######## design 1 ########
Figure 1. Signal wires by layer (design 1).
Only two layers are drawn.
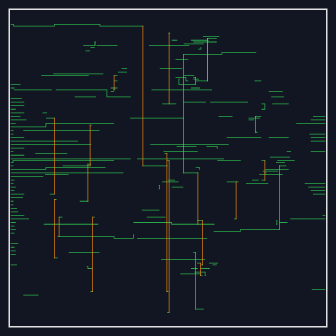

$ cat config.mk
export PLATFORM = sky130hd
export DESIGN_NAME = loop_test_sequencer
export DESIGN_NICKNAME = d
export VERILOG_FILES = /design/src/rtl/loop_test_sequencer.sv
export SDC_FILE = /design/constraint.sdc
export NUM_CORES = 1
export LEC_CHECK = 0
export ABC_AREA = 1
export CAP_MARGIN = 20
export CORE_MARGIN = 1
export CORE_UTILIZATION = 50
export DETAILED_ROUTE_END_ITERATION = 8
export PLACE_DENSITY = 0.78
export SLEW_MARGIN = 20
export SYNTH_ARGS = -nofsm -noshare
export SYNTH_HDL_FRONTEND = slang
export SYNTH_SLANG_ARGS = --single-unit
$ cat constraint.sdc
create_clock -name i_clk -period 2.2 [get_ports i_clk]
set_clock_uncertainty 0.2 [all_clocks]
set_input_delay 0.44 -clock i_clk [delete_from_list [all_inputs] [get_ports i_clk]]
set_output_delay 0.44 -clock i_clk [all_outputs]
set_load 0.01 [all_outputs]
$ cat src/rtl/loop_test_sequencer.sv
// loop_test_sequencer
//   Automates loop-interface test sweeps. For each sweep it walks the pattern
//   number 0..PATTERN_CNT-1 and pulses o_loop_enable once per pattern. Each
//   run is supervised by a watchdog. Pass/timeout counts and min/max cycle
//   statistics are accumulated for PC readout.
//
// Handshake with the loop interface: o_loop_enable is a level request. The
// loop interface answers with i_loop_run (started) and then i_loop_done
// (finished, with i_loop_cycle valid in the same cycle). The sequencer drops
// o_loop_enable and waits in GAP until both status lines return low.
//
// Ports
//   i_clk, i_arst_n            clock, asynchronous active-low reset
//   i_start, i_abort           control pulses from the register bank
//   i_repeat[15:0]             sweep count (0 behaves as 1)
//   o_busy, o_done, o_error    sequence status (done/error are sticky)
//   o_loop_enable              run request to the loop interface
//   o_pattern_num[2:0]         pattern number to the loop interface
//   i_loop_run, i_loop_done    loop interface status
//   i_loop_cycle[15:0]         cycle count of the current run
//   o_pass_cnt, o_timeout_cnt  saturating run counters
//   o_cycle_min, o_cycle_max   cycle statistics over passed runs
module loop_test_sequencer #(
  parameter int PATTERN_CNT    = 8,
  parameter int TIMEOUT_CYCLES = 4096
) (
  input  logic        i_clk,
  input  logic        i_arst_n,
  input  logic        i_start,
  input  logic        i_abort,
  input  logic [15:0] i_repeat,
  output logic        o_busy,
  output logic        o_done,
  output logic        o_error,
  output logic        o_loop_enable,
  output logic [2:0]  o_pattern_num,
  input  logic        i_loop_run,
  input  logic        i_loop_done,
  input  logic [15:0] i_loop_cycle,
  output logic [15:0] o_pass_cnt,
  output logic [15:0] o_timeout_cnt,
  output logic [15:0] o_cycle_min,
  output logic [15:0] o_cycle_max
);

  localparam logic [2:0]  LAST_PAT = 3'(PATTERN_CNT - 1);
  localparam logic [15:0] WD_LIMIT = 16'(TIMEOUT_CYCLES - 1);

  typedef enum logic [2:0] {S_IDLE, S_ARM, S_RUN, S_GAP, S_NEXT} state_t;

  state_t      r_state, w_next;
  logic        r_busy, r_done, r_error, r_enable;
  logic [2:0]  r_pattern;
  logic [15:0] r_pass, r_tmo, r_min, r_max;
  logic [15:0] r_repeat, r_sweep, r_wd;
  logic        r_gap_cnt;     // 1 once the first GAP cycle has elapsed
  logic        r_abort_pend;

  logic        w_accept, w_pass_ev, w_tmo_ev, w_finish;
  logic        w_pat_adv, w_sweep_adv, w_abort_set, w_wd_hit;
  logic [16:0] w_sweep_inc;

  assign w_wd_hit    = (r_wd == WD_LIMIT);
  assign w_sweep_inc = {1'b0, r_sweep} + 17'd1;

  always_comb begin
    w_next      = r_state;
    w_accept    = 1'b0;
    w_pass_ev   = 1'b0;
    w_tmo_ev    = 1'b0;
    w_finish    = 1'b0;
    w_pat_adv   = 1'b0;
    w_sweep_adv = 1'b0;
    w_abort_set = 1'b0;
    case (r_state)
      S_IDLE: begin
        if (i_start && !i_abort) begin
          w_accept = 1'b1;
          w_next   = S_ARM;
        end
      end
      S_ARM: begin
        if (i_abort) begin
          w_abort_set = 1'b1;
          w_next      = S_GAP;
        end else if (w_wd_hit) begin
          w_tmo_ev = 1'b1;
          w_next   = S_GAP;
        end else if (i_loop_run) begin
          w_next = S_RUN;
        end
      end
      S_RUN: begin
        // done is checked before the watchdog so a coincident done passes
        if (i_abort) begin
          w_abort_set = 1'b1;
          w_next      = S_GAP;
        end else if (i_loop_done) begin
          w_pass_ev = 1'b1;
          w_next    = S_GAP;
        end else if (w_wd_hit) begin
          w_tmo_ev = 1'b1;
          w_next   = S_GAP;
        end
      end
      S_GAP: begin
        w_abort_set = i_abort;
        if (r_gap_cnt && !i_loop_run && !i_loop_done)
          w_next = (r_abort_pend || i_abort) ? S_IDLE : S_NEXT;
      end
      S_NEXT: begin
        if (i_abort) begin
          w_abort_set = 1'b1;
          w_next      = S_GAP;
        end else if (r_pattern < LAST_PAT) begin
          w_pat_adv = 1'b1;
          w_next    = S_ARM;
        end else begin
          w_sweep_adv = 1'b1;
          if (w_sweep_inc == {1'b0, r_repeat}) begin
            w_finish = 1'b1;
            w_next   = S_IDLE;
          end else begin
            w_next = S_ARM;
          end
        end
      end
      default: w_next = S_IDLE;
    endcase
  end

  always_ff @(posedge i_clk or negedge i_arst_n) begin
    if (!i_arst_n) begin
      r_state      <= S_IDLE;
      r_busy       <= 1'b0;
      r_done       <= 1'b0;
      r_error      <= 1'b0;
      r_enable     <= 1'b0;
      r_pattern    <= 3'd0;
      r_pass       <= 16'd0;
      r_tmo        <= 16'd0;
      r_min        <= 16'hFFFF;
      r_max        <= 16'd0;
      r_repeat     <= 16'd1;
      r_sweep      <= 16'd0;
      r_wd         <= 16'd0;
      r_gap_cnt    <= 1'b0;
      r_abort_pend <= 1'b0;
    end else begin
      r_state   <= w_next;
      r_busy    <= (w_next != S_IDLE);
      r_enable  <= (w_next == S_ARM) || (w_next == S_RUN);
      r_gap_cnt <= (r_state == S_GAP);
      // Watchdog is zero in the first ARM cycle and counts through ARM and RUN.
      r_wd      <= ((r_state == S_ARM) || (r_state == S_RUN)) ? r_wd + 16'd1 : 16'd0;

      if (w_next == S_IDLE)  r_abort_pend <= 1'b0;
      else if (w_abort_set)  r_abort_pend <= 1'b1;

      if (w_accept) begin
        r_repeat  <= (i_repeat == 16'd0) ? 16'd1 : i_repeat;
        r_pass    <= 16'd0;
        r_tmo     <= 16'd0;
        r_done    <= 1'b0;
        r_error   <= 1'b0;
        r_min     <= 16'hFFFF;
        r_max     <= 16'd0;
        r_pattern <= 3'd0;
        r_sweep   <= 16'd0;
      end

      if (w_pass_ev) begin
        if (r_pass != 16'hFFFF) r_pass <= r_pass + 16'd1;
        if (i_loop_cycle < r_min) r_min <= i_loop_cycle;
        if (i_loop_cycle > r_max) r_max <= i_loop_cycle;
      end

      if (w_tmo_ev) begin
        if (r_tmo != 16'hFFFF) r_tmo <= r_tmo + 16'd1;
        r_error <= 1'b1;
      end

      if (w_pat_adv) r_pattern <= r_pattern + 3'd1;
      if (w_sweep_adv) begin
        r_pattern <= 3'd0;
        r_sweep   <= w_sweep_inc[15:0];
      end
      if (w_finish) r_done <= 1'b1;
    end
  end

  assign o_busy        = r_busy;
  assign o_done        = r_done;
  assign o_error       = r_error;
  assign o_loop_enable = r_enable;
  assign o_pattern_num = r_pattern;
  assign o_pass_cnt    = r_pass;
  assign o_timeout_cnt = r_tmo;
  assign o_cycle_min   = r_min;
  assign o_cycle_max   = r_max;

endmodule

######## design 2 ########
$ cat config.mk
export PLATFORM = sky130hd
export DESIGN_NAME = pipe_arbiter_ctrl_flat
export DESIGN_NICKNAME = d
export VERILOG_FILES = /design/src/rtl/pipe_arbiter_ctrl_if.sv /design/src/rtl/pipe_arbiter_ctrl.sv /design/src/flat_wrapper.sv
export SDC_FILE = /design/constraint.sdc
export NUM_CORES = 1
export LEC_CHECK = 0
export CORE_MARGIN = 2
export CORE_UTILIZATION = 66
export DETAILED_ROUTE_END_ITERATION = 8
export DONT_BUFFER_PORTS = 1
export PLACE_DENSITY = 0.94
export SYNTH_ARGS = -nofsm -noshare
export SYNTH_HDL_FRONTEND = slang
export SYNTH_SLANG_ARGS = --single-unit
$ cat constraint.sdc
create_clock -name clk -period 3.1 [get_ports clk]
set_clock_uncertainty 0.05 [all_clocks]
set_input_delay 0.31 -clock clk [delete_from_list [all_inputs] [get_ports clk]]
set_output_delay 0.31 -clock clk [all_outputs]
set_load 0.02 [all_outputs]
$ cat src/rtl/pipe_arbiter_ctrl_if.sv
// Bundles the handshake and pipeline signals of pipe_arbiter_ctrl.
// master: the requester/pipeline side, slave: the arbiter.
interface pipe_arbiter_ctrl_if #(
    parameter int DATA_W = 10,
    parameter int OUT_W  = 21
);
    logic              r0_valid;
    logic              r0_ready;
    logic [DATA_W-1:0] r0_in1;
    logic [DATA_W-1:0] r0_in2;
    logic [DATA_W-1:0] r0_in3;
    logic              r1_valid;
    logic              r1_ready;
    logic [DATA_W-1:0] r1_in1;
    logic [DATA_W-1:0] r1_in2;
    logic [DATA_W-1:0] r1_in3;
    logic [DATA_W-1:0] pipe_in1;
    logic [DATA_W-1:0] pipe_in2;
    logic [DATA_W-1:0] pipe_in3;
    logic [OUT_W-1:0]  pipe_out;
    logic              res_valid;
    logic              res_id;
    logic [OUT_W-1:0]  res_data;
    logic              flush_req;
    logic              flush_done;
    logic              busy;

    modport master (
        output r0_valid, r0_in1, r0_in2, r0_in3,
        output r1_valid, r1_in1, r1_in2, r1_in3,
        output pipe_out, flush_req,
        input  r0_ready, r1_ready, pipe_in1, pipe_in2, pipe_in3,
        input  res_valid, res_id, res_data, flush_done, busy
    );

    modport slave (
        input  r0_valid, r0_in1, r0_in2, r0_in3,
        input  r1_valid, r1_in1, r1_in2, r1_in3,
        input  pipe_out, flush_req,
        output r0_ready, r1_ready, pipe_in1, pipe_in2, pipe_in3,
        output res_valid, res_id, res_data, flush_done, busy
    );
endinterface

$ cat src/rtl/pipe_arbiter_ctrl.sv
// Two-requester round-robin front end for a shared 3-operand pipeline.
// Tracks in-flight ops with a tag shift register, returns tagged results,
// and offers a flush/drain handshake.
// Optional per-requester completion counters: define PIPE_ARB_STATS_EN.
module pipe_arbiter_ctrl #(
    parameter int DATA_W = 10,
    parameter int OUT_W  = 21,
    parameter int LAT    = 3,
    parameter int CNT_W  = 3
) (
    input logic clk,
    input logic rst_n,
    pipe_arbiter_ctrl_if.slave bus
`ifdef PIPE_ARB_STATS_EN
    ,
    output logic [15:0] r0_done_cnt,
    output logic [15:0] r1_done_cnt
`endif
);

    typedef enum logic [1:0] {
        IDLE,
        ACTIVE,
        DRAIN
    } state_t;

    state_t           state;
    logic             rr_ptr;      // 1: r1 is favoured on contention
    logic [LAT:0]     tag_v;
    logic [LAT:0]     tag_id;
    logic [CNT_W-1:0] cnt;
    logic [CNT_W-1:0] cnt_nxt;
    logic             accept;
    logic             grant_id;

    // Round-robin grant; flush_req and DRAIN suppress both readies
    always_comb begin
        bus.r0_ready = 1'b0;
        bus.r1_ready = 1'b0;
        if (state != DRAIN && !bus.flush_req) begin
            if (bus.r0_valid && (!bus.r1_valid || !rr_ptr))
                bus.r0_ready = 1'b1;
            else if (bus.r1_valid)
                bus.r1_ready = 1'b1;
        end
    end

    assign accept   = bus.r0_ready | bus.r1_ready;
    assign grant_id = bus.r1_ready;

    // Next in-flight count: +1 on accept, -1 on result, both cancel
    always_comb begin
        cnt_nxt = cnt;
        if (accept && !bus.res_valid)
            cnt_nxt = cnt + 1'b1;
        else if (!accept && bus.res_valid)
            cnt_nxt = cnt - 1'b1;
    end

    // Register winner operands (bubble = zeros) and advance the RR pointer
    always_ff @(posedge clk or negedge rst_n) begin
        if (!rst_n) begin
            bus.pipe_in1 <= '0;
            bus.pipe_in2 <= '0;
            bus.pipe_in3 <= '0;
            rr_ptr       <= 1'b0;
        end else begin
            if (bus.r0_ready) begin
                bus.pipe_in1 <= bus.r0_in1;
                bus.pipe_in2 <= bus.r0_in2;
                bus.pipe_in3 <= bus.r0_in3;
            end else if (bus.r1_ready) begin
                bus.pipe_in1 <= bus.r1_in1;
                bus.pipe_in2 <= bus.r1_in2;
                bus.pipe_in3 <= bus.r1_in3;
            end else begin
                bus.pipe_in1 <= '0;
                bus.pipe_in2 <= '0;
                bus.pipe_in3 <= '0;
            end
            if (accept)
                rr_ptr <= ~grant_id;
        end
    end

    // Tag shift register: stage 0 plus LAT stages, mirroring the pipeline
    always_ff @(posedge clk or negedge rst_n) begin
        if (!rst_n) begin
            tag_v  <= '0;
            tag_id <= '0;
        end else begin
            tag_v  <= {tag_v[LAT-1:0], accept};
            tag_id <= {tag_id[LAT-1:0], grant_id};
        end
    end

    assign bus.res_valid = tag_v[LAT];
    assign bus.res_id    = tag_id[LAT];
    assign bus.res_data  = bus.res_valid ? bus.pipe_out : '0;
    assign bus.busy      = (cnt != '0);

    // Control FSM with in-flight counter and registered flush_done pulse
    always_ff @(posedge clk or negedge rst_n) begin
        if (!rst_n) begin
            state          <= IDLE;
            cnt            <= '0;
            bus.flush_done <= 1'b0;
        end else begin
            cnt            <= cnt_nxt;
            bus.flush_done <= 1'b0;
            case (state)
                IDLE: begin
                    if (bus.flush_req)
                        state <= DRAIN;
                    else if (accept)
                        state <= ACTIVE;
                end
                ACTIVE: begin
                    if (bus.flush_req)
                        state <= DRAIN;
                    else if (cnt_nxt == '0)
                        state <= IDLE;
                end
                DRAIN: begin
                    // Looking at cnt_nxt puts the pulse right after the last result
                    if (cnt_nxt == '0) begin
                        bus.flush_done <= 1'b1;
                        state          <= IDLE;
                    end
                end
                default: state <= IDLE;
            endcase
        end
    end

`ifdef PIPE_ARB_STATS_EN
    // Saturating per-requester completion counters
    always_ff @(posedge clk or negedge rst_n) begin
        if (!rst_n) begin
            r0_done_cnt <= '0;
            r1_done_cnt <= '0;
        end else if (bus.res_valid) begin
            if (!bus.res_id && r0_done_cnt != '1)
                r0_done_cnt <= r0_done_cnt + 1'b1;
            if (bus.res_id && r1_done_cnt != '1)
                r1_done_cnt <= r1_done_cnt + 1'b1;
        end
    end
`endif

endmodule

$ cat src/flat_wrapper.sv
// flat-port wrapper written by rule: the top's interface ports become plain ports
module pipe_arbiter_ctrl_flat 
#(
    parameter int DATA_W = 10,
    parameter int OUT_W  = 21,
    parameter int LAT    = 3,
    parameter int CNT_W  = 3
)
  (clk, rst_n, bus_r0_valid, bus_r0_in1, bus_r0_in2, bus_r0_in3, bus_r1_valid, bus_r1_in1, bus_r1_in2, bus_r1_in3, bus_pipe_out, bus_flush_req, bus_r0_ready, bus_r1_ready, bus_pipe_in1, bus_pipe_in2, bus_pipe_in3, bus_res_valid, bus_res_id, bus_res_data, bus_flush_done, bus_busy);
  pipe_arbiter_ctrl_if #(.DATA_W(DATA_W), .OUT_W(OUT_W)) bus_i ();
  input logic clk;
  input logic rst_n;
  input wire logic [$bits(bus_i.r0_valid)-1:0] bus_r0_valid;
  input wire logic [$bits(bus_i.r0_in1)-1:0] bus_r0_in1;
  input wire logic [$bits(bus_i.r0_in2)-1:0] bus_r0_in2;
  input wire logic [$bits(bus_i.r0_in3)-1:0] bus_r0_in3;
  input wire logic [$bits(bus_i.r1_valid)-1:0] bus_r1_valid;
  input wire logic [$bits(bus_i.r1_in1)-1:0] bus_r1_in1;
  input wire logic [$bits(bus_i.r1_in2)-1:0] bus_r1_in2;
  input wire logic [$bits(bus_i.r1_in3)-1:0] bus_r1_in3;
  input wire logic [$bits(bus_i.pipe_out)-1:0] bus_pipe_out;
  input wire logic [$bits(bus_i.flush_req)-1:0] bus_flush_req;
  output wire logic [$bits(bus_i.r0_ready)-1:0] bus_r0_ready;
  output wire logic [$bits(bus_i.r1_ready)-1:0] bus_r1_ready;
  output wire logic [$bits(bus_i.pipe_in1)-1:0] bus_pipe_in1;
  output wire logic [$bits(bus_i.pipe_in2)-1:0] bus_pipe_in2;
  output wire logic [$bits(bus_i.pipe_in3)-1:0] bus_pipe_in3;
  output wire logic [$bits(bus_i.res_valid)-1:0] bus_res_valid;
  output wire logic [$bits(bus_i.res_id)-1:0] bus_res_id;
  output wire logic [$bits(bus_i.res_data)-1:0] bus_res_data;
  output wire logic [$bits(bus_i.flush_done)-1:0] bus_flush_done;
  output wire logic [$bits(bus_i.busy)-1:0] bus_busy;
  assign bus_i.r0_valid = bus_r0_valid;
  assign bus_i.r0_in1 = bus_r0_in1;
  assign bus_i.r0_in2 = bus_r0_in2;
  assign bus_i.r0_in3 = bus_r0_in3;
  assign bus_i.r1_valid = bus_r1_valid;
  assign bus_i.r1_in1 = bus_r1_in1;
  assign bus_i.r1_in2 = bus_r1_in2;
  assign bus_i.r1_in3 = bus_r1_in3;
  assign bus_i.pipe_out = bus_pipe_out;
  assign bus_i.flush_req = bus_flush_req;
  assign bus_r0_ready = bus_i.r0_ready;
  assign bus_r1_ready = bus_i.r1_ready;
  assign bus_pipe_in1 = bus_i.pipe_in1;
  assign bus_pipe_in2 = bus_i.pipe_in2;
  assign bus_pipe_in3 = bus_i.pipe_in3;
  assign bus_res_valid = bus_i.res_valid;
  assign bus_res_id = bus_i.res_id;
  assign bus_res_data = bus_i.res_data;
  assign bus_flush_done = bus_i.flush_done;
  assign bus_busy = bus_i.busy;
  pipe_arbiter_ctrl #(.DATA_W(DATA_W), .OUT_W(OUT_W), .LAT(LAT), .CNT_W(CNT_W)) u_core (.clk(clk), .rst_n(rst_n), .bus(bus_i));
endmodule
######## design 3 ########
`config.mk`:
```
export PLATFORM = sky130hd
export DESIGN_NAME = icache_refill_controller
export DESIGN_NICKNAME = d
export VERILOG_FILES = /design/src/rtl/icache_refill_controller.sv
export SDC_FILE = /design/constraint.sdc
export NUM_CORES = 1
export LEC_CHECK = 0
export CORE_MARGIN = 10
export CORE_UTILIZATION = 35
export DETAILED_ROUTE_END_ITERATION = 16
export GPL_TIMING_DRIVEN = 0
export PLACE_DENSITY = 0.62
export SYNTH_ARGS = -nofsm -noshare
export SYNTH_HDL_FRONTEND = slang
export SYNTH_SLANG_ARGS = --single-unit
```
`constraint.sdc`:
```
create_clock -name clk -period 3.39 [get_ports clk]
set_input_delay 0.678 -clock clk [delete_from_list [all_inputs] [get_ports clk]]
set_output_delay 0.678 -clock clk [all_outputs]
set_load 0.01 [all_outputs]
```
`src/rtl/icache_refill_controller.sv`:
```
// Instruction-cache line refill sequencer: one Avalon-MM burst per miss,
// beat assembly into a line buffer, victim way choice and a one-cycle lane write.
module icache_refill_controller #(
  parameter int unsigned number_of_sets        = 4,
  parameter int unsigned log_of_number_of_sets = 2,
  parameter int unsigned bits_for_offset       = 6,
  parameter int unsigned single_lane_size      = 8 * (2 ** bits_for_offset),
  parameter int unsigned address_width         = 32,
  parameter int unsigned mem_data_width        = 32,
  parameter int unsigned beats                 = single_lane_size / mem_data_width
) (
  input  logic                             clk,
  input  logic                             reset,
  input  logic                             miss_valid,
  input  logic [address_width-1:0]         miss_addr,
  input  logic [number_of_sets-1:0]        way_valid,
  output logic                             busy,
  output logic [address_width-1:0]         avm_address,
  output logic                             avm_read,
  output logic [$clog2(beats):0]           avm_burstcount,
  input  logic                             avm_waitrequest,
  input  logic [mem_data_width-1:0]        avm_readdata,
  input  logic                             avm_readdatavalid,
  output logic [single_lane_size-1:0]      line_data,
  output logic [log_of_number_of_sets-1:0] line_pos,
  output logic [address_width-1:0]         line_addr,
  output logic                             line_we,
  output logic                             refill_done
);

  localparam int unsigned CNT_W = (beats > 1) ? $clog2(beats) : 1;
  localparam int unsigned BC_W  = $clog2(beats) + 1;

  typedef enum logic [1:0] {S_IDLE, S_REQ, S_RECV, S_WRITE} state_t;

  state_t                           r_state;
  logic [CNT_W-1:0]                 r_cnt;
  logic [log_of_number_of_sets-1:0] r_rr;
  logic [log_of_number_of_sets-1:0] r_pos;
  logic                             r_from_rr;
  logic                             r_busy;
  logic                             r_read;
  logic                             r_we;
  logic [address_width-1:0]         r_line_addr;
  logic [single_lane_size-1:0]      r_line_data;

  logic                             w_free_found;
  logic [log_of_number_of_sets-1:0] w_free_idx;
  logic [log_of_number_of_sets-1:0] w_victim;

  // Scan from the top down so the lowest-index invalid way is the one kept.
  always_comb begin
    w_free_found = 1'b0;
    w_free_idx   = '0;
    for (int unsigned i = number_of_sets; i > 0; i--) begin
      if (!way_valid[i-1]) begin
        w_free_found = 1'b1;
        w_free_idx   = log_of_number_of_sets'(i - 1);
      end
    end
    w_victim = w_free_found ? w_free_idx : r_rr;
  end

  always_ff @(posedge clk) begin
    if (reset) begin
      r_state     <= S_IDLE;
      r_cnt       <= '0;
      r_rr        <= '0;
      r_pos       <= '0;
      r_from_rr   <= 1'b0;
      r_busy      <= 1'b0;
      r_read      <= 1'b0;
      r_we        <= 1'b0;
      r_line_addr <= '0;
      r_line_data <= '0;
    end else begin
      r_we <= 1'b0;
      unique case (r_state)
        S_IDLE: begin
          if (miss_valid) begin
            r_line_addr <= {miss_addr[address_width-1:bits_for_offset], {bits_for_offset{1'b0}}};
            r_pos       <= w_victim;
            r_from_rr   <= !w_free_found;
            r_busy      <= 1'b1;
            r_read      <= 1'b1;
            r_state     <= S_REQ;
          end
        end
        S_REQ: begin
          if (!avm_waitrequest) begin
            r_read  <= 1'b0;
            r_cnt   <= '0;
            r_state <= S_RECV;
            // The slave may return beat 0 in the very cycle it accepts the burst.
            if (avm_readdatavalid) begin
              r_line_data[0 +: mem_data_width] <= avm_readdata;
              r_cnt                            <= CNT_W'(1);
            end
          end
        end
        S_RECV: begin
          if (avm_readdatavalid) begin
            r_line_data[r_cnt*mem_data_width +: mem_data_width] <= avm_readdata;
            if (r_cnt == CNT_W'(beats - 1)) begin
              r_we    <= 1'b1;
              r_state <= S_WRITE;
            end else begin
              r_cnt <= r_cnt + 1'b1;
            end
          end
        end
        S_WRITE: begin
          r_busy  <= 1'b0;
          r_state <= S_IDLE;
          if (r_from_rr) r_rr <= r_rr + 1'b1;
        end
        default: r_state <= S_IDLE;
      endcase
    end
  end

  assign busy           = r_busy;
  assign avm_read       = r_read;
  assign avm_address    = r_line_addr;
  assign avm_burstcount = BC_W'(beats);
  assign line_data      = r_line_data;
  assign line_pos       = r_pos;
  assign line_addr      = r_line_addr;
  assign line_we        = r_we;
  assign refill_done    = r_we;

endmodule

```
######## design 4 ########
## src/rtl/pipeline_regs_pkg.sv

```systemverilog
// Shared helpers for the stage-to-stage pipeline register.
// Occupancy width is derived here so parents can size their own wires identically.
package pipeline_regs_pkg;

  function automatic int occ_bits(input int depth);
    return $clog2(depth + 1);
  endfunction

endpackage

```

## src/rtl/pipe_stage.sv

```systemverilog
// One valid+data pipeline slot. Priority: reset > clear > hold > load.
// An invalid slot always carries BUBBLE, so downstream never sees stale payload.
module pipe_stage
  import pipeline_regs_pkg::*;
#(
  parameter int              WIDTH  = 64,
  parameter logic [WIDTH-1:0] BUBBLE = '0
) (
  input  logic             clk,
  input  logic             reset,
  input  logic             clear,
  input  logic             hold,
  input  logic             d_valid,
  input  logic [WIDTH-1:0] d,
  output logic             q_valid,
  output logic [WIDTH-1:0] q
);

  always_ff @(posedge clk) begin
    if (reset || clear) begin
      q_valid <= 1'b0;
      q       <= BUBBLE;
    end else if (!hold) begin
      q_valid <= d_valid;
      q       <= d_valid ? d : BUBBLE;
    end
  end

endmodule

```

## src/rtl/pipeline_regs.sv

```systemverilog
// DEPTH-stage pipeline register with per-stage valid, global stall and flush.
// occupancy is a popcount of registered valid bits only, so it has no input path.
module pipeline_regs
  import pipeline_regs_pkg::*;
#(
  parameter int               WIDTH  = 64,
  parameter int               DEPTH  = 1,
  parameter logic [WIDTH-1:0] BUBBLE = '0
) (
  input  logic                        clk,
  input  logic                        reset,
  input  logic                        stall,
  input  logic                        flush,
  input  logic                        in_valid,
  input  logic [WIDTH-1:0]            in_data,
  output logic                        out_valid,
  output logic [WIDTH-1:0]            out_data,
  output logic [occ_bits(DEPTH)-1:0]  occupancy
);

  localparam int OW = occ_bits(DEPTH);

  logic [DEPTH-1:0] valid_q;
  logic [WIDTH-1:0] data_q   [DEPTH];
  logic [DEPTH-1:0] src_valid;
  logic [WIDTH-1:0] src_data [DEPTH];

  for (genvar k = 0; k < DEPTH; k++) begin : g_stage
    if (k == 0) begin : g_head
      assign src_valid[k] = in_valid;
      assign src_data[k]  = in_data;
    end else begin : g_chain
      assign src_valid[k] = valid_q[k-1];
      assign src_data[k]  = data_q[k-1];
    end

    pipe_stage #(
      .WIDTH  (WIDTH),
      .BUBBLE (BUBBLE)
    ) u_stage (
      .clk     (clk),
      .reset   (reset),
      .clear   (flush),
      .hold    (stall),
      .d_valid (src_valid[k]),
      .d       (src_data[k]),
      .q_valid (valid_q[k]),
      .q       (data_q[k])
    );
  end

  assign out_valid = valid_q[DEPTH-1];
  assign out_data  = data_q[DEPTH-1];

  always_comb begin
    occupancy = '0;
    for (int k = 0; k < DEPTH; k++) begin
      occupancy = occupancy + OW'(valid_q[k]);
    end
  end

endmodule

```

## config.mk

```make
export PLATFORM = sky130hd
export DESIGN_NAME = pipeline_regs
export DESIGN_NICKNAME = d
export VERILOG_FILES = /design/src/rtl/pipeline_regs_pkg.sv /design/src/rtl/pipe_stage.sv /design/src/rtl/pipeline_regs.sv
export SDC_FILE = /design/constraint.sdc
export NUM_CORES = 1
export LEC_CHECK = 0
export CORE_MARGIN = 1
export CORE_UTILIZATION = 35
export DETAILED_ROUTE_END_ITERATION = 7
export PLACE_DENSITY = 0.68
export SYNTH_ARGS = -nofsm -noshare
export SYNTH_HDL_FRONTEND = slang
export SYNTH_HIERARCHICAL = 1
export SYNTH_SLANG_ARGS = --single-unit
```

## constraint.sdc

```tcl
create_clock -name clk -period 1 [get_ports clk]
set_input_delay 0.25 -clock clk [delete_from_list [all_inputs] [get_ports clk]]
set_output_delay 0.25 -clock clk [all_outputs]
set_load 0.01 [all_outputs]
```

Figure 2. PDN straps and rails (design 1).
Bar = 20 um. Pins as bars on the die edge.
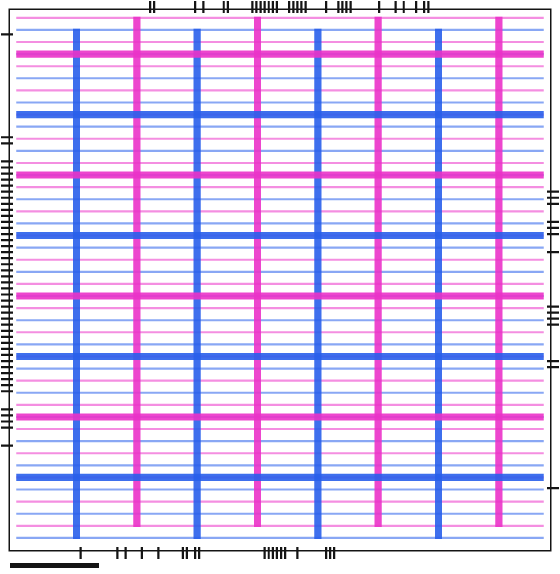
legend:
  VSS:
    colour: blue
  VDD:
    colour: magenta
signal pins: 109
met1 rails: 44
met5 straps: 8
rows: 43
met4 straps: 8
die height: 121 um
die width: 121 um
Core Region: 0.0139 mm^2
peak supply drop: 0.888 mV

Notes on Figure 1 above:
legend:
  metal 4:
    colour: orange
    wire_length: 496 um
  metal 3:
    colour: green
    wire_length: 1360 um
wire per inst: 16.1 um
Routed WL: 21400 um
GRT Total Usage: 27.8%
Vias: 7346

==> results.tsv, design 1 <==
stage	metric	value	unit
final_layout	drive_above_1_share	24.5	%
timing	finalClockPeriodUsage	108	%
min_path	hp-class	in -> reg	
timing	setup_viol	29	
final_layout	lay_top_count	nand2_1	
yosys	simple_gate_share	29.2	%
floorplan	rows	43	
yosys	ys_top_logic_family	simple AND/OR/NAND/NOR gates	
timing	max-slew-margin-rel	54.0	%
worst_setup_path	worstSetupPathDepth	11	
yosys	synth_nets	987	
routing	remaining_drc_errors	0	
floorplan	fp_util	51.4	%
timing	tns	-2090	ps
final_layout	n_all_buffers	227	
worst_setup_path	max_stage_delay	420	ps
global_routing	grt_max_degree	125	
pwr	p_sw_share	38.0	%
placement	pre_cts_ws	-533	ps
final_layout	final_cell_mix	nand2_1 (200), inv_1 (115), dfrtp_1 (106), buf_4 (101), clkdlybuf4s50_1 (93)	
status	outcome	finished with violations	
final_layout	final_cells	1334	
status	failed_checks	setup timing	
yosys	xor_area_share	2.21	%
routing	highest_layer	met4	
worst_setup_path	critPathArrivalTime	2490	ps
timing	worst_slack	-179	ps
pwr	finalPower	11400	uW
worst_setup_path	rr_endpoint	o_timeout_cnt[1]	
min_path	min_path_cells	3	
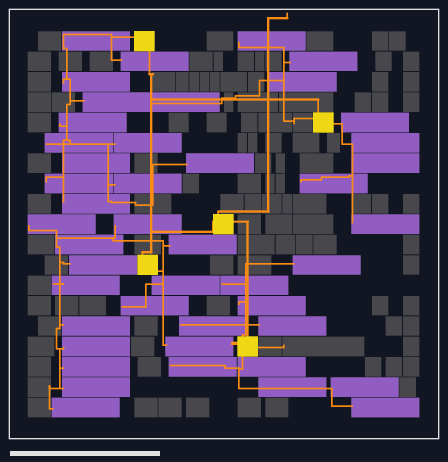
Figure 3: design 2, clock network drawn from the DEF.
Bar = 20 um.
legend:
  clock drivers:
    colour: yellow
    count: 5
  flip-flops:
    colour: purple
    count: 45
  clock wires:
    colour: orange
    length: 429 um
flops lie: widely spread
routed clock nets: 6
worst skew pair latency: 360 ps
Clk pwr share: 21.5%

==> results.tsv, design 2 <==
stage	metric	value	unit
yosys	netlist_area	0.00187	mm^2
yosys	synth_cell_types	28	
pwr	comb-power	475	uW
final_layout	insertedDiodeCount	0	
worst_setup_path	r2r_start	u_core.state[1]	
worst_setup_path	critPathArrivalTime	2470	ps
pwr	p_int	1090	uW
floorplan	tap_cells	31	
final_layout	largestRegisters	u_core.bus.pipe_in1 x10, u_core.bus.pipe_in2 x10, u_core.bus.pipe_in3 x10	
global_routing	antenna_found_initial	0	
final_layout	buffer_area_share	4.98	%
final_layout	area_growth	10.3	%
floorplan	die-area	0.00327	mm^2
placement	globalplace.congestion	0.734	
timing	max_freq	451	MHz
status	outcome	completed	
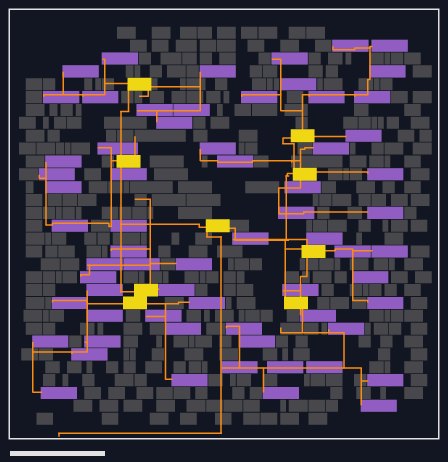
Figure 4: design 4, clock network drawn from the DEF.
Bar = 20 um.
legend:
  clock wires:
    colour: orange
    length: 804 um
  flip-flops:
    colour: purple
    count: 65
  clock drivers:
    colour: yellow
    count: 9
flops lie: widely spread
routed clock nets: 10
Clock Skews: 0 ps
Clk pwr share: 41.3%
Power Clock: 2500 uW

==> results.tsv, design 4 <==
stage	metric	value	unit
status	outcome	finished with violations	
status	failed_checks	setup timing	
final_layout	flop-count	65	
yosys	synth_cell_types	12	
routing	wl_met1	3240	um
timing	setup_viol	66	
global_routing	grt_max_degree	54	
placement	placed_area	0.00422	mm^2
global_routing	grt-ovfl-total	0	
yosys	yosysTopAreaCellShare	47.5	%
placement	placed_cells	510	
timing	rsz0062_at_grt	true	
global_routing	gr-usage-met3	4.46	%
final_layout	inverters	0	
final_layout	comb_cells	195	
final_layout	insertedDiodeCount	1	
floorplan	design.core.area	0.00741	mm^2
worst_setup_path	start_kind	register	
routing	wl_per_cell	13.6	um
min_path	hp-class	in -> reg	
final_layout	logic_area	0.00128	mm^2
cts	clk_pin_slew_worst_paths	70	ps
timing	worst_slack	-46.5	ps
Figure 5. Placement by cell class (design 3).
Bar = 100 um.
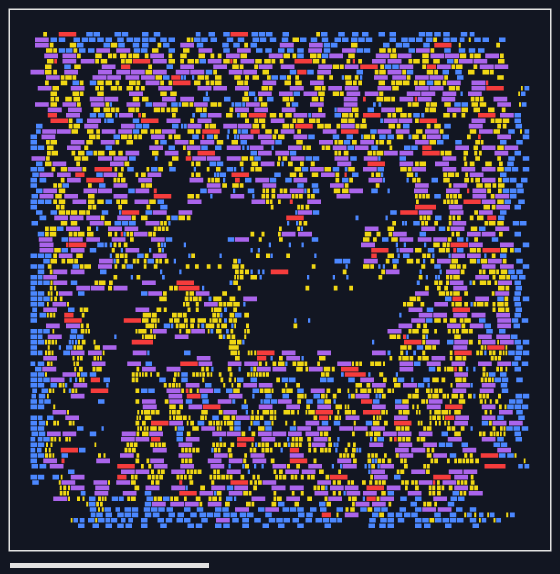
legend:
  flops:
    colour: purple
    cells: 552
    share_of_their_area: 36%
  other buffers and delay cells:
    colour: blue
    cells: 894
    share_of_their_area: 25%
  combinational and other logic:
    colour: yellow
    cells: 1544
    share_of_their_area: 33%
  clock drivers and dummy loads:
    colour: red
    cells: 114
    share_of_their_area: 6.8%
Core Region: 0.0630 mm^2
sequential portion of the cell area: 34.7%
row count: 92
Util after Layout: 50.5%

Figure 6. Clock network drawn from the DEF (design 3).
Bar = 100 um.
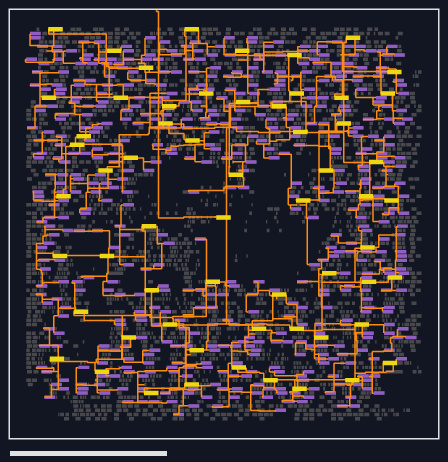
legend:
  flip-flops:
    colour: purple
    count: 552
  clock drivers:
    colour: yellow
    count: 60
  clock wires:
    colour: orange
    length: 7250 um
routed clock nets: 61
Clock Skews: 19.4 ps
Clk pwr share: 42.8%
Power Clock: 6900 uW

==> results.tsv, design 3 <==
stage	metric	value	unit
global_routing	gr-usage-met3	6.29	%
yosys	avgSynthCellArea	9.49	um^2
yosys	synth-edff-count	0	
final_layout	drive_above_1_share	6.22	%
floorplan	die_w	272	um
final_layout	final_cell_mix	clkdlybuf4s50_1 (635), dfxtp_1 (552), nand2b_1 (355), mux2i_1 (320), o21ai_0 (260)	
timing	slew_violations	0	
yosys	ys_area	0.0222	mm^2
cts	cts_hold_buf	0	
yosys	yosys-top-cells-area	dfxtp_1 (50%), mux2i_1 (14%), nand2b_1 (10%), o21ai_0 (5.9%), nor2b_1 (3.7%)	
yosys	netlist_area	0.0222	mm^2
placement	pre_cts_ws	-333	ps
floorplan	io_pins	660	
final_layout	final_nets	3132	
yosys	synth_cell_types	47	
yosys	yosys_warnings	0	
floorplan	die_h	272	um
cts	clock_latency	620	ps
worst_setup_path	r2r_start	r_cnt[2]	
min_path	min_path_cells	2	
placement	placed_cells	3837	
cts	cts_setup_buffers	0	
min_path	hold_end	line_data[168]	
worst_setup_path	setup.worst_path.end	line_data[331]	
placement	io_buffer_count	635	
worst_setup_path	startpoint	r_cnt[2]	
routing	wl_per_cell	24.1	um
status	outcome	completed	
yosys	simple_gate_share	21.7	%
cts	clk_pin_slew_worst_paths	60	ps

######## design 5 ########
Figure 7. Cell placement (design 5).
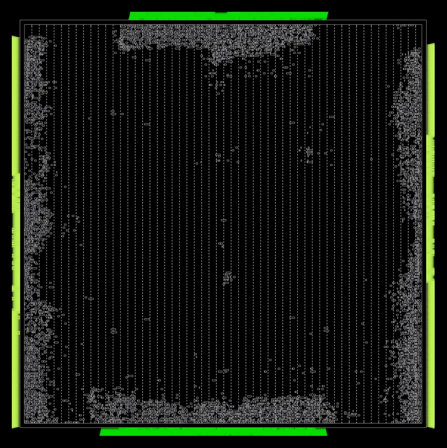

===== config.mk =====
export PLATFORM = sky130hd
export DESIGN_NAME = cci_mpf_shim_tx_sched
export DESIGN_NICKNAME = d
export VERILOG_FILES = /design/src/rtl/cci_mpf_shim_tx_sched_pkg.sv /design/src/rtl/cci_mpf_shim_tx_sched_arb.sv /design/src/rtl/cci_mpf_shim_tx_sched.sv
export SDC_FILE = /design/constraint.sdc
export NUM_CORES = 1
export LEC_CHECK = 0
export CORE_AREA = 8 8 752 754
export CTS_CLUSTER_SIZE = 12
export DETAILED_ROUTE_END_ITERATION = 8
export DIE_AREA = 0 0 760 762
export SLEW_MARGIN = 20
export SYNTH_ARGS = -nofsm -noshare
export SYNTH_HDL_FRONTEND = slang
export SYNTH_SLANG_ARGS = --single-unit

===== constraint.sdc =====
create_clock -name clk -period 5.2 [get_ports clk]
set_input_delay 0.78 -clock clk [delete_from_list [all_inputs] [get_ports clk]]
set_output_delay 0.78 -clock clk [all_outputs]
set_load 0.01 [all_outputs]

===== src/rtl/cci_mpf_shim_tx_sched_pkg.sv =====
// Shared types and helpers for the two-source CCI Tx scheduler.
// Statistics counters are built only when CCI_MPF_TX_SCHED_STATS_EN is defined.
package cci_mpf_shim_tx_sched_pkg;

    typedef logic [0:0] t_sched_src;
    typedef logic [3:0] t_sched_run;

    localparam int BURST_MAX = 15;

    // Source 0 wins the first contention after reset.
    localparam t_sched_src SRC_RESET_LAST = 1'b1;

    function automatic logic [31:0] sat_inc32(input logic [31:0] v);
        logic [31:0] r;
        if (v == 32'hFFFF_FFFF) begin
            r = v;
        end else begin
            r = v + 32'd1;
        end
        return r;
    endfunction

    function automatic logic [1:0] src_onehot(input t_sched_src s);
        logic [1:0] r;
        if (s == 1'b1) begin
            r = 2'b10;
        end else begin
            r = 2'b01;
        end
        return r;
    endfunction

endpackage


===== src/rtl/cci_mpf_shim_tx_sched_arb.sv =====
// Burst-limited round-robin arbiter between two sources for one CCI Tx channel.
// Grant is combinational. The last winner and run length are registered.
module cci_mpf_shim_tx_sched_arb
    import cci_mpf_shim_tx_sched_pkg::*;
#(
    parameter int BURST = 4
)
(
    input  logic       clk,
    input  logic       resetb,
    input  logic [1:0] req,
    input  logic       block,
    output logic [1:0] grant
);

    localparam t_sched_run BURST_RUN = t_sched_run'(BURST);

    t_sched_src last_r;
    t_sched_run run_r;
    t_sched_src gsrc_s;
    logic       gvalid_s;

    // Choose the winning source for this cycle.
    always_comb begin
        gvalid_s = 1'b0;
        gsrc_s   = last_r;
        if (block) begin
            gvalid_s = 1'b0;
            gsrc_s   = last_r;
        end else begin
            case (req)
                2'b01: begin
                    gvalid_s = 1'b1;
                    gsrc_s   = 1'b0;
                end
                2'b10: begin
                    gvalid_s = 1'b1;
                    gsrc_s   = 1'b1;
                end
                2'b11: begin
                    gvalid_s = 1'b1;
                    // run==0 exists only after reset, so it hands the first contention to !last.
                    if ((run_r == 4'd0) || (run_r >= BURST_RUN)) begin
                        gsrc_s = ~last_r;
                    end else begin
                        gsrc_s = last_r;
                    end
                end
                default: begin
                    gvalid_s = 1'b0;
                    gsrc_s   = last_r;
                end
            endcase
        end
    end

    // Expand the winner to a one-hot grant.
    always_comb begin
        grant = 2'b00;
        if (gvalid_s) begin
            grant = src_onehot(gsrc_s);
        end else begin
            grant = 2'b00;
        end
    end

    // Track the last winner and its consecutive grant count. Idle cycles hold the state.
    always_ff @(posedge clk or negedge resetb) begin
        if (!resetb) begin
            last_r <= SRC_RESET_LAST;
            run_r  <= 4'd0;
        end else if (gvalid_s) begin
            if (gsrc_s == last_r) begin
                if (run_r < BURST_RUN) begin
                    run_r <= run_r + 4'd1;
                end else begin
                    run_r <= BURST_RUN;
                end
            end else begin
                last_r <= gsrc_s;
                run_r  <= 4'd1;
            end
        end else begin
            last_r <= last_r;
            run_r  <= run_r;
        end
    end

endmodule


===== src/rtl/cci_mpf_shim_tx_sched.sv =====
// Shares one QLP-side CCI Tx port between two buffered AFU request streams.
// Define CCI_MPF_TX_SCHED_STATS_EN to add per-source grant counters.
module cci_mpf_shim_tx_sched
    import cci_mpf_shim_tx_sched_pkg::*;
#(
    parameter int CCI_DATA_WIDTH   = 512,
    parameter int CCI_TX_HDR_WIDTH = 61,
    parameter int BURST            = 4
)
(
    input  logic                        clk,
    input  logic                        resetb,

    input  logic [1:0]                  s_c0_valid,
    input  logic [CCI_TX_HDR_WIDTH-1:0] s_c0_hdr [2],
    output logic [1:0]                  s_c0_deq,

    input  logic [1:0]                  s_c1_wr_valid,
    input  logic [1:0]                  s_c1_ir_valid,
    input  logic [CCI_TX_HDR_WIDTH-1:0] s_c1_hdr [2],
    input  logic [CCI_DATA_WIDTH-1:0]   s_c1_data [2],
    output logic [1:0]                  s_c1_deq,

    input  logic                        q_c0_almfull,
    input  logic                        q_c1_almfull,

    output logic                        q_c0_rd_valid,
    output logic [CCI_TX_HDR_WIDTH-1:0] q_c0_hdr,
    output logic                        q_c1_wr_valid,
    output logic                        q_c1_ir_valid,
    output logic [CCI_TX_HDR_WIDTH-1:0] q_c1_hdr,
    output logic [CCI_DATA_WIDTH-1:0]   q_c1_data
`ifdef CCI_MPF_TX_SCHED_STATS_EN
    ,
    output logic [31:0]                 stat_c0_grants [2],
    output logic [31:0]                 stat_c1_grants [2]
`endif
);

    logic [1:0] c0_grant_s;
    logic [1:0] c1_grant_s;
    logic [1:0] c1_req_s;
    t_sched_src c0_src_s;
    t_sched_src c1_src_s;

    assign c1_req_s = s_c1_wr_valid | s_c1_ir_valid;
    assign c0_src_s = c0_grant_s[1];
    assign c1_src_s = c1_grant_s[1];

    cci_mpf_shim_tx_sched_arb #(
        .BURST (BURST)
    ) arb_c0 (
        .clk    (clk),
        .resetb (resetb),
        .req    (s_c0_valid),
        .block  (q_c0_almfull),
        .grant  (c0_grant_s)
    );

    cci_mpf_shim_tx_sched_arb #(
        .BURST (BURST)
    ) arb_c1 (
        .clk    (clk),
        .resetb (resetb),
        .req    (c1_req_s),
        .block  (q_c1_almfull),
        .grant  (c1_grant_s)
    );

    // Dequeue the granted heads. No dequeue is issued while reset is held.
    always_comb begin
        s_c0_deq = 2'b00;
        s_c1_deq = 2'b00;
        if (resetb) begin
            s_c0_deq = c0_grant_s;
            s_c1_deq = c1_grant_s;
        end else begin
            s_c0_deq = 2'b00;
            s_c1_deq = 2'b00;
        end
    end

    // C0 output register toward the QLP.
    always_ff @(posedge clk or negedge resetb) begin
        if (!resetb) begin
            q_c0_rd_valid <= 1'b0;
            q_c0_hdr      <= {CCI_TX_HDR_WIDTH{1'b0}};
        end else if (|c0_grant_s) begin
            q_c0_rd_valid <= 1'b1;
            q_c0_hdr      <= s_c0_hdr[c0_src_s];
        end else begin
            q_c0_rd_valid <= 1'b0;
            q_c0_hdr      <= q_c0_hdr;
        end
    end

    // C1 output register. Both valid bits travel with the payload.
    always_ff @(posedge clk or negedge resetb) begin
        if (!resetb) begin
            q_c1_wr_valid <= 1'b0;
            q_c1_ir_valid <= 1'b0;
            q_c1_hdr      <= {CCI_TX_HDR_WIDTH{1'b0}};
            q_c1_data     <= {CCI_DATA_WIDTH{1'b0}};
        end else if (|c1_grant_s) begin
            q_c1_wr_valid <= s_c1_wr_valid[c1_src_s];
            q_c1_ir_valid <= s_c1_ir_valid[c1_src_s];
            q_c1_hdr      <= s_c1_hdr[c1_src_s];
            q_c1_data     <= s_c1_data[c1_src_s];
        end else begin
            q_c1_wr_valid <= 1'b0;
            q_c1_ir_valid <= 1'b0;
            q_c1_hdr      <= q_c1_hdr;
            q_c1_data     <= q_c1_data;
        end
    end

`ifdef CCI_MPF_TX_SCHED_STATS_EN
    // Saturating per-source grant counters.
    always_ff @(posedge clk or negedge resetb) begin
        if (!resetb) begin
            for (int s = 0; s < 2; s++) begin
                stat_c0_grants[s] <= 32'd0;
                stat_c1_grants[s] <= 32'd0;
            end
        end else begin
            for (int s = 0; s < 2; s++) begin
                if (c0_grant_s[s]) begin
                    stat_c0_grants[s] <= sat_inc32(stat_c0_grants[s]);
                end else begin
                    stat_c0_grants[s] <= stat_c0_grants[s];
                end
                if (c1_grant_s[s]) begin
                    stat_c1_grants[s] <= sat_inc32(stat_c1_grants[s]);
                end else begin
                    stat_c1_grants[s] <= stat_c1_grants[s];
                end
            end
        end
    end
`endif

endmodule


######## design 6 ########
--- src/rtl/rv_divide_seq.sv ---
// Radix-2 restoring divide sequencer for RV32M DIV/DIVU/REM/REMU.
// Define RV_DIV_EARLY_OUT_EN to short-cut divide-by-zero and signed overflow.
module rv_divide_seq #(
  parameter int ITERS = 32
) (
  input  logic        clk_i,
  input  logic        rst_i,
  input  logic        x_start_i,
  input  logic [2:0]  x_fun_i,
  input  logic        x_kill_i,
  input  logic [31:0] x_rs1_i,
  input  logic [31:0] x_rs2_i,
  output logic        x_stall_req_o,
  output logic        x_busy_o,
  output logic        w_done_o,
  output logic [31:0] w_result_o
);
  localparam int CW = $clog2(ITERS);

  typedef enum logic [2:0] {
    IDLE, PREP, DIVIDE, FIXUP, DONE
  } state_t;

  state_t state, state_nx;

  logic [31:0]   quo, rem, dvs;
  logic [1:0]    fun;
  logic          qneg, rneg, dz;
  logic [CW-1:0] cnt;

  logic        go, sgn, ge, last, early;
  logic [32:0] shifted;
  logic [31:0] diff, abs_a, abs_b;
  logic [31:0] q_fix, r_fix;

  assign go    = x_start_i && !x_kill_i && x_fun_i[2];
  assign sgn   = !fun[0];
  assign abs_a = (sgn && quo[31]) ? -quo : quo;
  assign abs_b = (sgn && dvs[31]) ? -dvs : dvs;

  // rem < dvs always holds, so a successful subtract fits in 32 bits
  assign shifted = {rem, quo[31]};
  assign ge      = shifted >= {1'b0, dvs};
  assign diff    = shifted[31:0] - dvs;
  assign last    = cnt == CW'(ITERS - 1);

  assign q_fix = (qneg && !dz) ? -quo : quo;
  assign r_fix = rneg ? -rem : rem;

`ifdef RV_DIV_EARLY_OUT_EN
  logic dz_now, ovf;
  assign dz_now = dvs == 32'd0;
  assign ovf    = sgn && quo == 32'h8000_0000
               && dvs == 32'hFFFF_FFFF;
  assign early  = dz_now || ovf;
`else
  assign early  = 1'b0;
`endif

  always_ff @(posedge clk_i or posedge rst_i) begin
    if (rst_i) state <= IDLE;
    else       state <= state_nx;
  end

  always_comb begin
    state_nx = state;
    unique case (state)
      IDLE:   if (go) state_nx = PREP;
      PREP: begin
        if (x_kill_i)   state_nx = IDLE;
        else if (early) state_nx = FIXUP;
        else            state_nx = DIVIDE;
      end
      DIVIDE: begin
        if (x_kill_i)  state_nx = IDLE;
        else if (last) state_nx = FIXUP;
      end
      FIXUP:  state_nx = x_kill_i ? IDLE : DONE;
      DONE:   state_nx = IDLE;
      default: state_nx = IDLE;
    endcase
  end

  always_ff @(posedge clk_i or posedge rst_i) begin
    if (rst_i) begin
      quo        <= '0;
      rem        <= '0;
      dvs        <= '0;
      fun        <= '0;
      qneg       <= 1'b0;
      rneg       <= 1'b0;
      dz         <= 1'b0;
      cnt        <= '0;
      w_done_o   <= 1'b0;
      w_result_o <= '0;
    end else begin
      w_done_o <= state == FIXUP && !x_kill_i;
      unique case (state)
        IDLE: begin
          if (go) begin
            quo <= x_rs1_i;
            dvs <= x_rs2_i;
            fun <= x_fun_i[1:0];
          end
        end
        PREP: begin
          quo  <= abs_a;
          dvs  <= abs_b;
          qneg <= sgn && (quo[31] ^ dvs[31]);
          rneg <= sgn && quo[31];
          dz   <= dvs == 32'd0;
          rem  <= '0;
          cnt  <= '0;
`ifdef RV_DIV_EARLY_OUT_EN
          if (dz_now) begin
            quo  <= 32'hFFFF_FFFF;
            rem  <= quo;
            qneg <= 1'b0;
            rneg <= 1'b0;
          end else if (ovf) begin
            quo  <= 32'h8000_0000;
            rem  <= '0;
            qneg <= 1'b0;
            rneg <= 1'b0;
          end
`endif
        end
        DIVIDE: begin
          rem <= ge ? diff : shifted[31:0];
          quo <= {quo[30:0], ge};
          cnt <= cnt + 1'b1;
        end
        FIXUP: begin
          if (!x_kill_i)
            w_result_o <= fun[1] ? r_fix : q_fix;
        end
        default: ;
      endcase
    end
  end

  assign x_busy_o = state != IDLE;

  // gated by reset so a held start cannot stall while in reset
  assign x_stall_req_o = !rst_i && (
      (state == IDLE && go)
    || state == PREP
    || state == DIVIDE
    || state == FIXUP);

endmodule

--- config.mk ---
export PLATFORM = sky130hd
export DESIGN_NAME = rv_divide_seq
export DESIGN_NICKNAME = d
export VERILOG_FILES = /design/src/rtl/rv_divide_seq.sv
export SDC_FILE = /design/constraint.sdc
export NUM_CORES = 1
export LEC_CHECK = 0
export CORE_UTILIZATION = 39
export CTS_BUF_LIST = sky130_fd_sc_hd__clkbuf_8
export CTS_CLUSTER_SIZE = 12
export DETAILED_ROUTE_END_ITERATION = 7
export PLACE_DENSITY_LB_ADDON = 0.3
export SLEW_MARGIN = 20
export SYNTH_ARGS = -nofsm -noshare
export SYNTH_HDL_FRONTEND = slang
export SYNTH_SLANG_ARGS = --single-unit
--- constraint.sdc ---
create_clock -name clk_i -period 10 [get_ports clk_i]
set_input_delay 2 -clock clk_i [delete_from_list [all_inputs] [get_ports clk_i]]
set_output_delay 2 -clock clk_i [all_outputs]
set_load 0.02 [all_outputs]
######## design 7 ########
$ cat config.mk
export PLATFORM = sky130hd
export DESIGN_NAME = flow_pulse_monitor_flat
export DESIGN_NICKNAME = d
export VERILOG_FILES = /design/src/rtl/fpm_pkg.sv /design/src/rtl/flow_pulse_monitor_if.sv /design/src/rtl/fpm_channel.sv /design/src/rtl/flow_pulse_monitor.sv /design/src/flat_wrapper.sv
export SDC_FILE = /design/constraint.sdc
export NUM_CORES = 1
export LEC_CHECK = 0
export ABC_AREA = 1
export CAP_MARGIN = 20
export CORE_ASPECT_RATIO = 0.8
export CORE_MARGIN = 1
export CORE_UTILIZATION = 40
export CTS_BUF_LIST = sky130_fd_sc_hd__clkbuf_8 sky130_fd_sc_hd__clkbuf_16
export DETAILED_ROUTE_END_ITERATION = 12
export SLEW_MARGIN = 20
export SYNTH_ARGS = -nofsm -noshare
export SYNTH_HDL_FRONTEND = slang
export SYNTH_HIERARCHICAL = 1
export SYNTH_SLANG_ARGS = --single-unit
$ cat constraint.sdc
create_clock -name clk_1us -period 2.5 [get_ports clk_1us]
set_clock_uncertainty 0.15 [all_clocks]
set_input_delay 0.75 -clock clk_1us [delete_from_list [all_inputs] [get_ports clk_1us]]
set_output_delay 0.75 -clock clk_1us [all_outputs]
set_load 0.05 [all_outputs]
$ cat src/rtl/fpm_pkg.sv
// fpm_pkg: shared channel state type and default parameters for flow_pulse_monitor
package fpm_pkg;
  typedef enum logic [1:0] {IDLE, WAIT_RISE, MEAS_H, MEAS_L} ch_state_t;
  localparam int CH_NUM_DEF = 4;
  localparam int CNT_W_DEF = 16;
  localparam int TIMEOUT_DEF = 25000;
  localparam int NCYC_DEF = 25;
  localparam int ERR_THD_DEF = 5;
  localparam int DUTY_SHIFT = 3;
endpackage

$ cat src/rtl/flow_pulse_monitor_if.sv
// flow_pulse_monitor_if: meter pins and register-file side signals of flow_pulse_monitor
interface flow_pulse_monitor_if
  import fpm_pkg::*;
#(
  parameter int CH_NUM = CH_NUM_DEF,
  parameter int CNT_W = CNT_W_DEF
);
  logic [CH_NUM-1:0] en_i;
  logic [CH_NUM-1:0] sig_i;
  logic [CNT_W-1:0] pdn_max_i;
  logic [CNT_W-1:0] pdn_min_i;
  logic err_clr_i;
  logic [CH_NUM*CNT_W-1:0] period_o;
  logic [CH_NUM*CNT_W-1:0] high_o;
  logic [CH_NUM-1:0] valid_o;
  logic [CH_NUM-1:0] stall_o;
  logic [CH_NUM-1:0] err_o;
  modport master (
    output en_i, sig_i, pdn_max_i, pdn_min_i, err_clr_i,
    input period_o, high_o, valid_o, stall_o, err_o
  );
  modport slave (
    input en_i, sig_i, pdn_max_i, pdn_min_i, err_clr_i,
    output period_o, high_o, valid_o, stall_o, err_o
  );
endinterface

$ cat src/rtl/fpm_channel.sv
// fpm_channel: one meter channel - synchroniser, period FSM, limit check and error window
// FPM_DUTY_CHECK_EN adds high-time capture and the duty-window check
module fpm_channel
  import fpm_pkg::*;
#(
  parameter int CNT_W = CNT_W_DEF,
  parameter int TIMEOUT = TIMEOUT_DEF,
  parameter int NCYC = NCYC_DEF,
  parameter int ERR_THD = ERR_THD_DEF
) (
  input  logic clk_1us,
  input  logic rstn_i,
  input  logic en,
  input  logic sig,
  input  logic [CNT_W-1:0] pdn_max,
  input  logic [CNT_W-1:0] pdn_min,
  input  logic err_clr,
  output logic [CNT_W-1:0] period,
  output logic [CNT_W-1:0] high,
  output logic valid,
  output logic stall,
  output logic err
);
  ch_state_t state;
  logic [2:0] sync;
  logic [CNT_W-1:0] cnt;
  logic [7:0] smp_cnt, bad_cnt, smp_nxt, bad_nxt;
  logic rise, fall, start, done, tmo, bad, duty_bad;
  assign rise = sync[1] & ~sync[2];
  assign fall = ~sync[1] & sync[2];
  assign start = rise && state == WAIT_RISE;
  assign done = rise && state == MEAS_L;
  // a real edge always wins over a timeout landing in the same cycle
  assign tmo = state != IDLE && !start && !done && cnt == CNT_W'(TIMEOUT);
  always_ff @(posedge clk_1us or negedge rstn_i)
    if (!rstn_i) sync <= '0;
    else sync <= {sync[1:0], sig};
  always_ff @(posedge clk_1us or negedge rstn_i)
    if (!rstn_i) begin
      state <= IDLE;
      cnt <= '0;
      period <= '0;
      valid <= 1'b0;
      stall <= 1'b0;
    end else if (!en) begin
      state <= IDLE;
      cnt <= '0;
      period <= '0;
      valid <= 1'b0;
      stall <= 1'b0;
    end else begin
      valid <= done | tmo;
      cnt <= (start || done) ? CNT_W'(1) : (tmo || state == IDLE) ? '0 : cnt + CNT_W'(1);
      if (done) begin
        period <= cnt;
        stall <= 1'b0;
      end else if (tmo) begin
        period <= '0;
        stall <= 1'b1;
      end
      if (state == IDLE || tmo) state <= WAIT_RISE;
      else if (start || done) state <= MEAS_H;
      else if (state == MEAS_H && fall) state <= MEAS_L;
    end
`ifdef FPM_DUTY_CHECK_EN
  logic [CNT_W-1:0] hcnt, eighth;
  always_ff @(posedge clk_1us or negedge rstn_i)
    if (!rstn_i) begin
      hcnt <= '0;
      high <= '0;
    end else if (!en) begin
      hcnt <= '0;
      high <= '0;
    end else begin
      if (state == MEAS_H && fall) hcnt <= cnt;
      if (done) high <= hcnt;
      else if (tmo) high <= '0;
    end
  assign eighth = period >> DUTY_SHIFT;
  assign duty_bad = high < eighth || high > period - eighth;
`else
  assign high = '0;
  assign duty_bad = 1'b0;
`endif
  // window runs one cycle behind the sample, off the registered outputs
  assign bad = stall || period > pdn_max || period < pdn_min || duty_bad;
  assign smp_nxt = smp_cnt + 8'd1;
  assign bad_nxt = bad_cnt + {7'd0, bad};
  always_ff @(posedge clk_1us or negedge rstn_i)
    if (!rstn_i) begin
      smp_cnt <= '0;
      bad_cnt <= '0;
      err <= 1'b0;
    end else if (!en || err_clr) begin
      smp_cnt <= '0;
      bad_cnt <= '0;
      err <= 1'b0;
    end else if (valid) begin
      err <= err || bad_nxt > 8'(ERR_THD);
      smp_cnt <= smp_nxt == 8'(NCYC) ? '0 : smp_nxt;
      bad_cnt <= smp_nxt == 8'(NCYC) ? '0 : bad_nxt;
    end
endmodule

$ cat src/rtl/flow_pulse_monitor.sv
// flow_pulse_monitor: CH_NUM independent flow-meter channels with packed result buses
// FPM_DUTY_CHECK_EN enables high-time capture and duty checking in every channel
module flow_pulse_monitor
  import fpm_pkg::*;
#(
  parameter int CH_NUM = CH_NUM_DEF,
  parameter int CNT_W = CNT_W_DEF,
  parameter int TIMEOUT = TIMEOUT_DEF,
  parameter int NCYC = NCYC_DEF,
  parameter int ERR_THD = ERR_THD_DEF
) (
  input logic clk_1us,
  input logic rstn_i,
  flow_pulse_monitor_if.slave bus
);
  logic [CNT_W-1:0] period [CH_NUM];
  logic [CNT_W-1:0] high [CH_NUM];
  logic [CH_NUM-1:0] valid, stall, err;
  for (genvar i = 0; i < CH_NUM; i++) begin : g_ch
    fpm_channel #(
      .CNT_W(CNT_W),
      .TIMEOUT(TIMEOUT),
      .NCYC(NCYC),
      .ERR_THD(ERR_THD)
    ) u_ch (
      .clk_1us(clk_1us),
      .rstn_i(rstn_i),
      .en(bus.en_i[i]),
      .sig(bus.sig_i[i]),
      .pdn_max(bus.pdn_max_i),
      .pdn_min(bus.pdn_min_i),
      .err_clr(bus.err_clr_i),
      .period(period[i]),
      .high(high[i]),
      .valid(valid[i]),
      .stall(stall[i]),
      .err(err[i])
    );
    assign bus.period_o[i*CNT_W +: CNT_W] = period[i];
    assign bus.high_o[i*CNT_W +: CNT_W] = high[i];
  end
  assign bus.valid_o = valid;
  assign bus.stall_o = stall;
  assign bus.err_o = err;
endmodule

$ cat src/flat_wrapper.sv
// flat-port wrapper written by rule: the top's interface ports become plain ports
module flow_pulse_monitor_flat import fpm_pkg::*;
#(
  parameter int CH_NUM = CH_NUM_DEF,
  parameter int CNT_W = CNT_W_DEF,
  parameter int TIMEOUT = TIMEOUT_DEF,
  parameter int NCYC = NCYC_DEF,
  parameter int ERR_THD = ERR_THD_DEF
)
  (clk_1us, rstn_i, bus_en_i, bus_sig_i, bus_pdn_max_i, bus_pdn_min_i, bus_err_clr_i, bus_period_o, bus_high_o, bus_valid_o, bus_stall_o, bus_err_o);
  flow_pulse_monitor_if #(.CH_NUM(CH_NUM), .CNT_W(CNT_W)) bus_i ();
  input logic clk_1us;
  input logic rstn_i;
  input wire logic [$bits(bus_i.en_i)-1:0] bus_en_i;
  input wire logic [$bits(bus_i.sig_i)-1:0] bus_sig_i;
  input wire logic [$bits(bus_i.pdn_max_i)-1:0] bus_pdn_max_i;
  input wire logic [$bits(bus_i.pdn_min_i)-1:0] bus_pdn_min_i;
  input wire logic [$bits(bus_i.err_clr_i)-1:0] bus_err_clr_i;
  output wire logic [$bits(bus_i.period_o)-1:0] bus_period_o;
  output wire logic [$bits(bus_i.high_o)-1:0] bus_high_o;
  output wire logic [$bits(bus_i.valid_o)-1:0] bus_valid_o;
  output wire logic [$bits(bus_i.stall_o)-1:0] bus_stall_o;
  output wire logic [$bits(bus_i.err_o)-1:0] bus_err_o;
  assign bus_i.en_i = bus_en_i;
  assign bus_i.sig_i = bus_sig_i;
  assign bus_i.pdn_max_i = bus_pdn_max_i;
  assign bus_i.pdn_min_i = bus_pdn_min_i;
  assign bus_i.err_clr_i = bus_err_clr_i;
  assign bus_period_o = bus_i.period_o;
  assign bus_high_o = bus_i.high_o;
  assign bus_valid_o = bus_i.valid_o;
  assign bus_stall_o = bus_i.stall_o;
  assign bus_err_o = bus_i.err_o;
  flow_pulse_monitor #(.CH_NUM(CH_NUM), .CNT_W(CNT_W), .TIMEOUT(TIMEOUT), .NCYC(NCYC), .ERR_THD(ERR_THD)) u_core (.clk_1us(clk_1us), .rstn_i(rstn_i), .bus(bus_i));
endmodule
######## design 8 ########
==> config.mk <==
export PLATFORM = sky130hd
export DESIGN_NAME = timera_count_ctrl_flat
export DESIGN_NICKNAME = d
export VERILOG_FILES = /design/src/rtl/timera_count_ctrl_if.sv /design/src/rtl/timera_count_ctrl.sv /design/src/flat_wrapper.sv
export SDC_FILE = /design/constraint.sdc
export NUM_CORES = 1
export LEC_CHECK = 0
export CAP_MARGIN = 10
export CORE_ASPECT_RATIO = 1.4
export CORE_MARGIN = 5
export CORE_UTILIZATION = 54
export CTS_BUF_LIST = sky130_fd_sc_hd__clkbuf_4 sky130_fd_sc_hd__clkbuf_8
export DETAILED_ROUTE_END_ITERATION = 12
export GPL_ROUTABILITY_DRIVEN = 0
export PLACE_DENSITY_LB_ADDON = 0.2
export RECOVER_POWER = 50
export REMOVE_ABC_BUFFERS = 1
export SETUP_SLACK_MARGIN = 0.5
export SLEW_MARGIN = 0
export SYNTH_ARGS = -nofsm -noshare
export SYNTH_HDL_FRONTEND = slang
export SYNTH_SLANG_ARGS = --single-unit
export TNS_END_PERCENT = 50
==> constraint.sdc <==
create_clock -name MCLK -period 8.5 [get_ports MCLK]
set_input_delay 0.85 -clock MCLK [delete_from_list [all_inputs] [get_ports MCLK]]
set_output_delay 0.85 -clock MCLK [all_outputs]
set_load 0.02 [all_outputs]
==> src/rtl/timera_count_ctrl_if.sv <==
// timera_count_ctrl_if: peripheral bus strobes and write data toward the Timer_A control block
interface timera_count_ctrl_if #(
  parameter int WIDTH = 16
);
  logic             wTACTL;
  logic             wTAEX0;
  logic             wTAR;
  logic             rTAIV;
  logic [WIDTH-1:0] DataIn;
  modport master (output wTACTL, wTAEX0, wTAR, rTAIV, DataIn);
  modport slave  (input  wTACTL, wTAEX0, wTAR, rTAIV, DataIn);
endinterface

==> src/rtl/timera_count_ctrl.sv <==
// timera_count_ctrl: Timer_A control registers, TimerClock tick synchroniser and TAR sequencer
module timera_count_ctrl #(
  parameter int WIDTH = 16
) (
  input  logic               MCLK,
  input  logic               reset,
  input  logic               TimerClock,
  timera_count_ctrl_if.slave bus,
  input  logic [WIDTH-1:0]   TACCR0,
  output logic [1:0]         TASSEL,
  output logic [1:0]         ID,
  output logic [2:0]         IDEX,
  output logic [1:0]         MC,
  output logic               wTACLR,
  output logic [WIDTH-1:0]   TACTL,
  output logic [WIDTH-1:0]   TAR,
  output logic               DIR,
  output logic               EQU0,
  output logic               TAIFG,
  output logic               TAIRQ
);
  localparam logic [WIDTH-1:0] ONE = WIDTH'(1);
  logic [2:0]       tclk_q;
  logic             tick;
  logic             taie;
  logic             clr;
  logic             hw_set;
  logic             roll;
  logic             dir_nx;
  logic [WIDTH-1:0] tar_nx;
  assign tick   = tclk_q[1] & ~tclk_q[2];
  assign clr    = bus.wTACTL & bus.DataIn[2];
  assign hw_set = tick & roll & ~clr & ~bus.wTAR;
  assign EQU0   = TAR == TACCR0;
  assign TAIRQ  = TAIFG & taie;
  assign TACTL  = {{(WIDTH-10){1'b0}}, TASSEL, ID, MC, 2'b00, taie, TAIFG};
  // two-flop synchroniser plus one history flop for the rising-edge detector
  always_ff @(posedge MCLK or negedge reset)
    if (!reset) tclk_q <= '0;
    else tclk_q <= {tclk_q[1:0], TimerClock};
  // configuration registers and the one-cycle pre-divider clear pulse
  always_ff @(posedge MCLK or negedge reset)
    if (!reset) begin
      {TASSEL, ID, MC} <= '0;
      taie             <= 1'b0;
      IDEX             <= '0;
      wTACLR           <= 1'b0;
    end else begin
      wTACLR <= clr;
      if (bus.wTACTL) {TASSEL, ID, MC} <= bus.DataIn[9:4];
      if (bus.wTACTL) taie <= bus.DataIn[1];
      if (bus.wTAEX0) IDEX <= bus.DataIn[2:0];
    end
  // counter step for one tick in the current mode, with rollover detection
  always_comb begin
    tar_nx = TAR;
    dir_nx = DIR;
    roll   = 1'b0;
    if (MC == 2'b01) begin
      tar_nx = (TAR < TACCR0) ? TAR + ONE : '0;
      roll   = (TAR == TACCR0) && (TACCR0 != '0);
    end else if (MC == 2'b10) begin
      tar_nx = TAR + ONE;
      roll   = &TAR;
    end else if (MC == 2'b11 && TACCR0 != '0) begin
      if (!DIR) begin
        dir_nx = TAR >= TACCR0;
        tar_nx = dir_nx ? TAR - ONE : TAR + ONE;
      end else if (TAR == '0) begin
        dir_nx = 1'b0;
        tar_nx = ONE;
      end else if (TAR == ONE) begin
        dir_nx = 1'b0;
        tar_nx = '0;
        roll   = 1'b1;
      end else begin
        tar_nx = TAR - ONE;
      end
    end
  end
  // TAR/DIR/TAIFG update: clear beats bus write beats tick; leaving up/down forces DIR low
  always_ff @(posedge MCLK or negedge reset)
    if (!reset) begin
      TAR   <= '0;
      DIR   <= 1'b0;
      TAIFG <= 1'b0;
    end else begin
      TAR   <= clr ? '0 : bus.wTAR ? bus.DataIn : tick ? tar_nx : TAR;
      DIR   <= (clr || (bus.wTACTL && bus.DataIn[5:4] != 2'b11)) ? 1'b0 :
               (bus.wTAR || !tick) ? DIR : dir_nx;
      TAIFG <= hw_set | (bus.wTACTL ? bus.DataIn[0] : TAIFG & ~bus.rTAIV);
    end
endmodule

==> src/flat_wrapper.sv <==
// flat-port wrapper written by rule: the top's interface ports become plain ports
module timera_count_ctrl_flat 
#(
  parameter int WIDTH = 16
)
  (MCLK, reset, TimerClock, TACCR0, TASSEL, ID, IDEX, MC, wTACLR, TACTL, TAR, DIR, EQU0, TAIFG, TAIRQ, bus_wTACTL, bus_wTAEX0, bus_wTAR, bus_rTAIV, bus_DataIn);
  timera_count_ctrl_if #(.WIDTH(WIDTH)) bus_i ();
  input  logic MCLK;
  input  logic reset;
  input  logic TimerClock;
  input  logic [WIDTH-1:0] TACCR0;
  output logic [1:0] TASSEL;
  output logic [1:0] ID;
  output logic [2:0] IDEX;
  output logic [1:0] MC;
  output logic wTACLR;
  output logic [WIDTH-1:0] TACTL;
  output logic [WIDTH-1:0] TAR;
  output logic DIR;
  output logic EQU0;
  output logic TAIFG;
  output logic TAIRQ;
  input wire logic [$bits(bus_i.wTACTL)-1:0] bus_wTACTL;
  input wire logic [$bits(bus_i.wTAEX0)-1:0] bus_wTAEX0;
  input wire logic [$bits(bus_i.wTAR)-1:0] bus_wTAR;
  input wire logic [$bits(bus_i.rTAIV)-1:0] bus_rTAIV;
  input wire logic [$bits(bus_i.DataIn)-1:0] bus_DataIn;
  assign bus_i.wTACTL = bus_wTACTL;
  assign bus_i.wTAEX0 = bus_wTAEX0;
  assign bus_i.wTAR = bus_wTAR;
  assign bus_i.rTAIV = bus_rTAIV;
  assign bus_i.DataIn = bus_DataIn;
  timera_count_ctrl #(.WIDTH(WIDTH)) u_core (.MCLK(MCLK), .reset(reset), .TimerClock(TimerClock), .bus(bus_i), .TACCR0(TACCR0), .TASSEL(TASSEL), .ID(ID), .IDEX(IDEX), .MC(MC), .wTACLR(wTACLR), .TACTL(TACTL), .TAR(TAR), .DIR(DIR), .EQU0(EQU0), .TAIFG(TAIFG), .TAIRQ(TAIRQ));
endmodule

==> layout pictures side by side <==
Placement by cell class.
image #1
Bar = 50 um.
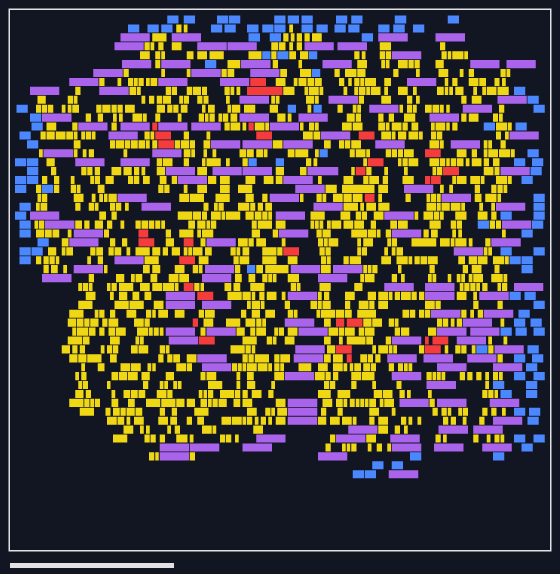
image #2
Bar = 50 um.
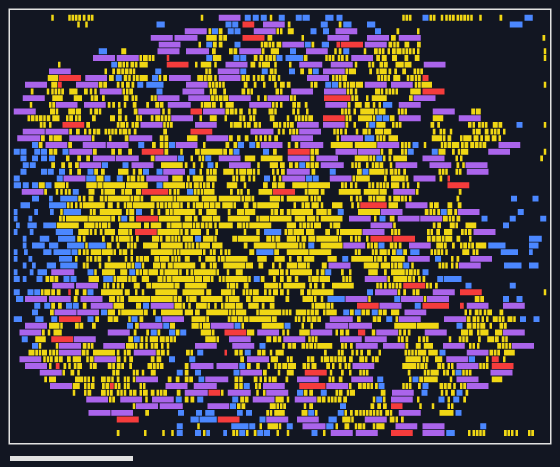
image #3
Bar = 20 um.
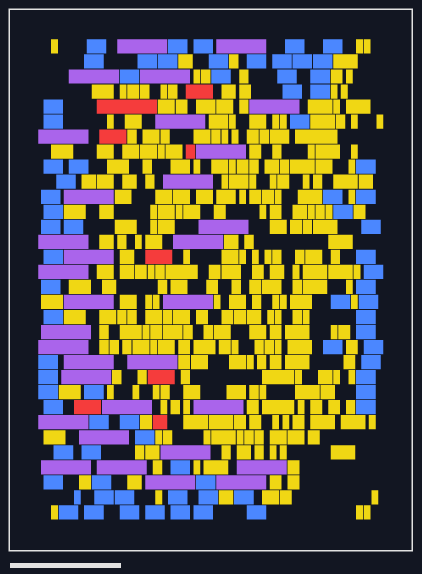
image #4
Bar = 200 um.
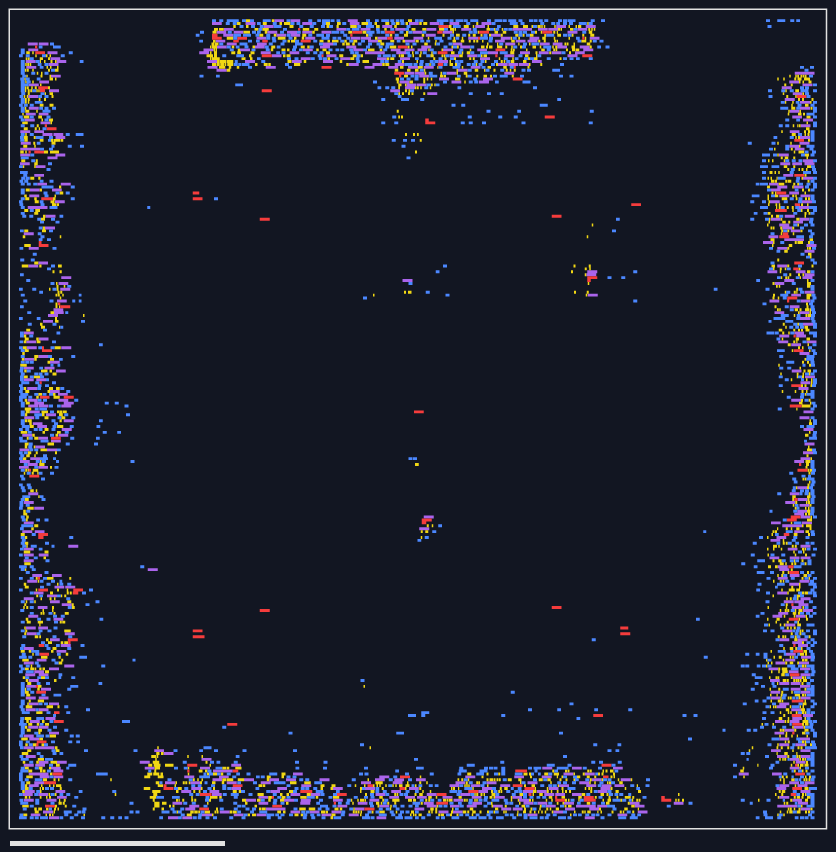
- lowest utilization: image #4
- most sequential cells: image #4
- design 7 = image #2
- design 8 = image #3
- design 5 = image #4
- design 6 = image #1

Figure 8. Signal wires by layer (design 5).
Only two layers are drawn.
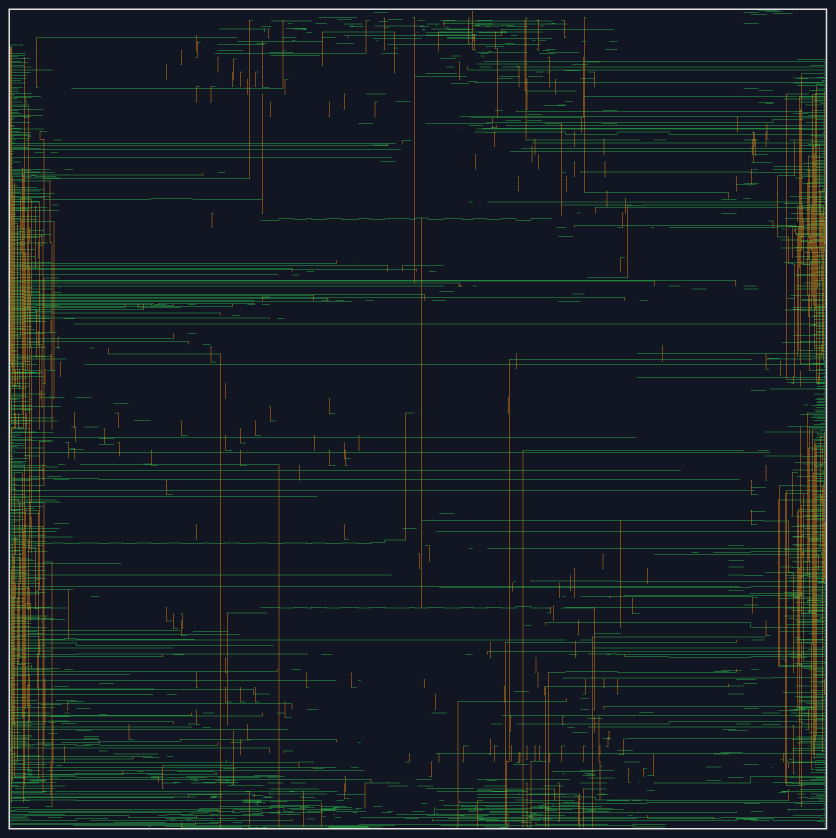
legend:
  metal 3:
    colour: green
    wire_length: 66.8 mm
  metal 4:
    colour: orange
    wire_length: 24.9 mm
Routed WL: 405000 um
GRT Total Usage: 13.3%
wire per inst: 32.6 um

Notes on Figure 7 above:
row count: 274
registers: 647
Core Region: 0.554 mm^2
Well Taps: 7314
sequential portion of the cell area: 26.9%

==> results.tsv, design 5 <==
stage	metric	value	unit
status	outcome	completed	
timing	max-slew-margin-rel	22.5	%
yosys	avgSynthCellArea	9.29	um^2
routing	dr.pass1.iters	6	
run	cap_violations	0	
placement	placed_area	0.0569	mm^2
cts	clock_latency	850	ps
yosys	synth_cell_types	42	
final_layout	comb-cell-share	18.9	%
pwr	p_int	16300	uW
routing	vias	35700	
final_layout	max_flop_register	q_c1_data	
global_routing	gr-usage-met3	9.56	%
worst_setup_path	max_stage_delay	650	ps
final_layout	comb_cells	2183	
timing	finalCriticalPeriod	4160	ps
final_layout	area_growth	109	%
floorplan	die_w	760	um
yosys	mux_area_share	0.0391	%
routing	met3_length	66800	um
routing	drtIter0Drc	3607	
cts	clk_pin_slew_worst_paths	60	ps
timing	skew	73.2	ps
pwr	p_sw_share	41.9	%
timing	timing.hold.ws	473	ps
floorplan	io_pins	1919	
worst_setup_path	reg2regPathDepth	8	
worst_setup_path	r2r_start	arb_c1.run_r[0]	
min_path	hold_end	q_c1_data[40]	
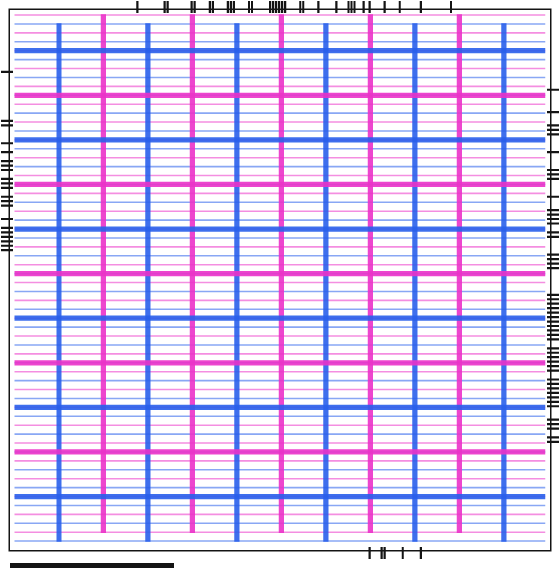
Figure 9: design 6, PDN straps and rails.
Bar = 50 um. Pins as bars on the die edge.
legend:
  VDD:
    colour: magenta
  VSS:
    colour: blue
met1 rails: 60
signal pins: 106
Core Region: 0.0260 mm^2
peak supply drop: 0.0941 mV
die height: 165 um
die width: 165 um

==> results.tsv, design 6 <==
stage	metric	value	unit
yosys	avgSynthCellArea	7.93	um^2
yosys	synth_nets	1412	
final_layout	clk_share	2.97	%
pwr	power_frac_comb	46.1	%
yosys	synth_cell_types	73	
routing	wl_per_cell	18.7	um
cts	clock_sinks	142	
worst_setup_path	critPathArrivalTime	3480	ps
pwr	total_leakage_power	0.00507	uW
yosys	synth_area_leader_cell	dfrtp_1	
timing	worst_slack	4520	ps
status	outcome	completed	
pwr	maxPowerGroup	combinational logic	
final_layout	flop-count	142	
pwr	p_clk	444	uW
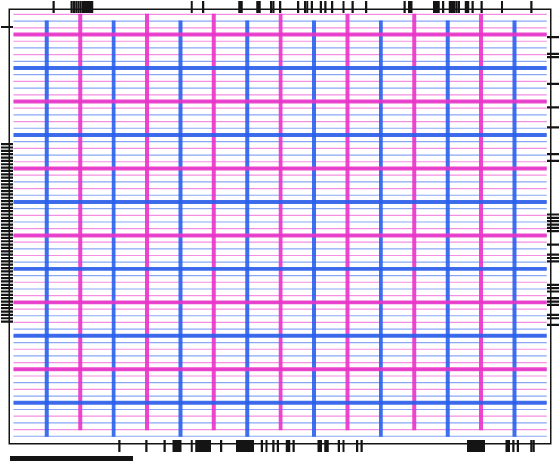
Figure 10: design 7, PDN straps and rails.
Bar = 50 um. Pins as bars on the die edge.
legend:
  VSS:
    colour: blue
  VDD:
    colour: magenta
rows: 63
met1 rails: 64
met5 straps: 12
signal pins: 183
met4 straps: 15
die width: 219 um
peak supply drop: 0.411 mV
Core Region: 0.0371 mm^2

==> results.tsv, design 7 <==
stage	metric	value	unit
final_layout	final_nets	2515	
cts	clock_sinks	224	
final_layout	n_all_buffers	290	
placement	io_buffer_count	118	
final_layout	flop-count	224	
floorplan	rows	63	
yosys	ys_top_logic_family	simple AND/OR/NAND/NOR gates	
cts	cts_setup_buffers	7	
yosys	yosys_warnings	6	
run	cap_violations	0	
timing	worst_slack	-192	ps
final_layout	nFillCells	3349	
status	outcome	finished with violations	
routing	remaining_drc_errors	0	
pwr	switchingPower	2330	uW
status	failed_checks	setup timing	
routing	dr.pass1.iters	6	
worst_setup_path	path_delay_family	simple AND/OR/NAND/NOR gates	
timing	setup_viol	17	
Figure 11. Cell placement (design 8).
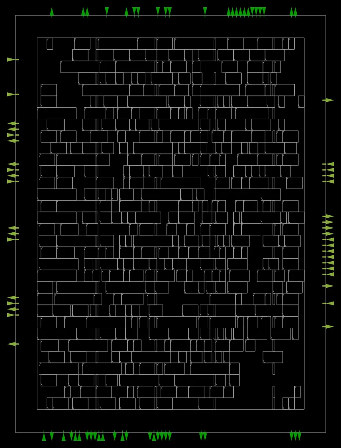
Core Region: 0.00545 mm^2
registers: 32

==> results.tsv, design 8 <==
stage	metric	value	unit
timing	worst_pin_slew	1800	ps
final_layout	seq_share	21.2	%
cts	cts_setup_buffers	0	
status	outcome	finished with violations	
routing	wl_per_cell	18.1	um
global_routing	met1_usage	30.7	%
status	failed_checks	capacitance limit, slew limit	
yosys	aoi_share	20.0	%
cts	clock_latency	290	ps
run	cap_violations	1	
final_layout	nFillCells	475	
pwr	pwr-share-seq	34.6	%
cts	clockBufferDepth	2	
yosys	yosysTopAreaCellShare	27.0	%
floorplan	fp_util	54.5	%
timing	slew_violations	33	
global_routing	grt_pass1_wl	14500	um
yosys	xor_area_share	3.54	%
worst_setup_path	reg2regPathDepth	9	


==> layout pictures side by side <==
Placement by cell class.
Bar = 20 um.
Plate I
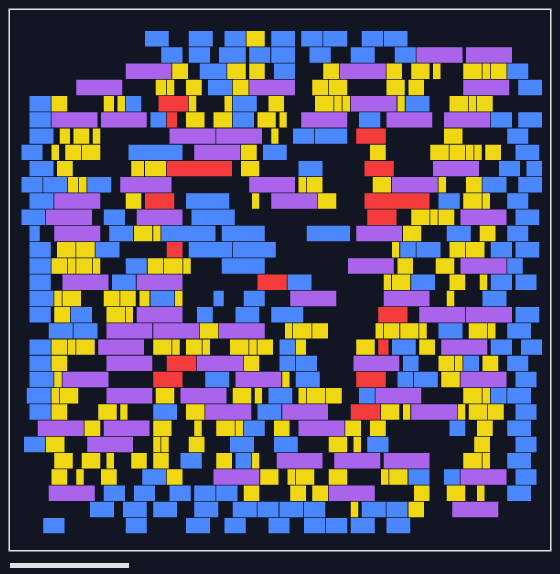
Plate II
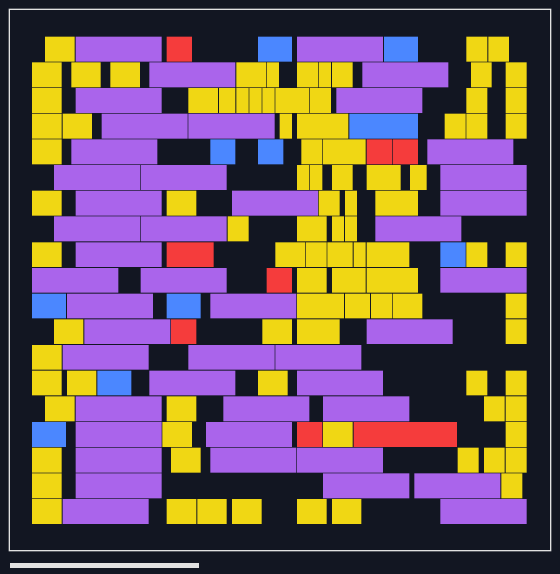
Plate III
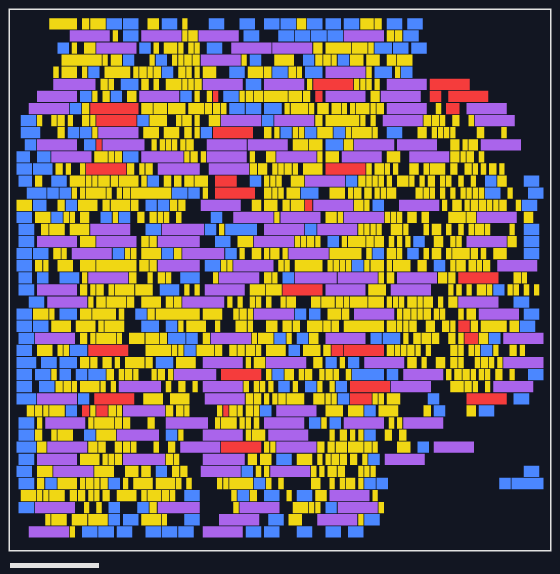
design 2: Plate II
design 4: Plate I
design 1: Plate III


## Gallery

Cell placement.
shot_01.png
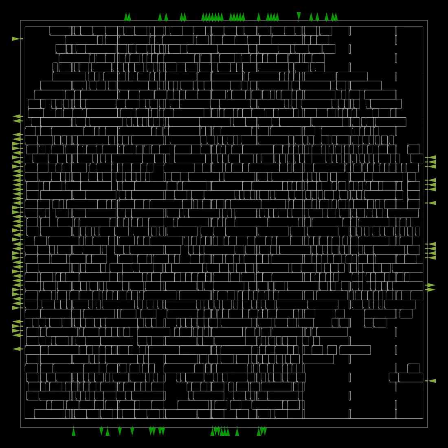
shot_02.png
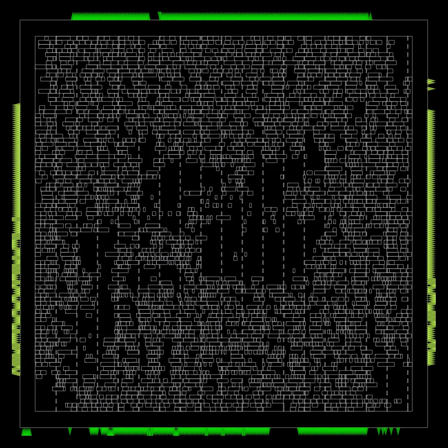
shot_03.png
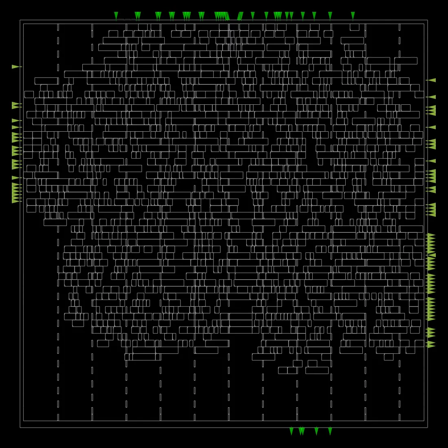
shot_04.png
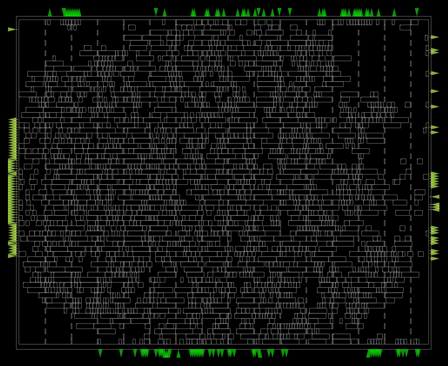
shot_05.png
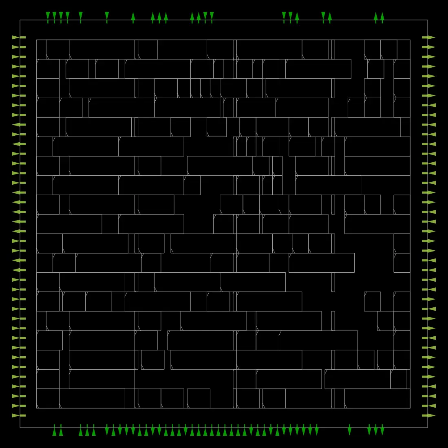
shot_06.png
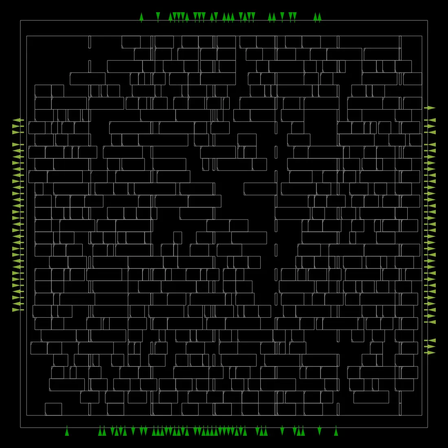
- shot_03.png = design 6
- shot_05.png = design 2
- shot_06.png = design 4
- shot_01.png = design 1
- shot_02.png = design 3
- shot_04.png = design 7
The one with the most cells is shot_02.png.

Power and IR drop assume default switching activity.
